# block 1

block_1/density.png
Scale: 0.5 px per um. 21 x 37 tiles, from white (low) to dark blue (high), 0 to 100% covered.
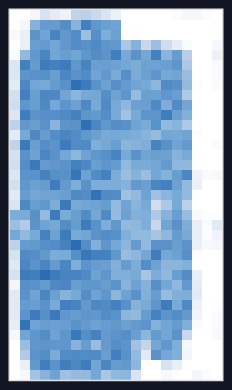

## src/rtl/branch_predictor.sv

```systemverilog
// Direct-mapped 2-bit-counter branch predictor with tagged target buffer and post-reset clearing sweep.
// Optional statistics counters are enabled by defining BRANCH_PREDICTOR_STATS_EN.
module branch_predictor #(
  parameter int ENTRIES = 64,
  parameter int TAG_W   = 8
) (
  input  logic        clk,
  input  logic        rst,
  input  logic [31:0] lookup_pc,
  output logic        pred_hit,
  output logic        pred_taken,
  output logic [31:0] pred_target,
  output logic        ready,
  input  logic        upd_valid,
  input  logic [31:0] upd_pc,
  input  logic        upd_taken,
  input  logic [31:0] upd_target,
  input  logic        upd_mispredict,
  output logic [31:0] stat_branches,
  output logic [31:0] stat_mispredicts
);
  localparam int IDX_W = $clog2(ENTRIES);

  typedef enum logic {INIT, RUN} state_e;

  state_e                         state_q, state_d;
  logic [IDX_W-1:0]               ptr_q;
  logic [ENTRIES-1:0]             valid_q;
  logic [ENTRIES-1:0][TAG_W-1:0]  tag_q;
  logic [ENTRIES-1:0][1:0]        ctr_q;
  logic [ENTRIES-1:0][31:0]       tgt_q;

  logic [IDX_W-1:0] lk_idx, up_idx;
  logic [TAG_W-1:0] lk_tag, up_tag;
  logic             up_hit, accept;

  always_ff @(posedge clk) begin
    if (rst) begin
      state_q <= INIT;
      ptr_q   <= '0;
    end else begin
      state_q <= state_d;
      if (state_q == INIT) ptr_q <= ptr_q + IDX_W'(1);
    end
  end

  always_comb begin
    state_d = state_q;
    if (state_q == INIT && ptr_q == IDX_W'(ENTRIES - 1)) state_d = RUN;
  end

  assign ready = (state_q == RUN);

  // Lookup reads registered state only; same-cycle updates are not bypassed.
  assign lk_idx      = lookup_pc[IDX_W+1:2];
  assign lk_tag      = lookup_pc[IDX_W+TAG_W+1:IDX_W+2];
  assign pred_hit    = ready & valid_q[lk_idx] & (tag_q[lk_idx] == lk_tag);
  assign pred_taken  = pred_hit & ctr_q[lk_idx][1];
  assign pred_target = pred_taken ? tgt_q[lk_idx] : lookup_pc + 32'd4;

  assign up_idx = upd_pc[IDX_W+1:2];
  assign up_tag = upd_pc[IDX_W+TAG_W+1:IDX_W+2];
  assign up_hit = valid_q[up_idx] & (tag_q[up_idx] == up_tag);
  assign accept = upd_valid & ready;

  // Single write port: the sweep owns it in INIT, the update path in RUN.
  always_ff @(posedge clk) begin
    if (!rst && state_q == INIT) begin
      valid_q[ptr_q] <= 1'b0;
      ctr_q[ptr_q]   <= 2'b01;
    end else if (!rst && accept) begin
      if (up_hit) begin
        if (upd_taken) begin
          if (ctr_q[up_idx] != 2'b11) ctr_q[up_idx] <= ctr_q[up_idx] + 2'b01;
          tgt_q[up_idx] <= upd_target;
        end else if (ctr_q[up_idx] != 2'b00) begin
          ctr_q[up_idx] <= ctr_q[up_idx] - 2'b01;
        end
      end else if (upd_taken) begin
        valid_q[up_idx] <= 1'b1;
        tag_q[up_idx]   <= up_tag;
        tgt_q[up_idx]   <= upd_target;
        ctr_q[up_idx]   <= 2'b10;
      end
    end
  end

`ifdef BRANCH_PREDICTOR_STATS_EN
  logic [31:0] br_q, mp_q;
  logic        unused_pc;

  always_ff @(posedge clk) begin
    if (rst) begin
      br_q <= '0;
      mp_q <= '0;
    end else if (accept) begin
      if (br_q != 32'hFFFF_FFFF) br_q <= br_q + 32'd1;
      if (upd_mispredict && mp_q != 32'hFFFF_FFFF) mp_q <= mp_q + 32'd1;
    end
  end

  assign stat_branches    = br_q;
  assign stat_mispredicts = mp_q;
  assign unused_pc        = ^{lookup_pc, upd_pc};
`else
  logic unused_pc;

  assign stat_branches    = '0;
  assign stat_mispredicts = '0;
  assign unused_pc        = ^{lookup_pc, upd_pc, upd_mispredict};
`endif

endmodule

```

## config.mk

```make
export PLATFORM = sky130hd
export DESIGN_NAME = branch_predictor
export DESIGN_NICKNAME = d
export VERILOG_FILES = /design/src/rtl/branch_predictor.sv
export SDC_FILE = /design/constraint.sdc
export NUM_CORES = 2
export LEC_CHECK = 0
export ABC_AREA = 1
export CAP_MARGIN = 0
export CORE_ASPECT_RATIO = 1.75
export CORE_MARGIN = 2
export CORE_UTILIZATION = 40
export DETAILED_ROUTE_END_ITERATION = 10
export PLACE_DENSITY = 0.56
export SLEW_MARGIN = 20
export SYNTH_ARGS = -nofsm -noshare
export SYNTH_HDL_FRONTEND = slang
export SYNTH_SLANG_ARGS = --single-unit
export TNS_END_PERCENT = 20
```

## constraint.sdc

```tcl
create_clock -name clk -period 10.7 [get_ports clk]
set_input_delay 2.14 -clock clk [delete_from_list [all_inputs] [get_ports clk]]
set_output_delay 2.14 -clock clk [all_outputs]
set_load 0.005 [all_outputs]
```

# block 2

--- config.mk ---
export PLATFORM = sky130hd
export DESIGN_NAME = feature_frame_tx
export DESIGN_NICKNAME = d
export VERILOG_FILES = /design/src/rtl/feature_frame_tx.sv
export SDC_FILE = /design/constraint.sdc
export NUM_CORES = 1
export LEC_CHECK = 0
export ABC_AREA = 1
export CAP_MARGIN = 20
export CELL_PAD_IN_SITES_DETAIL_PLACEMENT = 1
export CELL_PAD_IN_SITES_GLOBAL_PLACEMENT = 1
export CORE_MARGIN = 2
export CORE_UTILIZATION = 44
export DETAILED_ROUTE_END_ITERATION = 7
export PLACE_DENSITY = 0.89
export REMOVE_ABC_BUFFERS = 1
export SETUP_SLACK_MARGIN = 0.1
export SLEW_MARGIN = 20
export SYNTH_ARGS = -nofsm -noshare
export SYNTH_HDL_FRONTEND = slang
export SYNTH_SLANG_ARGS = --single-unit
--- constraint.sdc ---
create_clock -name clk -period 4 [get_ports clk]
set_input_delay 0.8 -clock clk [delete_from_list [all_inputs] [get_ports clk]]
set_output_delay 0.8 -clock clk [all_outputs]
set_load 0.005 [all_outputs]
--- src/rtl/feature_frame_tx.sv ---
// Frames per-channel epoch features into a checksummed byte stream on a valid/ready link.
// A shadow buffer lets capture of the next epoch overlap transmission of the current one.
module feature_frame_tx #(
  parameter int N_CH         = 4,
  parameter int EPOCH_LENGTH = 256,
  localparam int FEAT_W      = $clog2(EPOCH_LENGTH)
) (
  input  logic                     clk,
  input  logic                     rst,
  input  logic                     en,
  input  logic [N_CH*FEAT_W-1:0]   feat_in,
  input  logic [N_CH-1:0]          feat_valid,
  output logic [7:0]               m_data,
  output logic                     m_valid,
  input  logic                     m_ready,
  output logic                     m_last,
  output logic                     busy,
  output logic                     overrun
);

  localparam logic [7:0] SYNC_BYTE = 8'hA5;
  localparam logic [4:0] LAST_CNT  = 5'(2 * N_CH - 1);

  typedef enum logic [2:0] {S_IDLE, S_HDR, S_STAT, S_FEAT, S_CSUM} state_t;

  state_t            r_state, w_state_nxt;
  logic [N_CH-1:0]   r_v_q, r_flag;
  logic [N_CH-1:0]   w_event, w_overwrite;
  logic [FEAT_W-1:0] r_cap    [N_CH];
  logic [FEAT_W-1:0] r_shadow [N_CH];
  logic              r_ovf_pend, r_ovf_sh, r_overrun;
  logic [6:0]        r_idx, w_idx_nxt;
  logic [7:0]        r_csum, w_csum_nxt;
  logic [4:0]        r_byte_cnt, w_cnt_nxt;
  logic [7:0]        r_m_data, w_data_nxt;
  logic              r_m_valid, w_valid_nxt;
  logic              r_m_last, w_last_nxt;
  logic              w_launch, w_hs;
  logic [4:0]        w_sel_cnt;
  logic [15:0]       w_sel_feat;
  logic [7:0]        w_feat_byte;

  assign w_hs     = r_m_valid & m_ready;
  assign w_launch = (r_state == S_IDLE) & (&r_flag);
  assign w_event  = feat_valid & ~r_v_q & {N_CH{en}};
  // A capture in the launch cycle starts the next frame; the old value is already shadowed.
  assign w_overwrite = w_event & r_flag & {N_CH{~w_launch}};

  // NOTE: sequential state uses non-blocking assignments so every register samples pre-edge values.
  always_ff @(posedge clk or posedge rst) begin
    if (rst) begin
      r_v_q      <= '0;
      r_flag     <= '0;
      r_ovf_pend <= 1'b0;
      r_overrun  <= 1'b0;
    end else begin
      r_v_q <= en ? feat_valid : '0;
      if (!en) begin
        r_flag     <= '0;
        r_ovf_pend <= 1'b0;
      end else begin
        r_flag <= (w_launch ? '0 : r_flag) | w_event;
        if (|w_overwrite) r_ovf_pend <= 1'b1;
        else if (w_launch) r_ovf_pend <= 1'b0;
      end
      if (|w_overwrite) r_overrun <= 1'b1;
    end
  end

  // NOTE: capture and shadow storage carry no reset; the flags guarantee they are written before use.
  always_ff @(posedge clk) begin
    for (int i = 0; i < N_CH; i++) begin
      if (w_event[i]) r_cap[i] <= feat_in[i*FEAT_W +: FEAT_W];
      if (w_launch)   r_shadow[i] <= r_cap[i];
    end
  end

  // Byte to present after the current handshake: STAT leads into feature byte 0.
  // NOTE: every always_comb output gets a default first so no latch can be inferred.
  always_comb begin
    w_sel_cnt  = (r_state == S_STAT) ? 5'd0 : r_byte_cnt + 5'd1;
    w_sel_feat = '0;
    for (int i = 0; i < N_CH; i++) begin
      if (w_sel_cnt[4:1] == 4'(i)) w_sel_feat = 16'(r_shadow[i]);
    end
    w_feat_byte = w_sel_cnt[0] ? w_sel_feat[7:0] : w_sel_feat[15:8];
  end

  always_comb begin
    w_state_nxt = r_state;
    w_data_nxt  = r_m_data;
    w_valid_nxt = r_m_valid;
    w_last_nxt  = r_m_last;
    w_cnt_nxt   = r_byte_cnt;
    w_csum_nxt  = r_csum;
    w_idx_nxt   = r_idx;
    case (r_state)
      S_IDLE: begin
        if (w_launch) begin
          w_state_nxt = S_HDR;
          w_data_nxt  = SYNC_BYTE;
          w_valid_nxt = 1'b1;
          w_last_nxt  = 1'b0;
          w_csum_nxt  = SYNC_BYTE;
          w_cnt_nxt   = '0;
        end
      end
      S_HDR: begin
        if (w_hs) begin
          w_state_nxt = S_STAT;
          w_data_nxt  = {r_ovf_sh, r_idx};
          w_csum_nxt  = r_csum ^ {r_ovf_sh, r_idx};
        end
      end
      S_STAT: begin
        if (w_hs) begin
          w_state_nxt = S_FEAT;
          w_data_nxt  = w_feat_byte;
          w_csum_nxt  = r_csum ^ w_feat_byte;
          w_cnt_nxt   = '0;
        end
      end
      S_FEAT: begin
        if (w_hs) begin
          if (r_byte_cnt == LAST_CNT) begin
            w_state_nxt = S_CSUM;
            w_data_nxt  = r_csum;
            w_last_nxt  = 1'b1;
          end else begin
            w_data_nxt = w_feat_byte;
            w_csum_nxt = r_csum ^ w_feat_byte;
            w_cnt_nxt  = r_byte_cnt + 5'd1;
          end
        end
      end
      S_CSUM: begin
        if (w_hs) begin
          w_state_nxt = S_IDLE;
          w_data_nxt  = 8'h00;
          w_valid_nxt = 1'b0;
          w_last_nxt  = 1'b0;
          w_idx_nxt   = r_idx + 7'd1;
        end
      end
      default: w_state_nxt = S_IDLE;
    endcase
  end

  always_ff @(posedge clk or posedge rst) begin
    if (rst) begin
      r_state    <= S_IDLE;
      r_m_data   <= 8'h00;
      r_m_valid  <= 1'b0;
      r_m_last   <= 1'b0;
      r_byte_cnt <= '0;
      r_csum     <= 8'h00;
      r_idx      <= 7'd0;
      r_ovf_sh   <= 1'b0;
    end else begin
      r_state    <= w_state_nxt;
      r_m_data   <= w_data_nxt;
      r_m_valid  <= w_valid_nxt;
      r_m_last   <= w_last_nxt;
      r_byte_cnt <= w_cnt_nxt;
      r_csum     <= w_csum_nxt;
      r_idx      <= w_idx_nxt;
      if (w_launch) r_ovf_sh <= r_ovf_pend;
    end
  end

  assign m_data  = r_m_data;
  assign m_valid = r_m_valid;
  assign m_last  = r_m_last;
  assign busy    = (r_state != S_IDLE);
  assign overrun = r_overrun;

endmodule
# block 3

===== src/rtl/pipeline_pkg.sv =====
// Shared pipeline definitions for the next-PC logic.
//   EXC_VECTOR / IRQ_VECTOR : redirect entry addresses
//   PC_STEP                 : sequential fetch increment
//   btb_ctr_e               : 2-bit saturating branch-direction counter states
//   ctr_step()              : counter next state for one resolved branch outcome
package pipeline_pkg;

  localparam logic [31:0] EXC_VECTOR = 32'h8000_0008;
  localparam logic [31:0] IRQ_VECTOR = 32'h8000_0004;
  localparam logic [31:0] PC_STEP    = 32'd4;

  typedef enum logic [1:0] {
    SNT = 2'd0,  // strongly not taken
    WNT = 2'd1,  // weakly not taken (reset state)
    WT  = 2'd2,  // weakly taken (state on allocation)
    ST  = 2'd3   // strongly taken
  } btb_ctr_e;

  // Saturating step: taken moves toward ST, not taken toward SNT.
  function automatic btb_ctr_e ctr_step(input btb_ctr_e cur, input logic taken);
    btb_ctr_e nxt;
    nxt = cur;
    case (cur)
      SNT:     nxt = taken ? WNT : SNT;
      WNT:     nxt = taken ? WT  : SNT;
      WT:      nxt = taken ? ST  : WNT;
      ST:      nxt = taken ? ST  : WT;
      default: nxt = WNT;
    endcase
    return nxt;
  endfunction

endpackage


===== src/rtl/branch_target_buffer.sv =====
// Direct-mapped branch target buffer with 2-bit direction counters.
// Ports:
//   clk, reset            : clock, asynchronous active-high reset
//   lookup_pc_i           : fetch PC to predict for (combinational lookup)
//   pred_taken_o          : hit and counter in a taken state
//   pred_target_o         : stored target of the looked-up entry
//   upd_en_i              : apply a resolved branch at the next clock edge
//   upd_pc_i              : PC of the resolved branch (selects entry and tag)
//   upd_taken_i           : actual branch outcome
//   upd_target_i          : actual taken target
// A lookup and an update of the same index in one cycle see the pre-edge
// contents; the write lands on the clock edge.
module branch_target_buffer
  import pipeline_pkg::*;
#(
  parameter int ENTRIES = 16,
  parameter int IDX_W   = $clog2(ENTRIES)
) (
  input  logic        clk,
  input  logic        reset,
  input  logic [31:0] lookup_pc_i,
  output logic        pred_taken_o,
  output logic [31:0] pred_target_o,
  input  logic        upd_en_i,
  input  logic [31:0] upd_pc_i,
  input  logic        upd_taken_i,
  input  logic [31:0] upd_target_i
);

  localparam int TAG_W = 30 - IDX_W;

  logic             valid_q  [ENTRIES];
  logic [TAG_W-1:0] tag_q    [ENTRIES];
  logic [31:0]      target_q [ENTRIES];
  btb_ctr_e         ctr_q    [ENTRIES];

  logic [IDX_W-1:0] lk_idx;
  logic [TAG_W-1:0] lk_tag;
  logic [IDX_W-1:0] upd_idx;
  logic [TAG_W-1:0] upd_tag;
  logic             upd_hit;

  logic             wr_en_d;
  btb_ctr_e         ctr_d;
  logic [31:0]      target_d;

  // Byte-offset bits of a word-aligned PC carry no information here.
  logic unused_pc_bits;
  assign unused_pc_bits = ^{lookup_pc_i[1:0], upd_pc_i[1:0]};

  assign lk_idx  = lookup_pc_i[IDX_W+1:2];
  assign lk_tag  = lookup_pc_i[31:IDX_W+2];
  assign upd_idx = upd_pc_i[IDX_W+1:2];
  assign upd_tag = upd_pc_i[31:IDX_W+2];

  assign upd_hit = valid_q[upd_idx] && (tag_q[upd_idx] == upd_tag);

  // Prediction: taken only on a tag hit with the counter's upper bit set.
  assign pred_taken_o  = valid_q[lk_idx] && (tag_q[lk_idx] == lk_tag)
                         && ((ctr_q[lk_idx] == WT) || (ctr_q[lk_idx] == ST));
  assign pred_target_o = target_q[lk_idx];

  // Next contents of the entry selected by the update port.
  always_comb begin
    wr_en_d  = 1'b0;
    ctr_d    = ctr_q[upd_idx];
    target_d = target_q[upd_idx];
    if (upd_en_i) begin
      if (upd_hit) begin
        wr_en_d = 1'b1;
        ctr_d   = ctr_step(ctr_q[upd_idx], upd_taken_i);
        if (upd_taken_i) begin
          target_d = upd_target_i;
        end else begin
          target_d = target_q[upd_idx];
        end
      end else if (upd_taken_i) begin
        // Miss on a taken branch: claim the slot regardless of its owner.
        wr_en_d  = 1'b1;
        ctr_d    = WT;
        target_d = upd_target_i;
      end else begin
        wr_en_d = 1'b0;
      end
    end else begin
      wr_en_d = 1'b0;
    end
  end

  // Entry storage; reset clears every entry to invalid / weakly not taken.
  always_ff @(posedge clk or posedge reset) begin
    if (reset) begin
      for (int i = 0; i < ENTRIES; i++) begin
        valid_q[i]  <= 1'b0;
        tag_q[i]    <= '0;
        target_q[i] <= 32'd0;
        ctr_q[i]    <= WNT;
      end
    end else if (wr_en_d) begin
      valid_q[upd_idx]  <= 1'b1;
      tag_q[upd_idx]    <= upd_tag;
      target_q[upd_idx] <= target_d;
      ctr_q[upd_idx]    <= ctr_d;
    end
  end

endmodule


===== src/rtl/next_pc_unit.sv =====
// Next-PC selection in front of the PC register.
// Ports:
//   clk, reset                         : clock, asynchronous active-high reset
//   pc_if                              : current fetch PC
//   hold_i                             : stall request from the hazard unit
//   id_jump_*, id_pred_*               : jump resolved in ID and its prediction
//   ex_br_valid, ex_pc, ex_taken,
//   ex_target, ex_pred_*               : conditional branch resolved in EX
//   exc_req, irq_req                   : exception / interrupt redirects
//   pc_next                            : next value for the PC register
//   pc_hold_o                          : PC register hold, dropped on any redirect
//   pred_taken, pred_target            : IF-stage BTB prediction
//   flush_if_id, flush_id_ex           : pipeline register flushes
//   mispredict_cnt                     : saturating count of EX mispredicts
// Priority: exception > interrupt > EX mispredict > ID jump > prediction > PC+4.
module next_pc_unit #(
  parameter int          ENTRIES    = 16,
  parameter int          IDX_W      = $clog2(ENTRIES),
  parameter logic [31:0] EXC_VECTOR = pipeline_pkg::EXC_VECTOR,
  parameter logic [31:0] IRQ_VECTOR = pipeline_pkg::IRQ_VECTOR
) (
  input  logic        clk,
  input  logic        reset,
  input  logic [31:0] pc_if,
  input  logic        hold_i,
  input  logic        id_jump_valid,
  input  logic [31:0] id_jump_target,
  input  logic        id_pred_taken,
  input  logic [31:0] id_pred_target,
  input  logic        ex_br_valid,
  input  logic [31:0] ex_pc,
  input  logic        ex_taken,
  input  logic [31:0] ex_target,
  input  logic        ex_pred_taken,
  input  logic [31:0] ex_pred_target,
  input  logic        exc_req,
  input  logic        irq_req,
  output logic [31:0] pc_next,
  output logic        pc_hold_o,
  output logic        pred_taken,
  output logic [31:0] pred_target,
  output logic        flush_if_id,
  output logic        flush_id_ex,
  output logic [31:0] mispredict_cnt
);

  logic        ex_mis;
  logic        id_redir;
  logic        redirect;
  logic [31:0] ex_redir_addr;
  logic [31:0] mis_cnt_q;
  logic [31:0] mis_cnt_d;

  branch_target_buffer #(
    .ENTRIES (ENTRIES),
    .IDX_W   (IDX_W)
  ) u_btb (
    .clk           (clk),
    .reset         (reset),
    .lookup_pc_i   (pc_if),
    .pred_taken_o  (pred_taken),
    .pred_target_o (pred_target),
    .upd_en_i      (ex_br_valid & ~exc_req),
    .upd_pc_i      (ex_pc),
    .upd_taken_i   (ex_taken),
    .upd_target_i  (ex_target)
  );

  // Wrong direction, or right direction (taken) to the wrong target.
  assign ex_mis = ex_br_valid &
                  ((ex_taken != ex_pred_taken) |
                   (ex_taken & ex_pred_taken & (ex_target != ex_pred_target)));

  assign ex_redir_addr = ex_taken ? ex_target : (ex_pc + pipeline_pkg::PC_STEP);

  // A jump needs no redirect only when IF already fetched from its target.
  assign id_redir = id_jump_valid &
                    ~(id_pred_taken & (id_pred_target == id_jump_target));

  assign redirect    = exc_req | irq_req | ex_mis | id_redir;
  assign pc_hold_o   = hold_i & ~redirect;
  assign flush_id_ex = exc_req | irq_req | ex_mis;
  assign flush_if_id = flush_id_ex | id_redir;

  // Redirect arbitration, highest priority first.
  always_comb begin
    pc_next = pc_if + pipeline_pkg::PC_STEP;
    if (exc_req) begin
      pc_next = EXC_VECTOR;
    end else if (irq_req) begin
      pc_next = IRQ_VECTOR;
    end else if (ex_mis) begin
      pc_next = ex_redir_addr;
    end else if (id_redir) begin
      pc_next = id_jump_target;
    end else if (pred_taken) begin
      pc_next = pred_target;
    end else begin
      pc_next = pc_if + pipeline_pkg::PC_STEP;
    end
  end

  // Mispredict counter next value; an exception squashes the EX branch.
  always_comb begin
    mis_cnt_d = mis_cnt_q;
    if (ex_mis && !exc_req && (mis_cnt_q != 32'hFFFF_FFFF)) begin
      mis_cnt_d = mis_cnt_q + 32'd1;
    end else begin
      mis_cnt_d = mis_cnt_q;
    end
  end

  // Mispredict counter register.
  always_ff @(posedge clk or posedge reset) begin
    if (reset) begin
      mis_cnt_q <= 32'd0;
    end else begin
      mis_cnt_q <= mis_cnt_d;
    end
  end

  assign mispredict_cnt = mis_cnt_q;

endmodule

===== config.mk =====
export PLATFORM = sky130hd
export DESIGN_NAME = next_pc_unit
export DESIGN_NICKNAME = d
export VERILOG_FILES = /design/src/rtl/pipeline_pkg.sv /design/src/rtl/branch_target_buffer.sv /design/src/rtl/next_pc_unit.sv
export SDC_FILE = /design/constraint.sdc
export NUM_CORES = 2
export LEC_CHECK = 0
export ABC_CLOCK_PERIOD_IN_PS = 48300
export CORE_UTILIZATION = 55
export CTS_BUF_LIST = sky130_fd_sc_hd__clkbuf_2
export DETAILED_ROUTE_END_ITERATION = 16
export PLACE_DENSITY_LB_ADDON = 0.3
export SYNTH_ARGS = -nofsm -noshare
export SYNTH_HDL_FRONTEND = slang
export SYNTH_SLANG_ARGS = --single-unit

===== constraint.sdc =====
create_clock -name clk -period 48.3 [get_ports clk]
set_input_delay 9.66 -clock clk [delete_from_list [all_inputs] [get_ports clk]]
set_output_delay 9.66 -clock clk [all_outputs]
set_load 0.03 [all_outputs]

# block 4

$ cat src/rtl/paralelo_serial_tx_pkg.sv
// Shared definitions for the parallel-to-serial transmitter: FSM encoding,
// the idle/comma symbol and the default sync length.
package paralelo_serial_tx_pkg;

    typedef enum logic {
        ST_SYNC = 1'b0,
        ST_RUN  = 1'b1
    } tx_state_t;

    localparam logic [7:0] IDLE_BYTE_DEF   = 8'hBC;
    localparam int         SYNC_COMMAS_DEF = 4;

    // Width of a counter that must reach n-1 (at least one bit).
    function automatic int cnt_w(input int n);
        return (n <= 2) ? 1 : $clog2(n);
    endfunction

endpackage

$ cat src/rtl/paralelo_serial_tx_if.sv
// Byte-side handshake plus line-side outputs of the serial transmitter.
// master: the byte source / line observer; slave: the transmitter.
interface paralelo_serial_tx_if #(
    parameter int DATA_W = 8
);
    logic [DATA_W-1:0] data_in;
    logic              valid_in;
    logic              ready;
    logic              data_out;
    logic              active;

    modport master (
        output data_in,
        output valid_in,
        input  ready,
        input  data_out,
        input  active
    );

    modport slave (
        input  data_in,
        input  valid_in,
        output ready,
        output data_out,
        output active
    );
endinterface

$ cat src/rtl/paralelo_serial_tx_hold_reg.sv
// One-byte holding register with full flag, used by paralelo_serial_tx when
// built with PS_TX_HOLD_EN. A write has priority over a read on the same
// edge, so a load that drains the slot while a new byte arrives keeps it full.
`ifdef PS_TX_HOLD_EN
module tx_hold_reg #(
    parameter int DATA_W = 8
) (
    input  logic              clk,
    input  logic              rst_n,
    input  logic              wr,
    input  logic              rd,
    input  logic [DATA_W-1:0] din,
    output logic [DATA_W-1:0] q,
    output logic              full
);

    // Full flag: set by a write, cleared by a read without a write.
    always_ff @(posedge clk or negedge rst_n) begin
        if (!rst_n) begin
            full <= 1'b0;
        end else if (wr) begin
            full <= 1'b1;
        end else if (rd) begin
            full <= 1'b0;
        end
    end

    // Held byte; only meaningful while full is set, so no reset needed.
    always_ff @(posedge clk) begin
        if (wr) begin
            q <= din;
        end
    end

endmodule
`endif

$ cat src/rtl/paralelo_serial_tx.sv
// Parallel-to-serial transmitter: sends SYNC_COMMAS idle commas after reset,
// then accepted bytes MSB first, filling empty slots with IDLE_BYTE.
// Optional build macro PS_TX_HOLD_EN adds a one-byte holding register so a
// byte can be accepted anywhere inside a slot.
module paralelo_serial_tx
    import paralelo_serial_tx_pkg::*;
#(
    parameter int                DATA_W      = 8,
    parameter logic [DATA_W-1:0] IDLE_BYTE   = IDLE_BYTE_DEF,
    parameter int                SYNC_COMMAS = SYNC_COMMAS_DEF
) (
    input  logic                  clk_32f,
    input  logic                  reset_L,
    paralelo_serial_tx_if.slave   tx
);

    localparam int                CNT_W      = cnt_w(DATA_W);
    localparam logic [CNT_W-1:0]  LAST_BIT   = CNT_W'(DATA_W - 1);
    localparam logic [3:0]        LAST_COMMA = 4'(SYNC_COMMAS - 1);

    tx_state_t         state;
    tx_state_t         state_next;
    logic [DATA_W-1:0] shift_reg;
    logic [CNT_W-1:0]  bit_cnt;
    logic [3:0]        comma_cnt;
    logic              load;
    logic              ready_int;
    logic              accept;
    logic [DATA_W-1:0] next_byte;

    assign load   = (bit_cnt == LAST_BIT);
    assign accept = tx.valid_in && ready_int;

`ifdef PS_TX_HOLD_EN
    logic              hold_full;
    logic [DATA_W-1:0] hold_q;
    logic              hold_wr;
    logic              hold_rd;

    // Accepts mid-slot (or alongside a draining load) go to the hold slot;
    // an accept on a load edge with the slot empty bypasses it.
    assign ready_int = (state == ST_RUN) && (!hold_full || load);
    assign hold_wr   = accept && (hold_full || !load);
    assign hold_rd   = load && hold_full;

    tx_hold_reg #(
        .DATA_W (DATA_W)
    ) u_hold (
        .clk   (clk_32f),
        .rst_n (reset_L),
        .wr    (hold_wr),
        .rd    (hold_rd),
        .din   (tx.data_in),
        .q     (hold_q),
        .full  (hold_full)
    );

    // Next byte to load: held byte first to keep order, then bypass, then idle.
    always_comb begin
        next_byte = IDLE_BYTE;
        if (hold_full) begin
            next_byte = hold_q;
        end else if (accept) begin
            next_byte = tx.data_in;
        end
    end
`else
    assign ready_int = (state == ST_RUN) && load;

    // Next byte to load: accepted data, otherwise idle comma.
    always_comb begin
        next_byte = IDLE_BYTE;
        if (accept) begin
            next_byte = tx.data_in;
        end
    end
`endif

    // FSM state register.
    always_ff @(posedge clk_32f or negedge reset_L) begin
        if (!reset_L) begin
            state <= ST_SYNC;
        end else begin
            state <= state_next;
        end
    end

    // FSM next state: leave SYNC on the load of the last sync comma.
    always_comb begin
        state_next = state;
        if (state == ST_SYNC && load && comma_cnt == LAST_COMMA) begin
            state_next = ST_RUN;
        end
    end

    // Count commas loaded while in SYNC.
    always_ff @(posedge clk_32f or negedge reset_L) begin
        if (!reset_L) begin
            comma_cnt <= 4'd0;
        end else if (state == ST_SYNC && load) begin
            comma_cnt <= comma_cnt + 4'd1;
        end
    end

    // Byte slot: load on the last bit position, otherwise shift left.
    always_ff @(posedge clk_32f or negedge reset_L) begin
        if (!reset_L) begin
            shift_reg <= '0;
            bit_cnt   <= LAST_BIT;
        end else if (load) begin
            shift_reg <= next_byte;
            bit_cnt   <= '0;
        end else begin
            shift_reg <= {shift_reg[DATA_W-2:0], 1'b0};
            bit_cnt   <= bit_cnt + CNT_W'(1);
        end
    end

    assign tx.ready    = ready_int;
    assign tx.data_out = shift_reg[DATA_W-1];
    assign tx.active   = (state == ST_RUN);

endmodule

$ cat src/flat_wrapper.sv
// flat-port wrapper written by rule: the top's interface ports become plain ports
module paralelo_serial_tx_flat import paralelo_serial_tx_pkg::*;
#(
    parameter int                DATA_W      = 8,
    parameter logic [DATA_W-1:0] IDLE_BYTE   = IDLE_BYTE_DEF,
    parameter int                SYNC_COMMAS = SYNC_COMMAS_DEF
)
  (clk_32f, reset_L, tx_data_in, tx_valid_in, tx_ready, tx_data_out, tx_active);
  paralelo_serial_tx_if #(.DATA_W(DATA_W)) tx_i ();
  input  logic clk_32f;
  input  logic reset_L;
  input wire logic [$bits(tx_i.data_in)-1:0] tx_data_in;
  input wire logic [$bits(tx_i.valid_in)-1:0] tx_valid_in;
  output wire logic [$bits(tx_i.ready)-1:0] tx_ready;
  output wire logic [$bits(tx_i.data_out)-1:0] tx_data_out;
  output wire logic [$bits(tx_i.active)-1:0] tx_active;
  assign tx_i.data_in = tx_data_in;
  assign tx_i.valid_in = tx_valid_in;
  assign tx_ready = tx_i.ready;
  assign tx_data_out = tx_i.data_out;
  assign tx_active = tx_i.active;
  paralelo_serial_tx #(.DATA_W(DATA_W), .IDLE_BYTE(IDLE_BYTE), .SYNC_COMMAS(SYNC_COMMAS)) u_core (.clk_32f(clk_32f), .reset_L(reset_L), .tx(tx_i));
endmodule
$ cat config.mk
export PLATFORM = sky130hd
export DESIGN_NAME = paralelo_serial_tx_flat
export DESIGN_NICKNAME = d
export VERILOG_FILES = /design/src/rtl/paralelo_serial_tx_pkg.sv /design/src/rtl/paralelo_serial_tx_if.sv /design/src/rtl/paralelo_serial_tx_hold_reg.sv /design/src/rtl/paralelo_serial_tx.sv /design/src/flat_wrapper.sv
export SDC_FILE = /design/constraint.sdc
export NUM_CORES = 1
export LEC_CHECK = 0
export ABC_AREA = 1
export CORE_UTILIZATION = 51
export CTS_CLUSTER_DIAMETER = 80
export DETAILED_ROUTE_END_ITERATION = 8
export PLACE_DENSITY = 0.79
export SLEW_MARGIN = 20
export SYNTH_ARGS = -nofsm -noshare
export SYNTH_HDL_FRONTEND = slang
export SYNTH_SLANG_ARGS = --single-unit
$ cat constraint.sdc
create_clock -name clk_32f -period 3 [get_ports clk_32f]
set_input_delay 0.9 -clock clk_32f [delete_from_list [all_inputs] [get_ports clk_32f]]
set_output_delay 0.9 -clock clk_32f [all_outputs]
set_load 0.01 [all_outputs]
block_1/met3.png
Scale: 1 px per um.
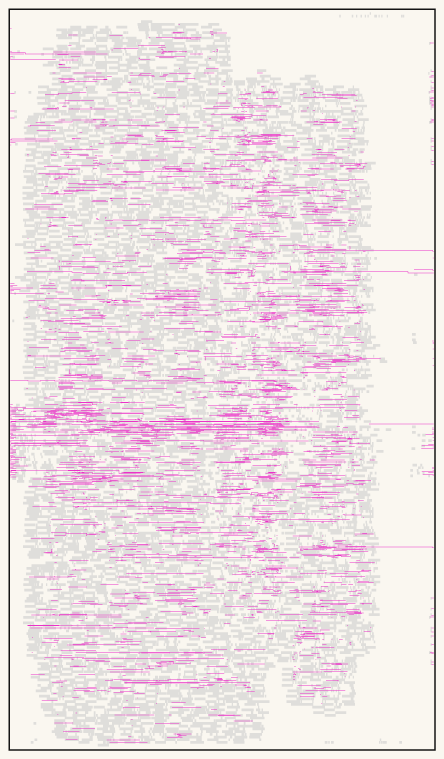
The longest straight run is 172 um. The layer holds 7.6% of the routed length. The wires run mostly horizontal.
DR vias: 92836
M3 GR Usage: 3.757%
WL final: 436300 um

block_1/final_clocks.png
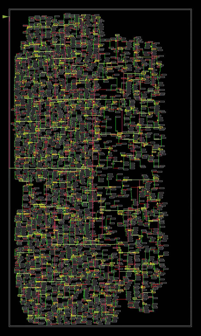
Max Clock Skew: 0.06459 ns
P_clk: 9.09 mW
registers: 2759
CTS buffer count: 245
CLK BUF: 285

About block_1/density.png:
The fullest tile reaches 76%. 0.30% of the tiles are over 75% full. The emptiest ninth of the die: upper right.
fin util: 44.41%
FP Core Util: 40.11%

==> flow_metrics.py, block 1 <==
# Metrics from the implementation run
metrics = {
    "layout": {
        "ff_latch_area_um2": 82780,
        "sh_comb_area_pct": 26.07,
        "comb_area_um2": 35670,
    },
    "pwr": {
        "combinationalPower_mw": 1.94,
    },
    "yosys": {
        "top_area_cell": "edfxtp_1",
        "postSynthAreaPerCell_um2": 10.58,
        "edf_count": 2752,
        "synth_top_cell_by_count": "edfxtp_1",
        "simple_gate_share_pct": 15.48,
    },
    "placement": {
        "dp_hpwl_um": 257900,
    },
    "setup_path": {
        "r2r_start": "valid_q[41]",
        "crit_end": "pred_target[10]",
    },
    "sta": {
        "setup_tns_ns": 0,
        "min_period_ns": 9.999,
    },
    "route": {
        "dr_wl_met3_um": 32980,
    },
    "floorplanning": {
        "nWellTaps": 4080,
        "die_w_um": 424.2,
    },
    "clock_tree": {
        "cts_resized": 0,
        "hold_buffers": 0,
    },
    "grt": {
        "grt_start_max_net_pins": 241,
    },
    "run_status": {
        "outcome": "finished, final reports clean",
    },
}
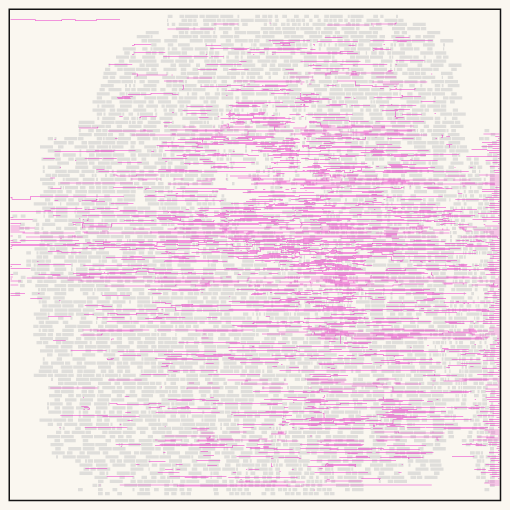
block_3/met3.png
Scale: 1.5 px per um.
The layer holds 12% of the routed length. 799 nets have wire on it. The longest straight run is 162 um. The layer carries 24.4 mm of wire. The wires run mostly horizontal.
M3 GR Usage: 11.93%
DR vias: 41264

==> flow_metrics.py, block 3 <==
# Metrics from the implementation run
metrics = {
    "layout": {
        "sh_comb_area_pct": 48.03,
        "comb_area_um2": 30720,
        "layout.nets": 4559,
        "regMostFlops": "u_btb.target_q",
        "fin_area_um2": 63960,
        "dominant-cell-class": "multi-input combinational cells",
    },
    "route": {
        "dr.pass1.iters": 7,
        "wl_met2_um": 87100,
        "drt_iter0_drc": 5198,
    },
    "setup_path": {
        "r2r_slack_ns": 41.85,
        "cp_slowest_cell": "buf_4",
        "cp.required_ns": 38.64,
        "cp-startpoint": "pc_if[3]",
        "cp_data_arrival_time_ns": 15.79,
    },
    "yosys": {
        "synth_warnings": 0,
        "ys_ff": 1008,
        "synth_top_area_share_pct": 42.86,
    },
    "placement": {
        "gp_congestion": 1.019,
    },
    "grt": {
        "groute.usage.overall_pct": 37.13,
        "antenna_found_initial": 17,
    },
    "floorplanning": {
        "fp_util_pct": 55.72,
        "coreArea_um2": 103900,
    },
    "run_status": {
        "outcome": "finished, final reports clean",
    },
    "sta": {
        "rsz0062_at_grt": "false",
        "period_used_pct": 52.68,
    },
    "clock_tree": {
        "clk_pin_slew_ns": 0.10,
    },
    "pwr": {
        "cellPowerDensity_nw_per_um2": 30.62,
        "leakage_nw": 28.62,
    },
}
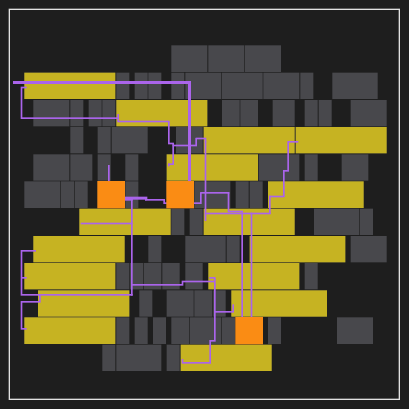
block_4/clock_map.png
Scale: 10 px per um.
Key: yellow = flip-flops [count 16]; orange = cells driving clock nets [count 3]; purple = clock wires [length 189 um]
There are 4 routed clock nets.
Max Clock Skew: 0.005339 ns
clock power share: 32.1%
clk latency of the worst-skew pair: 0.28 ns
P_clk: 0.116 mW

==> flow_metrics.py, block 4 <==
# Metrics from the implementation run
metrics = {
    "worst_hold_path": {
        "holdPathStages": 2,
    },
    "route": {
        "vias": 487,
        "wl_met2_um": 602,
        "avgRoutedWirePerCell_um": 11.05,
    },
    "run_status": {
        "outcome": "finished, final reports clean",
    },
    "yosys": {
        "top_area_cell": "dfrtp_1",
        "yosys_area_um2": 693.2,
        "synth-xor-area-share_pct": 1.264,
    },
    "clock_tree": {
        "cts_setup_buffers": 0,
        "clk_pin_slew_ns": 0.09,
        "cts_tree": "yes",
    },
    "setup_path": {
        "cp_slowest_cell": "dfstp_2",
        "cp-end-kind": "primary output",
        "crit_cells": 5,
    },
    "grt": {
        "grt_start_max_net_pins": 17,
    },
    "layout": {
        "fill_cells": 90,
        "inv_count": 9,
        "nNonClkBuffers": 14,
    },
    "sta": {
        "hold_viol": 0,
    },
    "floorplanning": {
        "die_y_um": 38.87,
    },
}
block_2/met3.png
Scale: 4 px per um.
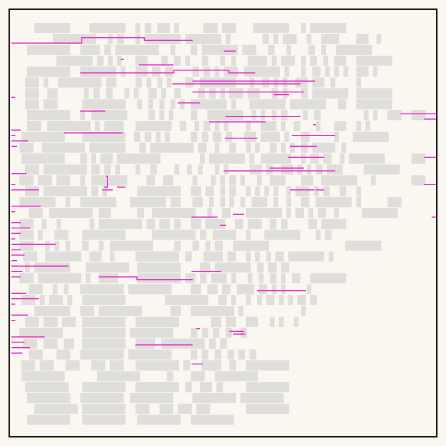
The layer carries 538 um of wire. The longest straight run is 31.7 um. The wires run mostly horizontal. The layer holds 4.8% of the routed length.
M3 GR Usage: 4.537%
WL final: 11240 um
DR vias: 3343

block_2/final_clocks.png
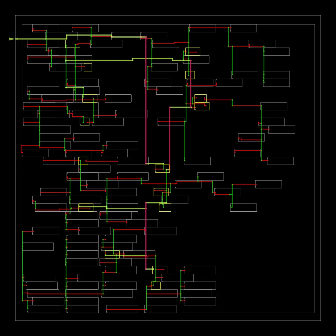
CLK BUF: 9
clk latency of the worst-skew pair: 0.38 ns
clk sinks: 108
registers: 108
Max Clock Skew: 0.007326 ns

==> flow_metrics.py, block 2 <==
# Metrics from the implementation run
metrics = {
    "yosys": {
        "synth_warnings": 0,
        "mux_share_pct": 0.2165,
    },
    "grt": {
        "grt_pass1_vias": 3567,
    },
    "run_status": {
        "outcome": "finished, final reports clean",
    },
    "sta": {
        "drv_slew": 0,
        "rsz0062_at_grt": "false",
    },
    "layout": {
        "nNonClkBuffers": 54,
    },
    "route": {
        "wl_met1_um": 4719,
    },
    "floorplanning": {
        "chipArea_um2": 11350,
    },
    "setup_path": {
        "path_max_fanout": 5,
        "cp.required_ns": 3.20,
        "crit_family": "buffers and inverters",
        "cp_num_buf_inv": 3,
    },
    "clock_tree": {
        "cts_setup_buffers": 0,
        "clockRootBuffer": "clkbuf_8",
    },
    "placement": {
        "numPortBuffers": 51,
    },
}

==> gallery <==
Local utilization.
Plate I
Scale: 1 px per um. 33 x 33 tiles, from white (low) to dark blue (high), 0 to 100% covered.
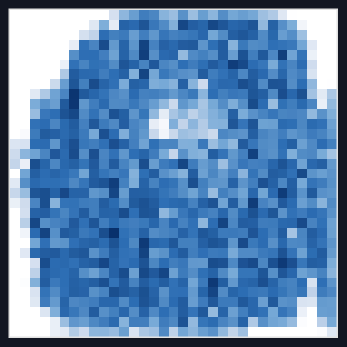
Plate II
Scale: 10 px per um. 8 x 8 tiles, from white (low) to dark blue (high), 0 to 100% covered.
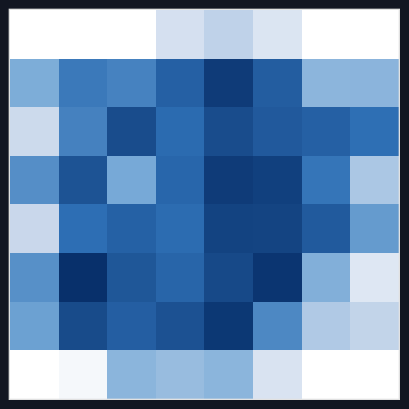
Plate III
Scale: 4 px per um. 11 x 11 tiles, from white (low) to dark blue (high), 0 to 100% covered.
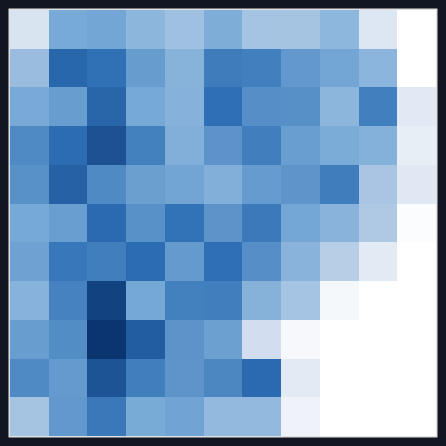
Plate III is block 2.
Plate II is block 4.
Plate I is block 3.
- largest die: Plate I

Key to Plate III:
The mean over all tiles is 47%. 9.9% of the tiles are over 75% full. 12% of the tiles are nearly empty. The fullest tile reaches 98%. The emptiest ninth of the die: lower right.


# block 5

block_5/met1.png
Scale: 2 px per um. Supply wires on this layer in gray.
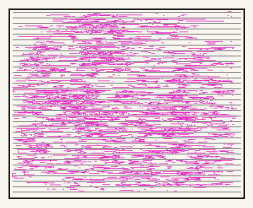

$ cat src/rtl/reaction_fsm.sv
// Reaction-time game controller: random 1..2 s wait, then a microsecond BCD
// stopwatch that records the last and the best reaction time.
module reaction_fsm #(
   parameter int TICKS_PER_US = 25,
   parameter int US_PER_MS    = 1000
) (
   input  logic        i_clk,
   input  logic        i_rst_n,
   input  logic        i_btn,
   input  logic        i_bcdmux,
   output logic [2:0]  o_dst,
   output logic [23:0] o_bcd,
   output logic        o_lit,
   output logic        o_miss,
   output logic        o_init
);

   typedef enum logic [2:0] {
      ST_IDLE  = 3'b000,
      ST_READY = 3'b001,
      ST_GO    = 3'b010,
      ST_MISS  = 3'b011,
      ST_HIT   = 3'b110
   } state_t;

   localparam logic [7:0]  PRESC_MAX = 8'(TICKS_PER_US - 1);
   localparam logic [9:0]  US_MAX    = 10'(US_PER_MS - 1);
   localparam logic [15:0] LFSR_SEED = 16'hACE1;
   localparam logic [15:0] LFSR_TAPS = 16'hB400;
   localparam logic [23:0] TIMER_MAX = 24'h999999;

   function automatic logic [15:0] lfsr_step(input logic [15:0] v);
      return {1'b0, v[15:1]} ^ (v[0] ? LFSR_TAPS : 16'h0000);
   endfunction

   function automatic logic [23:0] bcd_inc(input logic [23:0] v);
      logic [23:0] r;
      logic        c;
      r = v;
      c = 1'b1;
      for (int i = 0; i < 6; i++) begin
         if (c) begin
            if (r[i*4 +: 4] == 4'd9) begin
               r[i*4 +: 4] = 4'd0;
            end else begin
               r[i*4 +: 4] = r[i*4 +: 4] + 4'd1;
               c = 1'b0;
            end
         end
      end
      return r;
   endfunction

   state_t      state_r;
   logic        sync1_r, sync2_r, prev_r;
   logic [1:0]  prime_r;
   logic [15:0] lfsr_r;
   logic [7:0]  presc_r;
   logic [9:0]  us_r;
   logic [10:0] delay_r;
   logic [23:0] timer_r, last_r, best_r;
   logic        lit_r, miss_r, init_r;

   logic        press_s, tick_us_s, tick_ms_s;
   logic [10:0] delay_load_s;

   assign press_s      = sync2_r & ~prev_r;
   assign tick_us_s    = (presc_r == PRESC_MAX);
   assign tick_ms_s    = tick_us_s && (us_r == US_MAX);
   assign delay_load_s = 11'd1000 + {1'b0, lfsr_r[9:0]};

   assign o_dst  = state_r;
   assign o_lit  = lit_r;
   assign o_miss = miss_r;
   assign o_init = init_r;
   assign o_bcd  = i_bcdmux ? best_r : last_r;

   // Button synchronizer, edge history and free-running LFSR.
   // The edge history starts high and only tracks once the synchronizer is
   // filled, so a button held through reset release never reads as a press.
   always_ff @(posedge i_clk or negedge i_rst_n) begin
      if (!i_rst_n) begin
         sync1_r <= 1'b0;
         sync2_r <= 1'b0;
         prev_r  <= 1'b1;
         prime_r <= 2'b00;
         lfsr_r  <= LFSR_SEED;
      end else begin
         sync1_r <= i_btn;
         sync2_r <= sync1_r;
         prime_r <= {prime_r[0], 1'b1};
         if (prime_r[1]) begin
            prev_r <= sync2_r;
         end else begin
            prev_r <= 1'b1;
         end
         lfsr_r <= lfsr_step(lfsr_r);
      end
   end

   // Game FSM with timebase, delay counter, stopwatch and result registers.
   // Every transition restarts the timebase so ticks are aligned to entry.
   always_ff @(posedge i_clk or negedge i_rst_n) begin
      if (!i_rst_n) begin
         state_r <= ST_IDLE;
         presc_r <= 8'd0;
         us_r    <= 10'd0;
         delay_r <= 11'd0;
         timer_r <= 24'h000000;
         last_r  <= 24'h000000;
         best_r  <= 24'h000000;
         lit_r   <= 1'b0;
         miss_r  <= 1'b0;
         init_r  <= 1'b1;
      end else begin
         presc_r <= tick_us_s ? 8'd0 : presc_r + 8'd1;
         if (tick_ms_s) begin
            us_r <= 10'd0;
         end else if (tick_us_s) begin
            us_r <= us_r + 10'd1;
         end else begin
            us_r <= us_r;
         end

         case (state_r)
            ST_IDLE: begin
               if (press_s) begin
                  state_r <= ST_READY;
                  delay_r <= delay_load_s;
                  presc_r <= 8'd0;
                  us_r    <= 10'd0;
               end
            end

            ST_READY: begin
               if (press_s) begin
                  state_r <= ST_MISS;
                  miss_r  <= 1'b1;
                  presc_r <= 8'd0;
                  us_r    <= 10'd0;
               end else if (tick_ms_s && (delay_r == 11'd1)) begin
                  state_r <= ST_GO;
                  lit_r   <= 1'b1;
                  timer_r <= 24'h000000;
                  presc_r <= 8'd0;
                  us_r    <= 10'd0;
               end else if (tick_ms_s) begin
                  delay_r <= delay_r - 11'd1;
               end
            end

            ST_GO: begin
               if (press_s) begin
                  state_r <= ST_HIT;
                  lit_r   <= 1'b0;
                  last_r  <= timer_r;
                  if (init_r || (timer_r < best_r)) begin
                     best_r <= timer_r;
                  end
                  init_r  <= 1'b0;
                  presc_r <= 8'd0;
                  us_r    <= 10'd0;
               end else if (tick_us_s && (timer_r == TIMER_MAX)) begin
                  state_r <= ST_MISS;
                  lit_r   <= 1'b0;
                  miss_r  <= 1'b1;
                  presc_r <= 8'd0;
                  us_r    <= 10'd0;
               end else if (tick_us_s) begin
                  timer_r <= bcd_inc(timer_r);
               end
            end

            ST_MISS, ST_HIT: begin
               if (press_s) begin
                  state_r <= ST_READY;
                  miss_r  <= 1'b0;
                  delay_r <= delay_load_s;
                  presc_r <= 8'd0;
                  us_r    <= 10'd0;
               end
            end

            default: begin
               state_r <= ST_IDLE;
               lit_r   <= 1'b0;
               miss_r  <= 1'b0;
               presc_r <= 8'd0;
               us_r    <= 10'd0;
            end
         endcase
      end
   end

endmodule

$ cat config.mk
export PLATFORM = sky130hd
export DESIGN_NAME = reaction_fsm
export DESIGN_NICKNAME = d
export VERILOG_FILES = /design/src/rtl/reaction_fsm.sv
export SDC_FILE = /design/constraint.sdc
export NUM_CORES = 1
export LEC_CHECK = 0
export CORE_ASPECT_RATIO = 0.8
export CORE_UTILIZATION = 65
export CTS_BUF_LIST = sky130_fd_sc_hd__clkbuf_2
export CTS_CLUSTER_DIAMETER = 80
export DETAILED_ROUTE_END_ITERATION = 6
export PLACE_DENSITY = 0.82
export SKIP_LAST_GASP = 1
export SLEW_MARGIN = 20
export SYNTH_ARGS = -nofsm -noshare
export SYNTH_HDL_FRONTEND = slang
export SYNTH_SLANG_ARGS = --single-unit
export TNS_END_PERCENT = 30
$ cat constraint.sdc
create_clock -name i_clk -period 3.7 [get_ports i_clk]
set_input_delay 1.11 -clock i_clk [delete_from_list [all_inputs] [get_ports i_clk]]
set_output_delay 1.11 -clock i_clk [all_outputs]
set_load 0.02 [all_outputs]
# block 6

File: config.mk
export PLATFORM = sky130hd
export DESIGN_NAME = updown_counter_n
export DESIGN_NICKNAME = d
export VERILOG_FILES = /design/src/rtl/updown_counter_n.sv
export SDC_FILE = /design/constraint.sdc
export NUM_CORES = 1
export LEC_CHECK = 0
export ABC_CLOCK_PERIOD_IN_PS = 2600
export CELL_PAD_IN_SITES_DETAIL_PLACEMENT = 2
export CELL_PAD_IN_SITES_GLOBAL_PLACEMENT = 2
export CORE_ASPECT_RATIO = 0.6
export CORE_MARGIN = 1.5
export CORE_UTILIZATION = 27
export DETAILED_ROUTE_END_ITERATION = 6
export PLACE_DENSITY = 0.85
export REMOVE_ABC_BUFFERS = 1
export SYNTH_ARGS = -nofsm -noshare
export SYNTH_HDL_FRONTEND = slang
export SYNTH_SLANG_ARGS = --single-unit
export TNS_END_PERCENT = 20
File: constraint.sdc
create_clock -name clk -period 2.6 [get_ports clk]
set_input_delay 0.52 -clock clk [delete_from_list [all_inputs] [get_ports clk]]
set_output_delay 0.52 -clock clk [all_outputs]
set_load 0.05 [all_outputs]
File: src/rtl/updown_counter_n.sv
// updown_counter_n: parametrised load / up / down counter with a small
// command FSM, selectable wrap or saturate arithmetic, a free-running
// count mode, hold and clear, and registered overflow/underflow pulses.
//
// Optional build feature: define UPDOWN_COUNTER_STICKY_EN to add
// ovf_sticky / unf_sticky flags and their sticky_clr input.
//
// Handshake: there is no valid/ready pair. Commands are level inputs
// sampled at every rising edge. The highest-priority command wins:
// clr > load > inc > dec > stop.
module updown_counter_n #(
    parameter int WIDTH    = 8,
    parameter int STEP_W   = 4,
    parameter bit SATURATE = 1'b0
) (
    input  logic              clk,
    input  logic              reset_n,
    input  logic              clr,
    input  logic              load,
    input  logic              inc,
    input  logic              dec,
    input  logic              stop,
    input  logic [WIDTH-1:0]  d_in,
    input  logic [STEP_W-1:0] step,
    output logic [WIDTH-1:0]  count,
    output logic [2:0]        state,
    output logic              zero,
    output logic              ovf,
    output logic              unf
`ifdef UPDOWN_COUNTER_STICKY_EN
    ,
    input  logic              sticky_clr,
    output logic              ovf_sticky,
    output logic              unf_sticky
`endif
);

    typedef enum logic [2:0] {
        S_IDLE = 3'b000,
        S_LOAD = 3'b001,
        S_INC  = 3'b010,
        S_DEC  = 3'b100,
        S_HOLD = 3'b101
    } state_t;

    state_t            state_q;
    state_t            state_d;
    logic [WIDTH-1:0]  count_q;
    logic [WIDTH-1:0]  count_d;
    logic              ovf_q;
    logic              unf_q;
    logic              ovf_d;
    logic              unf_d;
    logic [WIDTH:0]    step_ext;
    logic [WIDTH:0]    sum;
    logic [WIDTH:0]    diff;

    assign state = state_q;
    assign count = count_q;
    assign ovf   = ovf_q;
    assign unf   = unf_q;
    assign zero  = (count_q == '0);

    // Next state: prioritised command decode, otherwise per-state default.
    always_comb begin
        state_d = S_IDLE;
        if (clr)       state_d = S_IDLE;
        else if (load) state_d = S_LOAD;
        else if (inc)  state_d = S_INC;
        else if (dec)  state_d = S_DEC;
        else if (stop) state_d = S_HOLD;
        else begin
            case (state_q)
                S_IDLE:  state_d = S_IDLE;
                S_LOAD:  state_d = S_HOLD;
                S_INC:   state_d = S_INC;
                S_DEC:   state_d = S_DEC;
                S_HOLD:  state_d = S_HOLD;
                default: state_d = S_IDLE;
            endcase
        end
    end

    // Datapath: the count acts on the state held before the edge, using
    // one extra bit so carry-out and borrow fall out of the top bit.
    always_comb begin
        step_ext = {{(WIDTH + 1 - STEP_W){1'b0}}, step};
        sum      = {1'b0, count_q} + step_ext;
        diff     = {1'b0, count_q} - step_ext;
        count_d  = count_q;
        ovf_d    = 1'b0;
        unf_d    = 1'b0;
        case (state_q)
            S_IDLE: count_d = '0;
            S_LOAD: count_d = d_in;
            S_INC: begin
                if (sum[WIDTH]) begin
                    ovf_d   = 1'b1;
                    count_d = SATURATE ? {WIDTH{1'b1}} : sum[WIDTH-1:0];
                end else begin
                    count_d = sum[WIDTH-1:0];
                end
            end
            S_DEC: begin
                if (diff[WIDTH]) begin
                    unf_d   = 1'b1;
                    count_d = SATURATE ? {WIDTH{1'b0}} : diff[WIDTH-1:0];
                end else begin
                    count_d = diff[WIDTH-1:0];
                end
            end
            S_HOLD:  count_d = count_q;
            default: count_d = '0;
        endcase
    end

    // State, count and the one-cycle pulses share one register stage.
    always_ff @(posedge clk or negedge reset_n) begin
        if (!reset_n) begin
            state_q <= S_IDLE;
            count_q <= '0;
            ovf_q   <= 1'b0;
            unf_q   <= 1'b0;
        end else begin
            state_q <= state_d;
            count_q <= count_d;
            ovf_q   <= ovf_d;
            unf_q   <= unf_d;
        end
    end

`ifdef UPDOWN_COUNTER_STICKY_EN
    logic ovf_sticky_q;
    logic unf_sticky_q;

    assign ovf_sticky = ovf_sticky_q;
    assign unf_sticky = unf_sticky_q;

    // Sticky flags: a new pulse beats a same-cycle clear.
    always_ff @(posedge clk or negedge reset_n) begin
        if (!reset_n) begin
            ovf_sticky_q <= 1'b0;
            unf_sticky_q <= 1'b0;
        end else begin
            if (ovf_d)                  ovf_sticky_q <= 1'b1;
            else if (sticky_clr || clr) ovf_sticky_q <= 1'b0;
            if (unf_d)                  unf_sticky_q <= 1'b1;
            else if (sticky_clr || clr) unf_sticky_q <= 1'b0;
        end
    end
`endif

endmodule

# block 7

**config.mk**
```make
export PLATFORM = sky130hd
export DESIGN_NAME = ra_cfg_bank
export DESIGN_NICKNAME = d
export VERILOG_FILES = /design/src/rtl/ra_cfg_bank.sv
export SDC_FILE = /design/constraint.sdc
export NUM_CORES = 1
export LEC_CHECK = 0
export CAP_MARGIN = 20
export CORE_ASPECT_RATIO = 1.5
export CORE_MARGIN = 2
export CORE_UTILIZATION = 40
export CTS_CLUSTER_SIZE = 30
export DETAILED_ROUTE_END_ITERATION = 7
export MAX_ROUTING_LAYER = met4
export PLACE_DENSITY = 0.65
export SETUP_SLACK_MARGIN = 0.1
export SYNTH_ARGS = -nofsm -noshare
export SYNTH_HDL_FRONTEND = slang
export SYNTH_SLANG_ARGS = --single-unit
```
**constraint.sdc**
```tcl
create_clock -name clk -period 2.1 [get_ports clk]
set_input_delay 0.42 -clock clk [delete_from_list [all_inputs] [get_ports clk]]
set_output_delay 0.42 -clock clk [all_outputs]
set_load 0.02 [all_outputs]
```
**src/rtl/ra_cfg_bank.sv**
```systemverilog
`default_nettype none
// ============================================================================
// Module   : ra_cfg_bank
// Purpose  : Shadow/active configuration bank with byte-enable writes, atomic
//            idle-gated commit, readback, sticky write lock and error pulse.
// Revision : 1.0
// ============================================================================
module ra_cfg_bank #(
    parameter int                       GENMODE = 0,
    parameter int                       NREGS   = 4,
    parameter int                       WIDTH   = 32,
    parameter logic [NREGS*WIDTH-1:0]   INIT    = '0,
    localparam int                      AW      = (NREGS > 1) ? $clog2(NREGS) : 1
) (
    input  logic                        clk,
    input  logic                        reset,
    input  logic                        cfg_wr,
    input  logic [AW-1:0]               cfg_addr,
    input  logic [WIDTH/8-1:0]          cfg_be,
    input  logic [WIDTH-1:0]            cfg_dat,
    input  logic                        cfg_rd,
    input  logic                        cfg_rd_shadow,
    output logic [WIDTH-1:0]            cfg_rdat,
    output logic                        cfg_rvld,
    input  logic                        cfg_commit,
    input  logic                        arr_idle,
    input  logic                        cfg_lock,
    output logic                        cfg_locked,
    output logic                        commit_pend,
    output logic                        cfg_err,
    output logic                        cfg_upd,
    output logic [NREGS*WIDTH-1:0]      cfg
);

    localparam int NBYTES = WIDTH / 8;

    typedef enum logic [0:0] {
        ST_IDLE = 1'b0,
        ST_PEND = 1'b1
    } state_t;

    state_t                 r_state;
    logic                   r_lock;
    logic                   r_err;
    logic                   r_upd;
    logic                   r_rvld;
    logic [WIDTH-1:0]       r_rdat;
    logic [WIDTH-1:0]       r_shadow [NREGS];
    logic [WIDTH-1:0]       r_active [NREGS];

    logic                   w_addr_ok;
    logic                   w_wr_ok;
    logic                   w_wr_err;
    logic                   w_rd_err;
    logic                   w_cmt_err;
    logic                   w_xfer;
    logic [WIDTH-1:0]       w_rsel;
    logic [NREGS*WIDTH-1:0] w_active_flat;

    assign w_addr_ok = (32'(cfg_addr) < NREGS);
    assign w_wr_ok   = cfg_wr && w_addr_ok && !r_lock;
    assign w_wr_err  = cfg_wr && (!w_addr_ok || r_lock);
    assign w_rd_err  = cfg_rd && !w_addr_ok;
    assign w_cmt_err = (r_state == ST_IDLE) && cfg_commit && r_lock;

    // A pending commit completes on idle even if the lock was set meanwhile.
    assign w_xfer = (r_state == ST_IDLE) ? (cfg_commit && !r_lock && arr_idle)
                                         : arr_idle;

    assign w_rsel = cfg_rd_shadow ? r_shadow[cfg_addr] : r_active[cfg_addr];

    always_ff @(posedge clk or negedge reset) begin
        if (!reset) begin
            r_state <= ST_IDLE;
            r_lock  <= 1'b0;
            r_err   <= 1'b0;
            r_upd   <= 1'b0;
        end else begin
            r_lock <= r_lock | cfg_lock;
            r_err  <= w_wr_err | w_rd_err | w_cmt_err;
            r_upd  <= w_xfer;
            case (r_state)
                ST_IDLE: if (cfg_commit && !r_lock && !arr_idle) r_state <= ST_PEND;
                ST_PEND: if (arr_idle) r_state <= ST_IDLE;
                default: r_state <= ST_IDLE;
            endcase
        end
    end

    // Transfer copies the pre-edge shadow, so a same-cycle write is excluded.
    always_ff @(posedge clk or negedge reset) begin
        if (!reset) begin
            for (int r = 0; r < NREGS; r++) begin
                r_shadow[r] <= INIT[(NREGS-r)*WIDTH-1 -: WIDTH];
                r_active[r] <= INIT[(NREGS-r)*WIDTH-1 -: WIDTH];
            end
        end else begin
            if (w_wr_ok) begin
                for (int b = 0; b < NBYTES; b++) begin
                    if (cfg_be[b]) r_shadow[cfg_addr][8*b +: 8] <= cfg_dat[8*b +: 8];
                end
            end
            if (w_xfer) begin
                for (int r = 0; r < NREGS; r++) r_active[r] <= r_shadow[r];
            end
        end
    end

    always_ff @(posedge clk or negedge reset) begin
        if (!reset) begin
            r_rvld <= 1'b0;
            r_rdat <= '0;
        end else begin
            r_rvld <= cfg_rd;
            if (cfg_rd) r_rdat <= w_addr_ok ? w_rsel : '0;
        end
    end

    generate
        for (genvar r = 0; r < NREGS; r++) begin : g_pack
            assign w_active_flat[(NREGS-r)*WIDTH-1 -: WIDTH] = r_active[r];
        end

        if (GENMODE == 0) begin : g_direct
            assign cfg     = w_active_flat;
            assign cfg_upd = r_upd;
        end else begin : g_staged
            logic [NREGS*WIDTH-1:0] r_cfg_q;
            logic                   r_upd_q;
            always_ff @(posedge clk or negedge reset) begin
                if (!reset) begin
                    r_cfg_q <= INIT;
                    r_upd_q <= 1'b0;
                end else begin
                    r_cfg_q <= w_active_flat;
                    r_upd_q <= r_upd;
                end
            end
            assign cfg     = r_cfg_q;
            assign cfg_upd = r_upd_q;
        end
    endgenerate

    assign cfg_rdat    = r_rdat;
    assign cfg_rvld    = r_rvld;
    assign cfg_err     = r_err;
    assign cfg_locked  = r_lock;
    assign commit_pend = (r_state == ST_PEND);

endmodule
`default_nettype wire

```
# block 8

### config.mk
export PLATFORM = sky130hd
export DESIGN_NAME = exe_muldiv_unit
export DESIGN_NICKNAME = d
export VERILOG_FILES = /design/src/rtl/exe_muldiv_unit_pkg.sv /design/src/rtl/muldiv_sign_fix.sv /design/src/rtl/exe_muldiv_unit.sv
export SDC_FILE = /design/constraint.sdc
export NUM_CORES = 1
export LEC_CHECK = 0
export CAP_MARGIN = 20
export CELL_PAD_IN_SITES_DETAIL_PLACEMENT = 1
export CELL_PAD_IN_SITES_GLOBAL_PLACEMENT = 2
export CORE_AREA = 2 2 203 205
export DETAILED_ROUTE_END_ITERATION = 12
export DIE_AREA = 0 0 205 207
export PLACE_DENSITY = 0.86
export SKIP_LAST_GASP = 1
export SLEW_MARGIN = 15
export SYNTH_ARGS = -nofsm -noshare
export SYNTH_HDL_FRONTEND = slang
export SYNTH_HIERARCHICAL = 1
export SYNTH_SLANG_ARGS = --single-unit
### constraint.sdc
create_clock -name clk -period 2.9 [get_ports clk]
set_input_delay 0.58 -clock clk [delete_from_list [all_inputs] [get_ports clk]]
set_output_delay 0.58 -clock clk [all_outputs]
set_load 0.02 [all_outputs]
### src/rtl/exe_muldiv_unit_pkg.sv
// exe_muldiv_unit_pkg
// Shared definitions for the EXE-stage multiply/divide unit: the datapath
// word length, the EXE command width, the mul/div command encodings, the FSM
// state type, and small command-decode helpers.
// Optional feature macro used by the importing files: MULDIV_SIGNED_EN.
package exe_muldiv_unit_pkg;

    localparam int unsigned WORD_LEN      = 32;
    localparam int unsigned EXE_CMD_LEN   = 4;
    localparam int unsigned MULDIV_OP_LEN = 3;

    localparam logic [MULDIV_OP_LEN-1:0] MULDIV_MULTU = 3'b000;
    localparam logic [MULDIV_OP_LEN-1:0] MULDIV_MULT  = 3'b001;
    localparam logic [MULDIV_OP_LEN-1:0] MULDIV_DIVU  = 3'b010;
    localparam logic [MULDIV_OP_LEN-1:0] MULDIV_DIV   = 3'b011;
    localparam logic [MULDIV_OP_LEN-1:0] MULDIV_MTHI  = 3'b100;
    localparam logic [MULDIV_OP_LEN-1:0] MULDIV_MTLO  = 3'b101;

    typedef enum logic [1:0] {
        ST_IDLE = 2'd0,
        ST_RUN  = 2'd1,
        ST_FIX  = 2'd2
    } muldiv_state_t;

    // True for MULTU/MULT/DIVU/DIV, i.e. commands that occupy the iterator.
    function automatic logic op_is_iter(input logic [MULDIV_OP_LEN-1:0] op);
        return (op[2] == 1'b0);
    endfunction

    // True for DIVU/DIV.
    function automatic logic op_is_div(input logic [MULDIV_OP_LEN-1:0] op);
        return (op[2:1] == 2'b01);
    endfunction

endpackage

### src/rtl/muldiv_sign_fix.sv
// muldiv_sign_fix
// Combinational sign correction applied to the magnitude results of the
// multiply/divide iterator. Only instantiated when MULDIV_SIGNED_EN is set.
// Ports:
//   pr       in  2*WIDTH  raw iterator register (product, or {remainder, quotient})
//   neg_res  in  1        negate product / quotient (sa ^ sb)
//   neg_rem  in  1        negate remainder (sa, truncating division)
//   prod     out 2*WIDTH  corrected product
//   quo      out WIDTH    corrected quotient
//   rem      out WIDTH    corrected remainder
module muldiv_sign_fix #(
    parameter int unsigned WIDTH = 32
) (
    input  logic [2*WIDTH-1:0] pr,
    input  logic               neg_res,
    input  logic               neg_rem,
    output logic [2*WIDTH-1:0] prod,
    output logic [WIDTH-1:0]   quo,
    output logic [WIDTH-1:0]   rem
);

    always_comb begin
        prod = neg_res ? (~pr + 1'b1) : pr;
        quo  = neg_res ? (~pr[WIDTH-1:0] + 1'b1) : pr[WIDTH-1:0];
        rem  = neg_rem ? (~pr[2*WIDTH-1:WIDTH] + 1'b1) : pr[2*WIDTH-1:WIDTH];
    end

endmodule

### src/rtl/exe_muldiv_unit.sv
// exe_muldiv_unit
// Multi-cycle radix-2 multiply/divide unit with architectural HI/LO
// registers, sitting in the EXE stage next to the ALU. MULT(U)/DIV(U) take
// WIDTH iteration cycles plus one fix-up cycle; MTHI/MTLO write in one edge.
// Optional feature: MULDIV_SIGNED_EN enables signed MULT/DIV; without it
// MULT behaves as MULTU and DIV as DIVU with identical latency.
// Ports:
//   clk          in  1      clock
//   rst          in  1      synchronous active-high reset
//   start        in  1      command valid (sampled only when idle)
//   flush        in  1      abort in-flight op; blocks a start in the same cycle
//   op           in  3      command (see exe_muldiv_unit_pkg encodings)
//   a            in  WIDTH  operand 1 (rs)
//   b            in  WIDTH  operand 2 (rt)
//   busy         out 1      unit occupied, stall request
//   done         out 1      one-cycle pulse, HI/LO updated by mul/div
//   div_by_zero  out 1      one-cycle pulse with done for divide by zero
//   hi           out WIDTH  HI register
//   lo           out WIDTH  LO register
module exe_muldiv_unit
    import exe_muldiv_unit_pkg::*;
#(
    parameter int unsigned WIDTH = WORD_LEN,
    parameter int unsigned CNT_W = $clog2(WIDTH) + 1
) (
    input  logic                     clk,
    input  logic                     rst,
    input  logic                     start,
    input  logic                     flush,
    input  logic [MULDIV_OP_LEN-1:0] op,
    input  logic [WIDTH-1:0]         a,
    input  logic [WIDTH-1:0]         b,
    output logic                     busy,
    output logic                     done,
    output logic                     div_by_zero,
    output logic [WIDTH-1:0]         hi,
    output logic [WIDTH-1:0]         lo
);

    muldiv_state_t      state;
    logic [CNT_W-1:0]   cnt;
    logic [2*WIDTH-1:0] pr;        // product, or {remainder, quotient}
    logic [WIDTH-1:0]   opb;       // multiplicand / divisor magnitude
    logic               is_div;
    logic               dz_pend;

    // Operand magnitudes and sign bits captured at start.
    logic [WIDTH-1:0]   a_mag;
    logic [WIDTH-1:0]   b_mag;

`ifdef MULDIV_SIGNED_EN
    logic               sa;
    logic               sb;
    logic               sa_in;
    logic               sb_in;

    always_comb begin
        sa_in = op_is_iter(op) & op[0] & a[WIDTH-1];
        sb_in = op_is_iter(op) & op[0] & b[WIDTH-1];
        a_mag = sa_in ? (~a + 1'b1) : a;
        b_mag = sb_in ? (~b + 1'b1) : b;
    end
`else
    always_comb begin
        a_mag = a;
        b_mag = b;
    end
`endif

    // One radix-2 step. Multiply: add multiplicand into the upper half when
    // the current multiplier bit is set, then shift right. Divide: shift the
    // {remainder, quotient} pair left and keep the trial subtraction if it
    // did not borrow (restoring division).
    logic [WIDTH:0]     mul_sum;
    logic [WIDTH:0]     div_part;
    logic [WIDTH:0]     div_diff;
    logic [2*WIDTH-1:0] pr_step;

    always_comb begin
        mul_sum  = {1'b0, pr[2*WIDTH-1:WIDTH]} + (pr[0] ? {1'b0, opb} : '0);
        div_part = pr[2*WIDTH-1:WIDTH-1];
        div_diff = div_part - {1'b0, opb};
        if (is_div) begin
            if (!div_diff[WIDTH]) begin
                pr_step = {div_diff[WIDTH-1:0], pr[WIDTH-2:0], 1'b1};
            end else begin
                pr_step = {div_part[WIDTH-1:0], pr[WIDTH-2:0], 1'b0};
            end
        end else begin
            pr_step = {mul_sum, pr[WIDTH-1:1]};
        end
    end

    // Final HI/LO values written in FIX. The register layout already matches
    // {hi, lo} for both multiply and divide, so only signed builds differ.
    logic [WIDTH-1:0]   res_hi;
    logic [WIDTH-1:0]   res_lo;

`ifdef MULDIV_SIGNED_EN
    logic [2*WIDTH-1:0] prod_fix;
    logic [WIDTH-1:0]   quo_fix;
    logic [WIDTH-1:0]   rem_fix;

    muldiv_sign_fix #(
        .WIDTH (WIDTH)
    ) u_sign_fix (
        .pr      (pr),
        .neg_res (sa ^ sb),
        .neg_rem (sa),
        .prod    (prod_fix),
        .quo     (quo_fix),
        .rem     (rem_fix)
    );

    always_comb begin
        res_hi = is_div ? rem_fix : prod_fix[2*WIDTH-1:WIDTH];
        res_lo = is_div ? quo_fix : prod_fix[WIDTH-1:0];
    end
`else
    always_comb begin
        res_hi = pr[2*WIDTH-1:WIDTH];
        res_lo = pr[WIDTH-1:0];
    end
`endif

    always_ff @(posedge clk) begin
        if (rst) begin
            state       <= ST_IDLE;
            cnt         <= '0;
            pr          <= '0;
            opb         <= '0;
            is_div      <= 1'b0;
            dz_pend     <= 1'b0;
            busy        <= 1'b0;
            done        <= 1'b0;
            div_by_zero <= 1'b0;
            hi          <= '0;
            lo          <= '0;
`ifdef MULDIV_SIGNED_EN
            sa          <= 1'b0;
            sb          <= 1'b0;
`endif
        end else begin
            done        <= 1'b0;
            div_by_zero <= 1'b0;
            case (state)
                ST_IDLE: begin
                    if (start && !flush) begin
                        if (op_is_iter(op)) begin
                            is_div <= op_is_div(op);
                            cnt    <= '0;
                            busy   <= 1'b1;
                            if (op_is_div(op) && (b == '0)) begin
                                // Divide by zero skips iteration: preload the
                                // fixed result and let FIX publish it unsigned.
                                pr      <= {a, {WIDTH{1'b1}}};
                                opb     <= '0;
                                dz_pend <= 1'b1;
                                state   <= ST_FIX;
`ifdef MULDIV_SIGNED_EN
                                sa      <= 1'b0;
                                sb      <= 1'b0;
`endif
                            end else begin
                                pr      <= {{WIDTH{1'b0}}, a_mag};
                                opb     <= b_mag;
                                dz_pend <= 1'b0;
                                state   <= ST_RUN;
`ifdef MULDIV_SIGNED_EN
                                sa      <= sa_in;
                                sb      <= sb_in;
`endif
                            end
                        end else if (op == MULDIV_MTHI) begin
                            hi <= a;
                        end else if (op == MULDIV_MTLO) begin
                            lo <= a;
                        end
                    end
                end
                ST_RUN: begin
                    if (flush) begin
                        state <= ST_IDLE;
                        busy  <= 1'b0;
                    end else begin
                        pr <= pr_step;
                        if (cnt == CNT_W'(WIDTH - 1)) begin
                            state <= ST_FIX;
                        end else begin
                            cnt <= cnt + CNT_W'(1);
                        end
                    end
                end
                ST_FIX: begin
                    state <= ST_IDLE;
                    busy  <= 1'b0;
                    if (!flush) begin
                        hi          <= res_hi;
                        lo          <= res_lo;
                        done        <= 1'b1;
                        div_by_zero <= dz_pend;
                    end
                end
                default: begin
                    state <= ST_IDLE;
                    busy  <= 1'b0;
                end
            endcase
        end
    end

endmodule


==> layout pictures side by side <==
Metal 3.
(a)
Scale: 2 px per um.
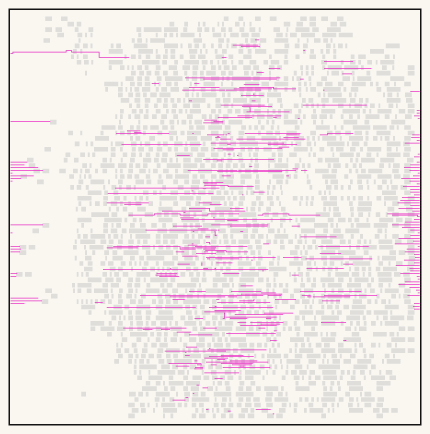
(b)
Scale: 2 px per um.
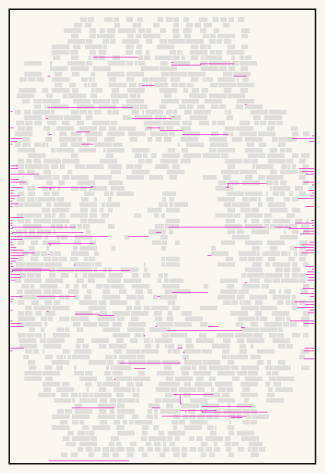
(c)
Scale: 4 px per um.
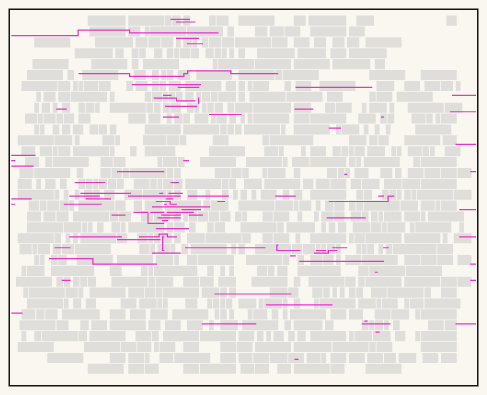
(d)
Scale: 8 px per um.
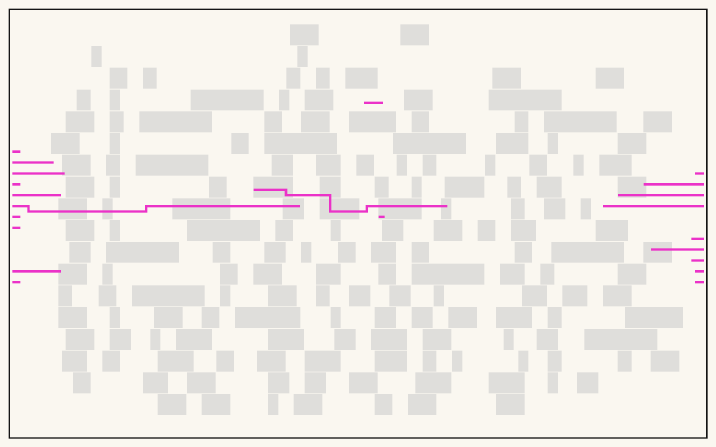
| from | picture |
|---|---|
| block 5 | (c) |
| block 7 | (b) |
| block 8 | (a) |
| block 6 | (d) |
Of these, largest die: (a)
Of these, smallest die: (d)

block_5/density.png
Scale: 3 px per um. 12 x 9 tiles, from white (low) to dark blue (high), 0 to 100% covered.
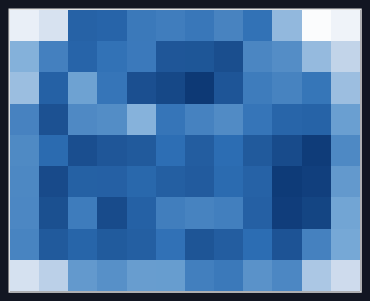
The mean over all tiles is 68%. 0.90% of the tiles are nearly empty. 44% of the tiles are over 75% full.
FP Core Util: 66.84%
fin util: 74.69%
Core Box Area: 10240 um2

block_5/clock_map.png
Scale: 3 px per um.
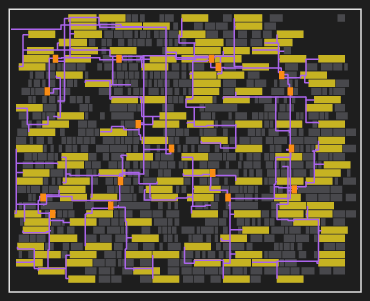
Key: yellow = flip-flops [count 128]; purple = clock wires [length 1500 um]; orange = cells driving clock nets [count 17]
There are 18 routed clock nets. Position of the flops: widely spread.
Max Clock Skew: 0.02890 ns
clk latency of the worst-skew pair: 0.69 ns
clock power share: 34.1%
P_clk: 1.05 mW

About block_5/met1.png:
The layer carries 6210 um of wire. The layer holds 44% of the routed length.
WL final: 14230 um
DR vias: 5123

==> flow_metrics.py, block 5 <==
# Metrics from the implementation run
metrics = {
    "yosys": {
        "ys_ff": 128,
        "synth_warnings": 0,
        "edf_count": 0,
        "async_flop_share_pct": 100.0,
    },
    "sta": {
        "setup_ws_ns": -0.1193,
        "min_period_ns": 3.819,
        "slew_headroom_pct": 30.70,
        "finalSetupViolCount": 12,
        "worst_pin_slew_ns": 1.033,
    },
    "layout": {
        "clkCellAreaFrac_pct": 3.975,
        "inv_count": 39,
        "layout.nonclk_buf_share_pct": 5.742,
        "comb_cells": 460,
    },
    "run_status": {
        "violations": "negative setup slack",
        "outcome": "complete, but fails checks",
    },
    "grt": {
        "use_met1_pct": 35.84,
    },
    "pwr": {
        "finalPower_mw": 3.078,
        "power_top_consumer": "registers",
    },
    "setup_path": {
        "criticalPathCategory": "input port to primary output",
        "crit_family": "buffers and inverters",
    },
    "route": {
        "avgRoutedWirePerCell_um": 16.88,
    },
    "floorplanning": {
        "die_w_um": 116.7,
    },
    "clock_tree": {
        "clock_path_buffers": 2,
    },
}
block_7/met1.png
Scale: 1 px per um. Supply wires on this layer in gray.
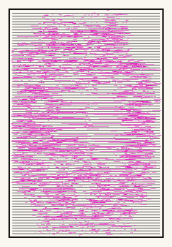
The longest straight run is 40.0 um. The layer carries 14600 um of wire. The layer holds 41% of the routed length.
GRT met1 Usage: 25.52%
WL final: 35630 um
DR vias: 8591

==> flow_metrics.py, block 7 <==
# Metrics from the implementation run
metrics = {
    "run_status": {
        "outcome": "finished, final reports clean",
    },
    "layout": {
        "fill_cells": 2764,
        "fin_util_pct": 53.37,
        "n_antenna_cell": 1,
        "dominant-cell-class": "sequential cells",
        "mostFrequentLayoutCells": "dfrtp_1 (292), mux2_2 (224), mux2i_1 (128), clkdlybuf4s50_1 (95), dlygate4sd2_1 (70)",
    },
    "setup_path": {
        "cp-startpoint": "cfg[26]",
        "crit_chain": "clkdlybuf4s50_1",
        "r2r_cells": 5,
        "cp_num_buf_inv": 1,
        "r2r_start": "cfg_locked",
    },
    "yosys": {
        "top_area_cell": "dfrtp_1",
        "yosys_area_um2": 13200,
        "synthAoiAreaFrac_pct": 4.416,
    },
    "route": {
        "drt_iter0_drc": 368,
    },
    "floorplanning": {
        "row_count": 81,
    },
    "clock_tree": {
        "cts_inserted_buffers": 29,
        "clock_path_buffers": 3,
    },
    "pwr": {
        "cellPowerDensity_nw_per_um2": 732.3,
        "combinationalPower_mw": 1.39,
        "p_clk_mw": 5.27,
    },
    "grt": {
        "grt_pass1_wl_um": 55760,
    },
    "run": {
        "drv_cap": 0,
    },
}
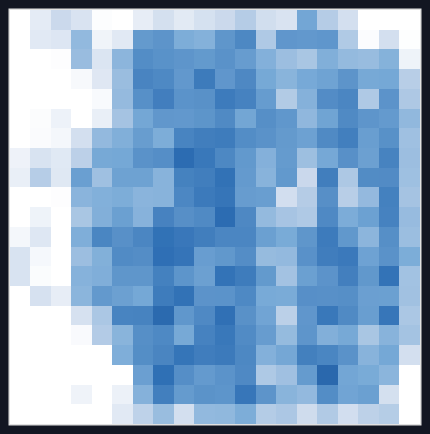
block_8/density.png
Scale: 2 px per um. 20 x 21 tiles, from white (low) to dark blue (high), 0 to 100% covered.
The fullest tile reaches 77%. The mean over all tiles is 41%. 1.0% of the tiles are over 75% full.
Core Box Area: 40370 um2
fin util: 45.07%
FP Core Util: 29.59%

==> flow_metrics.py, block 8 <==
# Metrics from the implementation run
metrics = {
    "yosys": {
        "ys_ff": 173,
        "simple_gate_share_pct": 20.73,
        "area_leaders": "dfxtp_1 (29%), a21oi_1 (9.4%), ha_1 (6.8%)",
    },
    "sta": {
        "setup_ws_ns": -0.4481,
        "finalSetupViolCount": 33,
        "worst_pin_slew_ns": 0.5918,
    },
    "route": {
        "dr.pass1.iters": 5,
        "avgRoutedWirePerCell_um": 21.92,
    },
    "pwr": {
        "peakVddDrop_v": 0.0004070,
        "finalPower_mw": 8.368,
    },
    "clock_tree": {
        "insertion_delay_ns": 0.47,
        "cts_setup_buffers": 20,
        "clockRootBuffer": "clkbuf_16",
    },
    "layout": {
        "regMostFlops": "pr",
        "comb_area_um2": 8773,
        "drive_gt1_share_pct": 29.63,
    },
    "setup_path": {
        "cp.required_ns": 3.28,
    },
    "run_status": {
        "violations": "negative setup slack",
        "outcome": "complete, but fails checks",
    },
    "floorplanning": {
        "nWellTaps": 532,
    },
    "grt": {
        "met2_usage_pct": 40.56,
        "grt_pass1_wl_um": 82920,
    },
}
block_6/density.png
Scale: 6 px per um. 9 x 5 tiles, from white (low) to dark blue (high), 0 to 100% covered.
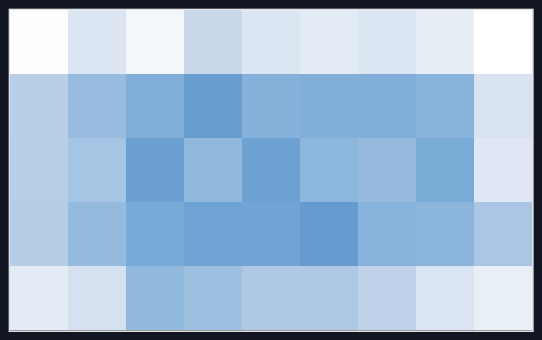
The densest ninth of the die: center. The fullest tile reaches 56%. 4.4% of the tiles are nearly empty. The mean over all tiles is 33%.
Core Box Area: 4076 um2
fin util: 39.35%
FP Core Util: 28.05%

==> flow_metrics.py, block 6 <==
# Metrics from the implementation run
metrics = {
    "clock_tree": {
        "cts_inserted_buffers": 3,
        "clock_path_buffers": 2,
        "clockRootBuffer": "clkbuf_8",
        "cts_setup_buffers": 0,
        "insertion_delay_ns": 0.24,
    },
    "yosys": {
        "synth_warnings": 0,
        "mux_share_pct": 7.221,
        "synthesis.area_um2": 1144,
        "ys_cells": 130,
        "ys_ff": 13,
    },
    "grt": {
        "gr-usage-met3_pct": 3.900,
    },
    "layout": {
        "mostFrequentLayoutCells": "clkdlybuf4s50_1 (31), dfrtp_1 (13), nor2_1 (12), inv_1 (9), ha_1 (8)",
        "sh_comb_area_pct": 46.72,
        "drive_gt1_share_pct": 10.91,
    },
    "setup_path": {
        "cp.required_ns": 2.72,
        "criticalPathCategory": "input port to register",
        "crit_chain": "clkdlybuf4s50_1 -> ha_1 -> inv_1 -> fa_2 -> a21o_1 -> a2111o_1 -> a21o_1 -> o311ai_2 -> o221ai_2",
        "crit_end": "count[6]",
        "cp_slowest_cell": "clkdlybuf4s50_1",
        "cp-startpoint": "step[0]",
        "cp_num_buf_inv": 2,
    },
    "pwr": {
        "finalPower_mw": 0.9498,
        "power_top_consumer": "combinational cells",
        "combPwrFrac_pct": 51.9,
        "power_report.internal_total_mw": 0.5430,
    },
    "placement": {
        "dp_hpwl_um": 3387,
    },
    "sta": {
        "fmax_mhz": 399.6,
    },
    "run_status": {
        "outcome": "finished, final reports clean",
    },
}

# block 9

block_9/density.png
Scale: 10 px per um. 8 x 8 tiles, from white (low) to dark blue (high), 0 to 100% covered.
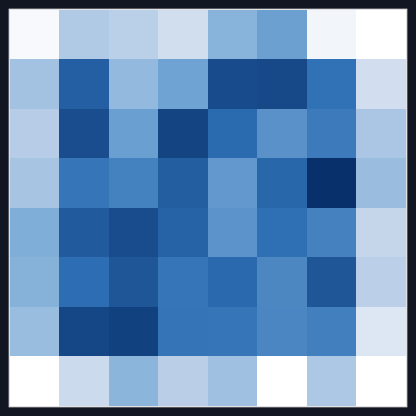

===== config.mk =====
export PLATFORM = sky130hd
export DESIGN_NAME = irq_pending_controller_flat
export DESIGN_NICKNAME = d
export VERILOG_FILES = /design/src/rtl/irq_pkg.sv /design/src/rtl/irq_pending_controller_if.sv /design/src/rtl/irq_edge_detect.sv /design/src/rtl/irq_pending_controller.sv /design/src/flat_wrapper.sv
export SDC_FILE = /design/constraint.sdc
export NUM_CORES = 1
export LEC_CHECK = 0
export CAP_MARGIN = 20
export CORE_UTILIZATION = 41
export CTS_CLUSTER_DIAMETER = 50
export DETAILED_ROUTE_END_ITERATION = 16
export PLACE_DENSITY = 0.77
export REMOVE_ABC_BUFFERS = 1
export SYNTH_ARGS = -nofsm -noshare
export SYNTH_HDL_FRONTEND = slang
export SYNTH_HIERARCHICAL = 1
export SYNTH_SLANG_ARGS = --single-unit

===== constraint.sdc =====
create_clock -name clk -period 2.9 [get_ports clk]
set_input_delay 0.725 -clock clk [delete_from_list [all_inputs] [get_ports clk]]
set_output_delay 0.725 -clock clk [all_outputs]
set_load 0.005 [all_outputs]

===== src/rtl/irq_pkg.sv =====
// Shared definitions for the interrupt pending controller.
//   NUM_SRC     : number of interrupt sources (fixed at 4)
//   ID_W        : width of the presented source index
//   irq_state_t : handshake FSM states
//   prio_sel    : highest set index of a source vector (index NUM_SRC-1 wins)
package irq_pkg;

  localparam int NUM_SRC = 4;
  localparam int ID_W    = $clog2(NUM_SRC);

  typedef enum logic {
    IDLE    = 1'b0,
    PRESENT = 1'b1
  } irq_state_t;

  // Ascending scan so the last hit, i.e. the highest index, is returned.
  function automatic logic [ID_W-1:0] prio_sel(input logic [NUM_SRC-1:0] vec);
    logic [ID_W-1:0] sel;
    sel = '0;
    for (int i = 0; i < NUM_SRC; i++) begin
      if (vec[i]) sel = ID_W'(i);
    end
    return sel;
  endfunction

endpackage


===== src/rtl/irq_pending_controller_if.sv =====
// Interrupt presentation handshake between the controller and its consumer.
//   irq_valid : an id is being presented
//   irq_id    : index of the presented source
//   irq_ack   : consumer accepts irq_id
// Handshake: a transfer happens on a rising clk edge where irq_valid && irq_ack.
// Once irq_valid rises, irq_id is held unchanged and irq_valid stays high until
// that transfer; irq_ack while irq_valid is low has no effect.
interface irq_pending_controller_if;

  logic                     irq_valid;
  logic [irq_pkg::ID_W-1:0] irq_id;
  logic                     irq_ack;

  modport master (output irq_valid, output irq_id, input irq_ack);
  modport slave  (input irq_valid, input irq_id, output irq_ack);

endinterface


===== src/rtl/irq_edge_detect.sv =====
// Rising-edge detector for the raw source levels.
//   clk, rst : clock, synchronous active-high reset
//   src_i    : source levels, already synchronous to clk
//   rise_o   : one-cycle pulse per bit where src_i goes 0 -> 1
// The history register resets to all-ones so a source already high when
// reset releases does not register as a new edge.
module irq_edge_detect
  import irq_pkg::*;
(
  input  logic               clk,
  input  logic               rst,
  input  logic [NUM_SRC-1:0] src_i,
  output logic [NUM_SRC-1:0] rise_o
);

  logic [NUM_SRC-1:0] src_q;

  always_ff @(posedge clk) begin
    if (rst) src_q <= '1;
    else     src_q <= src_i;
  end

  assign rise_o = src_i & ~src_q;

endmodule


===== src/rtl/irq_pending_controller.sv =====
// Four-source interrupt collector.
//   clk, rst    : clock, synchronous active-high reset
//   src_i       : raw source levels; rising edges set sticky pending bits
//   mask_i      : 1 = source may be selected (pending is captured regardless)
//   ovf_clr_i   : write-1-to-clear for overflow bits
//   pending_o   : pending register, unmasked
//   overflow_o  : sticky, an edge arrived while that bit was already pending
//   state_o     : current handshake FSM state, for observation
//   irq_if      : master side of the valid/ack presentation handshake
module irq_pending_controller
  import irq_pkg::*;
(
  input  logic                       clk,
  input  logic                       rst,
  input  logic [NUM_SRC-1:0]         src_i,
  input  logic [NUM_SRC-1:0]         mask_i,
  input  logic [NUM_SRC-1:0]         ovf_clr_i,
  output logic [NUM_SRC-1:0]         pending_o,
  output logic [NUM_SRC-1:0]         overflow_o,
  output irq_state_t                 state_o,
  irq_pending_controller_if.master   irq_if
);

  irq_state_t         state_q, state_d;
  logic [ID_W-1:0]    id_q, id_d;
  logic [NUM_SRC-1:0] pending_q, pending_d;
  logic [NUM_SRC-1:0] overflow_q, overflow_d;
  logic [NUM_SRC-1:0] rise;
  logic [NUM_SRC-1:0] served;
  logic [NUM_SRC-1:0] eligible;
  logic               ack_fire;

  irq_edge_detect u_edge (
    .clk    (clk),
    .rst    (rst),
    .src_i  (src_i),
    .rise_o (rise)
  );

  assign ack_fire = (state_q == PRESENT) && irq_if.irq_ack;
  // One-hot of the bit being serviced this cycle, zero when no transfer.
  assign served   = ack_fire ? (NUM_SRC'(1) << id_q) : '0;
  assign eligible = pending_q & mask_i;

  // A fresh edge beats the service clear, so a re-raise during ack is kept.
  assign pending_d  = rise | (pending_q & ~served);
  // A new loss beats a simultaneous clear request.
  assign overflow_d = (overflow_q & ~ovf_clr_i) | (rise & pending_q & ~served);

  // State register
  always_ff @(posedge clk) begin
    if (rst) begin
      state_q    <= IDLE;
      id_q       <= '0;
      pending_q  <= '0;
      overflow_q <= '0;
    end else begin
      state_q    <= state_d;
      id_q       <= id_d;
      pending_q  <= pending_d;
      overflow_q <= overflow_d;
    end
  end

  // Next-state logic; the id is only captured when leaving IDLE so it cannot
  // move while presented.
  always_comb begin
    state_d = state_q;
    id_d    = id_q;
    unique case (state_q)
      IDLE: begin
        if (|eligible) begin
          state_d = PRESENT;
          id_d    = prio_sel(eligible);
        end
      end
      PRESENT: begin
        if (ack_fire) state_d = IDLE;
      end
      default: state_d = IDLE;
    endcase
  end

  // Outputs
  always_comb begin
    irq_if.irq_valid = (state_q == PRESENT);
    irq_if.irq_id    = id_q;
    pending_o        = pending_q;
    overflow_o       = overflow_q;
    state_o          = state_q;
  end

endmodule


===== src/flat_wrapper.sv =====
// flat-port wrapper written by rule: the top's interface ports become plain ports
module irq_pending_controller_flat import irq_pkg::*;
  (clk, rst, src_i, mask_i, ovf_clr_i, pending_o, overflow_o, state_o, irq_if_irq_valid, irq_if_irq_id, irq_if_irq_ack);
  irq_pending_controller_if irq_if_i ();
  input  logic clk;
  input  logic rst;
  input  logic [NUM_SRC-1:0] src_i;
  input  logic [NUM_SRC-1:0] mask_i;
  input  logic [NUM_SRC-1:0] ovf_clr_i;
  output logic [NUM_SRC-1:0] pending_o;
  output logic [NUM_SRC-1:0] overflow_o;
  output irq_state_t state_o;
  output wire logic [$bits(irq_if_i.irq_valid)-1:0] irq_if_irq_valid;
  output wire logic [$bits(irq_if_i.irq_id)-1:0] irq_if_irq_id;
  input wire logic [$bits(irq_if_i.irq_ack)-1:0] irq_if_irq_ack;
  assign irq_if_irq_valid = irq_if_i.irq_valid;
  assign irq_if_irq_id = irq_if_i.irq_id;
  assign irq_if_i.irq_ack = irq_if_irq_ack;
  irq_pending_controller u_core (.clk(clk), .rst(rst), .src_i(src_i), .mask_i(mask_i), .ovf_clr_i(ovf_clr_i), .pending_o(pending_o), .overflow_o(overflow_o), .state_o(state_o), .irq_if(irq_if_i));
endmodule

# block 10

[src/rtl/div_pkg.sv]
// Shared definitions for the divide sequencer: op encoding, FSM states and
// the RISC-V special-case result constants.
package div_pkg;

    localparam logic [1:0] OP_DIV  = 2'b00;
    localparam logic [1:0] OP_DIVU = 2'b01;
    localparam logic [1:0] OP_REM  = 2'b10;
    localparam logic [1:0] OP_REMU = 2'b11;

    typedef enum logic [1:0] {
        IDLE = 2'd0,
        WAIT = 2'd1,
        DONE = 2'd2
    } div_state_e;

    localparam logic [31:0] DIV_BY_ZERO_Q = 32'hFFFF_FFFF;
    localparam logic [31:0] INT_MIN       = 32'h8000_0000;
    localparam logic [31:0] NEG_ONE       = 32'hFFFF_FFFF;

endpackage

[src/rtl/div_ctrl_if.sv]
// Request/response handshake plus divider operand/result bus of div_ctrl.
// slave = the controller side, master = requester/consumer/divider side.
interface div_ctrl_if #(
    parameter int TAG_W = 5
);
    logic             req_valid;
    logic             req_ready;
    logic [1:0]       req_op;
    logic [31:0]      req_a;
    logic [31:0]      req_b;
    logic [TAG_W-1:0] req_tag;

    logic [31:0]      div_number1;
    logic [31:0]      div_number2;
    logic             div_sign_mode;
    logic [31:0]      div_ans;
    logic [31:0]      div_remind;

    logic             resp_valid;
    logic             resp_ready;
    logic [31:0]      resp_data;
    logic [TAG_W-1:0] resp_tag;

    modport slave (
        input  req_valid, req_op, req_a, req_b, req_tag,
        input  div_ans, div_remind, resp_ready,
        output req_ready, div_number1, div_number2, div_sign_mode,
        output resp_valid, resp_data, resp_tag
    );

    modport master (
        output req_valid, req_op, req_a, req_b, req_tag,
        output div_ans, div_remind, resp_ready,
        input  req_ready, div_number1, div_number2, div_sign_mode,
        input  resp_valid, resp_data, resp_tag
    );

endinterface

[src/rtl/div_special_detect.sv]
// Combinational detection of divide-by-zero and signed overflow with the
// RISC-V defined result; no latency, no backpressure.
module div_special_detect
    import div_pkg::*;
(
    input  logic [31:0] a,
    input  logic [31:0] b,
    input  logic [1:0]  op,
    output logic        is_special,
    output logic [31:0] special_result
);

    logic is_rem;
    logic is_unsigned;
    logic div_by_zero;
    logic overflow;

    assign is_rem      = op[1];
    assign is_unsigned = op[0];
    assign div_by_zero = (b == 32'd0);
    assign overflow    = !is_unsigned && (a == INT_MIN) && (b == NEG_ONE);
    assign is_special  = div_by_zero | overflow;

    always_comb begin
        special_result = '0;
        if (div_by_zero) begin
            special_result = is_rem ? a : DIV_BY_ZERO_Q;
        end else if (overflow) begin
            special_result = is_rem ? 32'd0 : INT_MIN;
        end
    end

endmodule

[src/rtl/div_ctrl.sv]
// Sequencer for the shared pipelined divider: one request at a time, result after
// DIV_LATENCY+1 cycles (1 for special cases); req_ready low until the result is taken.
// DIV_CTRL_REUSE_EN: reuse the last divider result for matching a/b/sign.
module div_ctrl
    import div_pkg::*;
#(
    parameter int DIV_LATENCY = 36,
    parameter int TAG_W       = 5
) (
    input  logic       clk,
    input  logic       rst,
    div_ctrl_if.slave  bus,
    output logic       busy
);

    localparam logic [1:0] S_IDLE = IDLE;
    localparam logic [1:0] S_WAIT = WAIT;
    localparam logic [1:0] S_DONE = DONE;
    localparam int CNT_W = (DIV_LATENCY > 1) ? $clog2(DIV_LATENCY) : 1;

    logic [1:0]       state_q;
    logic [CNT_W-1:0] cnt_q;
    logic             rem_q;
    logic [31:0]      a_q;
    logic [31:0]      b_q;
    logic             sign_q;
    logic [31:0]      data_q;
    logic [TAG_W-1:0] tag_q;

    logic             accept;
    logic             div_capture;
    logic             is_special;
    logic [31:0]      special_result;
    logic             reuse_hit;
    logic [31:0]      reuse_data;

    div_special_detect u_special (
        .a              (bus.req_a),
        .b              (bus.req_b),
        .op             (bus.req_op),
        .is_special     (is_special),
        .special_result (special_result)
    );

    assign accept      = bus.req_valid && (state_q == S_IDLE);
    assign div_capture = (state_q == S_WAIT) && (cnt_q == '0);

    always_ff @(posedge clk) begin
        if (rst) begin
            state_q <= S_IDLE;
            cnt_q   <= '0;
            rem_q   <= 1'b0;
            a_q     <= '0;
            b_q     <= '0;
            sign_q  <= 1'b0;
            data_q  <= '0;
            tag_q   <= '0;
        end else begin
            case (state_q)
                S_IDLE: begin
                    if (accept) begin
                        a_q    <= bus.req_a;
                        b_q    <= bus.req_b;
                        sign_q <= bus.req_op[0];
                        rem_q  <= bus.req_op[1];
                        tag_q  <= bus.req_tag;
                        if (is_special) begin
                            data_q  <= special_result;
                            state_q <= S_DONE;
                        end else if (reuse_hit) begin
                            data_q  <= reuse_data;
                            state_q <= S_DONE;
                        end else begin
                            cnt_q   <= CNT_W'(DIV_LATENCY - 1);
                            state_q <= S_WAIT;
                        end
                    end
                end
                S_WAIT: begin
                    // The counter alone decides when the divider output is valid.
                    if (div_capture) begin
                        data_q  <= rem_q ? bus.div_remind : bus.div_ans;
                        state_q <= S_DONE;
                    end else begin
                        cnt_q <= cnt_q - CNT_W'(1);
                    end
                end
                S_DONE: begin
                    if (bus.resp_ready) begin
                        state_q <= S_IDLE;
                    end
                end
                default: state_q <= S_IDLE;
            endcase
        end
    end

`ifdef DIV_CTRL_REUSE_EN
    logic        reuse_vld;
    logic [31:0] reuse_a;
    logic [31:0] reuse_b;
    logic        reuse_sign;
    logic [31:0] reuse_q;
    logic [31:0] reuse_r;

    // Only normal-path divider results are stored; special cases never touch this.
    always_ff @(posedge clk) begin
        if (rst) begin
            reuse_vld  <= 1'b0;
            reuse_a    <= '0;
            reuse_b    <= '0;
            reuse_sign <= 1'b0;
            reuse_q    <= '0;
            reuse_r    <= '0;
        end else if (div_capture) begin
            reuse_vld  <= 1'b1;
            reuse_a    <= a_q;
            reuse_b    <= b_q;
            reuse_sign <= sign_q;
            reuse_q    <= bus.div_ans;
            reuse_r    <= bus.div_remind;
        end
    end

    assign reuse_hit  = reuse_vld && (bus.req_a == reuse_a) && (bus.req_b == reuse_b)
                        && (bus.req_op[0] == reuse_sign);
    assign reuse_data = bus.req_op[1] ? reuse_r : reuse_q;
`else
    assign reuse_hit  = 1'b0;
    assign reuse_data = '0;
`endif

    assign bus.req_ready     = (state_q == S_IDLE);
    assign bus.resp_valid    = (state_q == S_DONE);
    assign bus.resp_data     = data_q;
    assign bus.resp_tag      = tag_q;
    assign bus.div_number1   = a_q;
    assign bus.div_number2   = b_q;
    assign bus.div_sign_mode = sign_q;
    assign busy              = (state_q != S_IDLE);

`ifndef SYNTHESIS
    always_ff @(posedge clk) begin
        assert (DIV_LATENCY >= 1) else $error("div_ctrl: DIV_LATENCY must be at least 1");
    end
`endif

endmodule

[src/flat_wrapper.sv]
// flat-port wrapper written by rule: the top's interface ports become plain ports
module div_ctrl_flat import div_pkg::*;
#(
    parameter int DIV_LATENCY = 36,
    parameter int TAG_W       = 5
)
  (clk, rst, busy, bus_req_valid, bus_req_op, bus_req_a, bus_req_b, bus_req_tag, bus_div_ans, bus_div_remind, bus_resp_ready, bus_req_ready, bus_div_number1, bus_div_number2, bus_div_sign_mode, bus_resp_valid, bus_resp_data, bus_resp_tag);
  div_ctrl_if #(.TAG_W(TAG_W)) bus_i ();
  input  logic clk;
  input  logic rst;
  output logic busy;
  input wire logic [$bits(bus_i.req_valid)-1:0] bus_req_valid;
  input wire logic [$bits(bus_i.req_op)-1:0] bus_req_op;
  input wire logic [$bits(bus_i.req_a)-1:0] bus_req_a;
  input wire logic [$bits(bus_i.req_b)-1:0] bus_req_b;
  input wire logic [$bits(bus_i.req_tag)-1:0] bus_req_tag;
  input wire logic [$bits(bus_i.div_ans)-1:0] bus_div_ans;
  input wire logic [$bits(bus_i.div_remind)-1:0] bus_div_remind;
  input wire logic [$bits(bus_i.resp_ready)-1:0] bus_resp_ready;
  output wire logic [$bits(bus_i.req_ready)-1:0] bus_req_ready;
  output wire logic [$bits(bus_i.div_number1)-1:0] bus_div_number1;
  output wire logic [$bits(bus_i.div_number2)-1:0] bus_div_number2;
  output wire logic [$bits(bus_i.div_sign_mode)-1:0] bus_div_sign_mode;
  output wire logic [$bits(bus_i.resp_valid)-1:0] bus_resp_valid;
  output wire logic [$bits(bus_i.resp_data)-1:0] bus_resp_data;
  output wire logic [$bits(bus_i.resp_tag)-1:0] bus_resp_tag;
  assign bus_i.req_valid = bus_req_valid;
  assign bus_i.req_op = bus_req_op;
  assign bus_i.req_a = bus_req_a;
  assign bus_i.req_b = bus_req_b;
  assign bus_i.req_tag = bus_req_tag;
  assign bus_i.div_ans = bus_div_ans;
  assign bus_i.div_remind = bus_div_remind;
  assign bus_i.resp_ready = bus_resp_ready;
  assign bus_req_ready = bus_i.req_ready;
  assign bus_div_number1 = bus_i.div_number1;
  assign bus_div_number2 = bus_i.div_number2;
  assign bus_div_sign_mode = bus_i.div_sign_mode;
  assign bus_resp_valid = bus_i.resp_valid;
  assign bus_resp_data = bus_i.resp_data;
  assign bus_resp_tag = bus_i.resp_tag;
  div_ctrl #(.DIV_LATENCY(DIV_LATENCY), .TAG_W(TAG_W)) u_core (.clk(clk), .rst(rst), .bus(bus_i), .busy(busy));
endmodule
[config.mk]
export PLATFORM = sky130hd
export DESIGN_NAME = div_ctrl_flat
export DESIGN_NICKNAME = d
export VERILOG_FILES = /design/src/rtl/div_pkg.sv /design/src/rtl/div_ctrl_if.sv /design/src/rtl/div_special_detect.sv /design/src/rtl/div_ctrl.sv /design/src/flat_wrapper.sv
export SDC_FILE = /design/constraint.sdc
export NUM_CORES = 1
export LEC_CHECK = 0
export CORE_MARGIN = 10
export CORE_UTILIZATION = 41
export CTS_CLUSTER_DIAMETER = 60
export DETAILED_ROUTE_END_ITERATION = 10
export PLACE_DENSITY = 0.81
export SLEW_MARGIN = 15
export SYNTH_ARGS = -nofsm -noshare
export SYNTH_HDL_FRONTEND = slang
export SYNTH_SLANG_ARGS = --single-unit
[constraint.sdc]
create_clock -name clk -period 2.6 [get_ports clk]
set_input_delay 0.52 -clock clk [delete_from_list [all_inputs] [get_ports clk]]
set_output_delay 0.52 -clock clk [all_outputs]
set_load 0.005 [all_outputs]
# block 11

<file path="config.mk">
export PLATFORM = sky130hd
export DESIGN_NAME = jtpang_objdma
export DESIGN_NICKNAME = d
export VERILOG_FILES = /design/src/rtl/jtpang_objdma.sv
export SDC_FILE = /design/constraint.sdc
export NUM_CORES = 2
export LEC_CHECK = 0
export CAP_MARGIN = 20
export CORE_AREA = 2 2 536 538
export DETAILED_ROUTE_END_ITERATION = 10
export DIE_AREA = 0 0 538 540
export PLACE_DENSITY = 0.72
export SYNTH_ARGS = -nofsm -noshare
export SYNTH_HDL_FRONTEND = slang
export SYNTH_SLANG_ARGS = --single-unit
</file>
<file path="constraint.sdc">
create_clock -name clk -period 1.9 [get_ports clk]
set_clock_uncertainty 0.05 [all_clocks]
set_input_delay 0.38 -clock clk [delete_from_list [all_inputs] [get_ports clk]]
set_output_delay 0.38 -clock clk [all_outputs]
set_load 0.005 [all_outputs]
</file>
<file path="src/rtl/jtpang_objdma.sv">
// jtpang_objdma: copies the 512-byte sprite table from VRAM into a private
// object RAM while holding the Z80 bus, and gives the object scanner a read
// port that the CPU cannot disturb mid-frame.
module jtpang_objdma #(
  parameter int AW = 9,
  parameter int DW = 8
) (
  input  logic          clk,
  input  logic          rst_n,
  input  logic          cen,
  input  logic          dma_go,
  input  logic          busak_n,
  output logic          busrq,
  output logic [AW-1:0] dma_addr,
  input  logic [DW-1:0] dma_din,
  output logic          busy,
  output logic          done,
  input  logic [AW-1:0] scan_addr,
  output logic [DW-1:0] scan_dout
);

  typedef enum logic [1:0] {IDLE, REQ, XFER, FLUSH} state_t;

  state_t          state_q, state_d;
  logic            dma_go_l_q, dma_go_l_d;
  logic            busrq_q, busrq_d;
  logic            busy_q, busy_d;
  logic            done_q, done_d;
  logic            pending_q, pending_d;
  logic [AW-1:0]   dma_addr_q, dma_addr_d;
  logic [AW-1:0]   wr_addr_q, wr_addr_d;
  logic            wr_en_q, wr_en_d;
  logic [DW-1:0]   scan_dout_q;
  logic [DW-1:0]   mem [2**AW];

  logic start;
  logic step;
  logic last;

  assign start = dma_go & ~dma_go_l_q;
  assign step  = (state_q == XFER) & ~busak_n;
  assign last  = (dma_addr_q == '1);

  // FSM state register; advances only on cen
  always_ff @(posedge clk or negedge rst_n) begin
    if (!rst_n) begin
      state_q <= IDLE;
    end else if (cen) begin
      state_q <= state_d;
    end
  end

  // FSM next-state logic
  always_comb begin
    state_d = state_q;
    case (state_q)
      IDLE:    if (start) state_d = REQ;
      REQ:     if (!busak_n) state_d = XFER;
      XFER:    if (step && last) state_d = FLUSH;
      FLUSH:   state_d = (pending_q || start) ? REQ : IDLE;
      default: state_d = IDLE;
    endcase
  end

  // FSM outputs and transfer datapath: next values of every registered output
  always_comb begin
    dma_go_l_d = dma_go;
    busrq_d    = busrq_q;
    busy_d     = busy_q;
    done_d     = 1'b0;
    dma_addr_d = dma_addr_q;
    wr_addr_d  = wr_addr_q;
    wr_en_d    = 1'b0;
    // A start seen while a transfer is in flight is remembered, not lost;
    // any number of such starts collapse into one pending transfer.
    pending_d  = pending_q | (start & (state_q != IDLE));
    case (state_q)
      IDLE: begin
        if (start) begin
          busrq_d    = 1'b1;
          busy_d     = 1'b1;
          dma_addr_d = '0;
        end
      end
      XFER: begin
        // A stalled step neither advances the address nor queues a write,
        // so the byte is fetched again when the bus comes back.
        if (step) begin
          dma_addr_d = dma_addr_q + 1'b1;
          wr_addr_d  = dma_addr_q;
          wr_en_d    = 1'b1;
        end
      end
      FLUSH: begin
        done_d = 1'b1;
        if (pending_q || start) begin
          // Chain straight into the next request, bus request held high.
          pending_d  = 1'b0;
          dma_addr_d = '0;
        end else begin
          busrq_d = 1'b0;
          busy_d  = 1'b0;
        end
      end
      default: ;
    endcase
  end

  // Datapath registers, advanced on cen
  always_ff @(posedge clk or negedge rst_n) begin
    if (!rst_n) begin
      dma_go_l_q <= 1'b0;
      busrq_q    <= 1'b0;
      busy_q     <= 1'b0;
      done_q     <= 1'b0;
      pending_q  <= 1'b0;
      dma_addr_q <= '0;
      wr_addr_q  <= '0;
      wr_en_q    <= 1'b0;
    end else if (cen) begin
      dma_go_l_q <= dma_go_l_d;
      busrq_q    <= busrq_d;
      busy_q     <= busy_d;
      done_q     <= done_d;
      pending_q  <= pending_d;
      dma_addr_q <= dma_addr_d;
      wr_addr_q  <= wr_addr_d;
      wr_en_q    <= wr_en_d;
    end
  end

  // Object RAM write port: VRAM data arrives one cen after its address
  always_ff @(posedge clk) begin
    if (cen && wr_en_q) begin
      mem[wr_addr_q] <= dma_din;
    end
  end

  // Scanner read port: every clk, old data on a same-address write
  always_ff @(posedge clk or negedge rst_n) begin
    if (!rst_n) begin
      scan_dout_q <= '0;
    end else begin
      scan_dout_q <= mem[scan_addr];
    end
  end

  assign busrq     = busrq_q;
  assign busy      = busy_q;
  assign done      = done_q;
  assign dma_addr  = dma_addr_q;
  assign scan_dout = scan_dout_q;

endmodule

</file>
block_11/clock_map.png
Scale: 1 px per um.
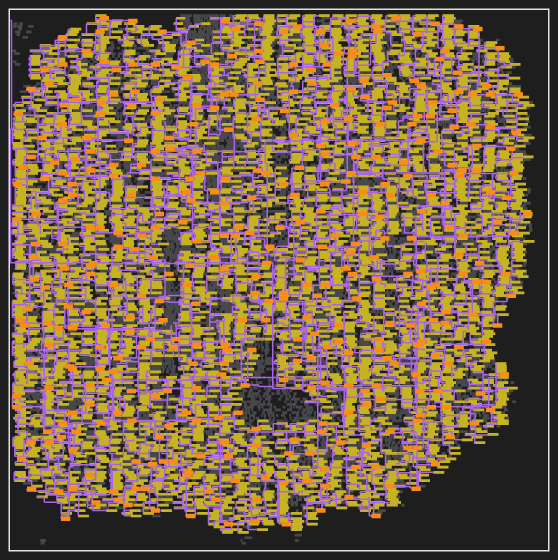
Key: purple = clock wires [length 44.0 mm]; yellow = flip-flops [count 4129]; orange = cells driving clock nets [count 404]
There are 405 routed clock nets.
P_clk: 81.1 mW
clock power share: 41.6%
clk latency of the worst-skew pair: 1.01 ns

==> flow_metrics.py, block 11 <==
# Metrics from the implementation run
metrics = {
    "sta": {
        "drv_slew": 0,
        "rsz0062_at_grt": "true",
        "finalSetupViolCount": 4087,
        "setup_ws_ns": -0.7211,
    },
    "setup_path": {
        "cp-end-kind": "register",
        "cp_data_arrival_time_ns": 3.41,
        "criticalPathCategory": "input port to register",
    },
    "run_status": {
        "outcome": "complete, but fails checks",
        "violations": "negative setup slack",
    },
    "layout": {
        "fin_area_um2": 199900,
        "dominant-cell-class": "sequential cells",
        "n_antenna_cell": 6,
        "comb_cells": 3496,
        "nClkBuffers": 485,
    },
    "yosys": {
        "postSynthAreaPerCell_um2": 19.80,
        "ys.flop_type": "edfxtp_1",
        "top_area_cell": "edfxtp_1",
    },
    "floorplanning": {
        "die_w_um": 538,
    },
    "route": {
        "drcViolationCount": 0,
    },
    "pwr": {
        "power_top_consumer": "registers",
    },
    "clock_tree": {
        "cts.sinks": 4129,
    },
}
block_10/clock_map.png
Scale: 3 px per um.
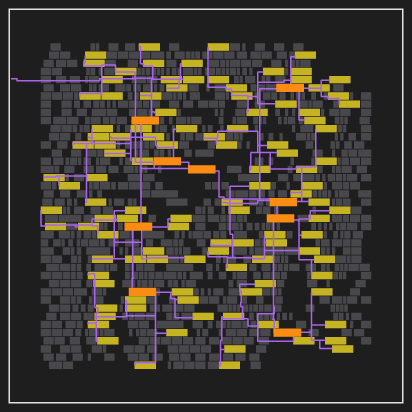
Key: purple = clock wires [length 1250 um]; yellow = flip-flops [count 111]; orange = cells driving clock nets [count 9]
There are 10 routed clock nets.
clk latency of the worst-skew pair: 0.35 ns
Max Clock Skew: 0.003926 ns

block_10/met3.png
Scale: 4 px per um.
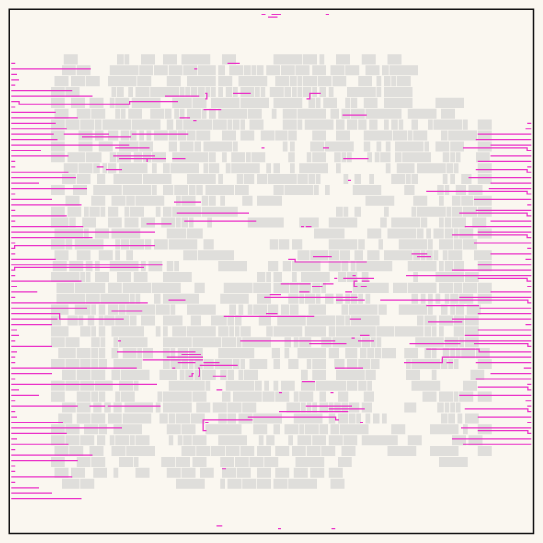
201 nets have wire on it. The wires run mostly horizontal.
M3 GR Usage: 8.098%
DR vias: 5696
WL final: 21360 um

==> flow_metrics.py, block 10 <==
# Metrics from the implementation run
metrics = {
    "run_status": {
        "outcome": "finished, final reports clean",
    },
    "worst_hold_path": {
        "min_to": "u_core.bus.div_number1[12]",
    },
    "placement": {
        "place_area_um2": 7878,
    },
    "layout": {
        "nNonClkBuffers": 299,
        "inv_count": 6,
        "fin_util_pct": 69.78,
        "sh_comb_area_pct": 31.96,
        "clkCellAreaFrac_pct": 3.314,
    },
    "setup_path": {
        "r2r_start": "u_core.cnt_q[2]",
    },
    "sta": {
        "slew_headroom_pct": 57.95,
        "hold_viol": 0,
        "fmax_mhz": 393.1,
    },
    "pwr": {
        "leakage_nw": 3.401,
        "power_top_consumer": "registers",
    },
    "grt": {
        "grt_pass1_wl_um": 31260,
    },
    "floorplanning": {
        "fp_util_pct": 41.80,
    },
    "yosys": {
        "ys_sh_adder_pct": 0.4984,
        "syn_nets": 764,
        "ys_seq_share_pct": 44.26,
        "yosys_area_um2": 5021,
        "edf_count": 0,
    },
    "clock_tree": {
        "hold_buffers": 0,
    },
}
block_9/met3.png
Scale: 12 px per um.
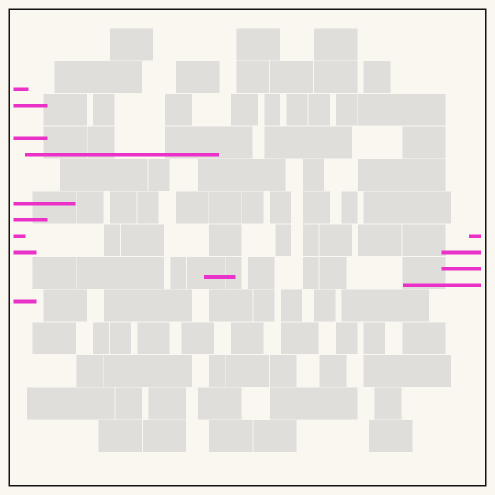
The longest straight run is 15.9 um. The layer carries 48.3 um of wire. The wires run mostly horizontal. The layer holds 3.9% of the routed length. 13 nets have wire on it.
WL final: 1229 um
M3 GR Usage: 3.409%
DR vias: 549

block_9/final_clocks.png
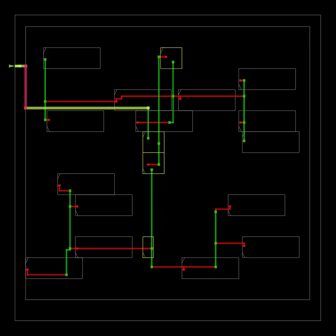
clk sinks: 15
registers: 15
P_clk: 0.114 mW
Max Clock Skew: 0.004969 ns
CLK BUF: 4

Notes on block_9/density.png above:
6.2% of the tiles are nearly empty. The fullest tile reaches 100%. The mean over all tiles is 54%.
Core Box Area: 1301 um2
fin util: 66.54%
FP Core Util: 44.52%

==> flow_metrics.py, block 9 <==
# Metrics from the implementation run
metrics = {
    "pwr": {
        "combPwrFrac_pct": 15.6,
    },
    "worst_hold_path": {
        "holdPathStages": 2,
    },
    "yosys": {
        "top_area_cell": "dfxtp_1",
        "logic_family": "simple AND/OR/NAND/NOR gates",
        "synth-xor-area-share_pct": 0,
    },
    "layout": {
        "sh_seq_area_pct": 34.68,
        "fill_cells": 135,
        "ff_latch_area_um2": 300.3,
        "inv_count": 1,
    },
    "grt": {
        "grt_pass1_wl_um": 2007,
    },
    "setup_path": {
        "cp.required_ns": 2.17,
        "cp-startpoint": "u_core/irq_if.irq_valid",
        "r2r_start": "u_core/irq_if.irq_valid",
    },
    "placement": {
        "numPortBuffers": 26,
    },
    "route": {
        "dr.pass1.iters": 4,
    },
    "run_status": {
        "outcome": "finished, final reports clean",
    },
}


==> screenshots <==
Metal 1.
panel A
Scale: 6 px per um. Supply wires on this layer in gray.
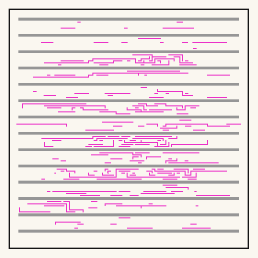
panel B
Scale: 8 px per um. Supply wires on this layer in gray.
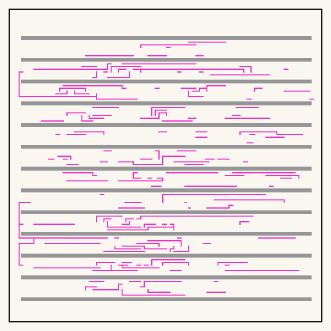
panel C
Scale: 1 px per um. Supply wires on this layer in gray.
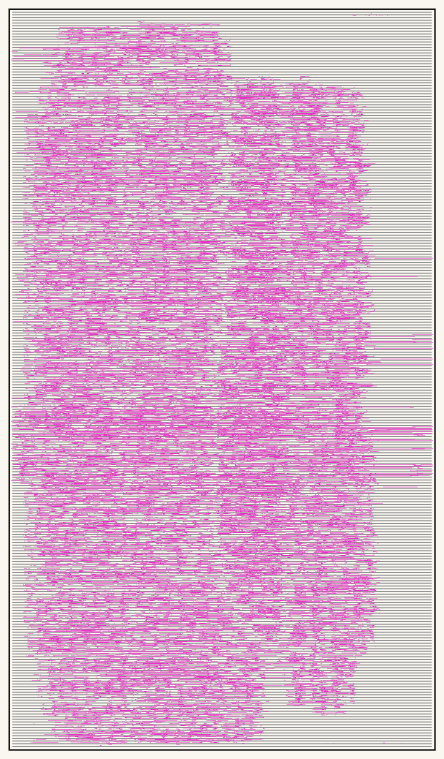
panel D
Scale: 2 px per um. Supply wires on this layer in gray.
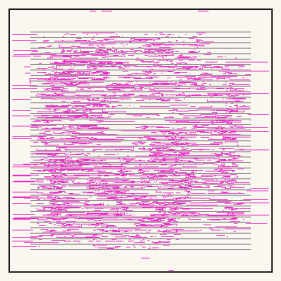
panel E
Scale: 1 px per um. Supply wires on this layer in gray.
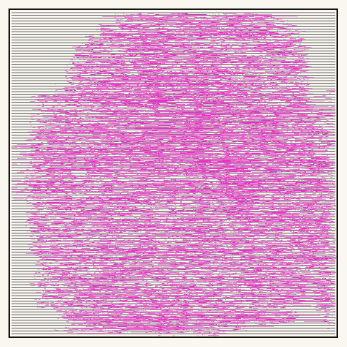
panel F
Scale: 1 px per um. Supply wires on this layer in gray.
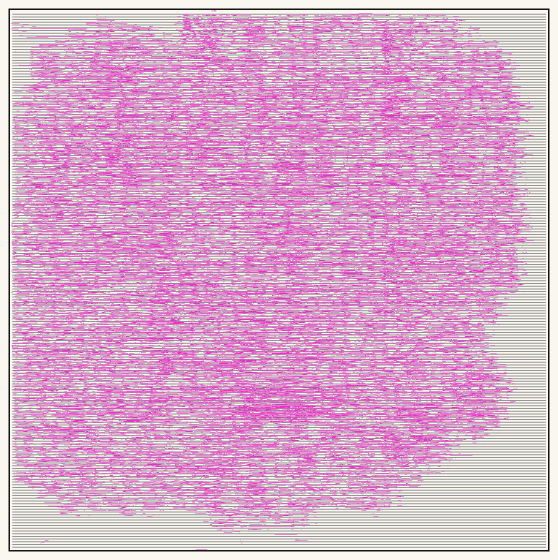
Block 9 is panel A.
Block 1 is panel C.
Block 10 is panel D.
Block 11 is panel F.
Block 3 is panel E.
Block 4 is panel B.


==> gallery <==
The clock network.
shot_01.png
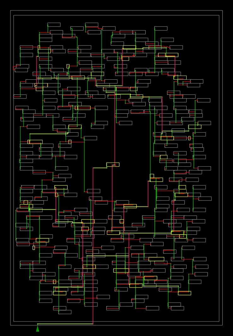
shot_02.png
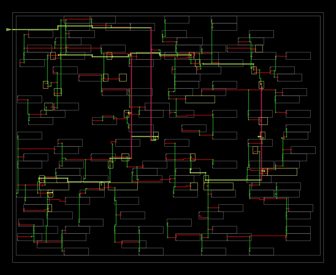
shot_03.png
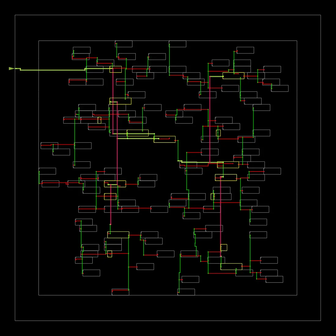
shot_04.png
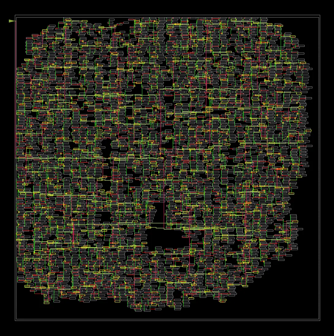
shot_05.png
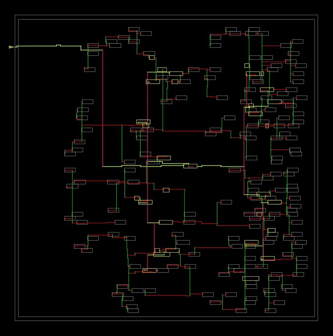
shot_06.png
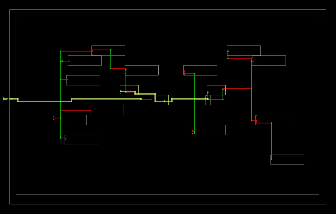
Of these, most sequential cells: shot_04.png
Of these, most clock buffers: shot_04.png
shot_05.png: block 8
shot_01.png: block 7
shot_02.png: block 5
shot_03.png: block 10
shot_06.png: block 6
shot_04.png: block 11

Power is estimated from default activity; no workload was simulated.
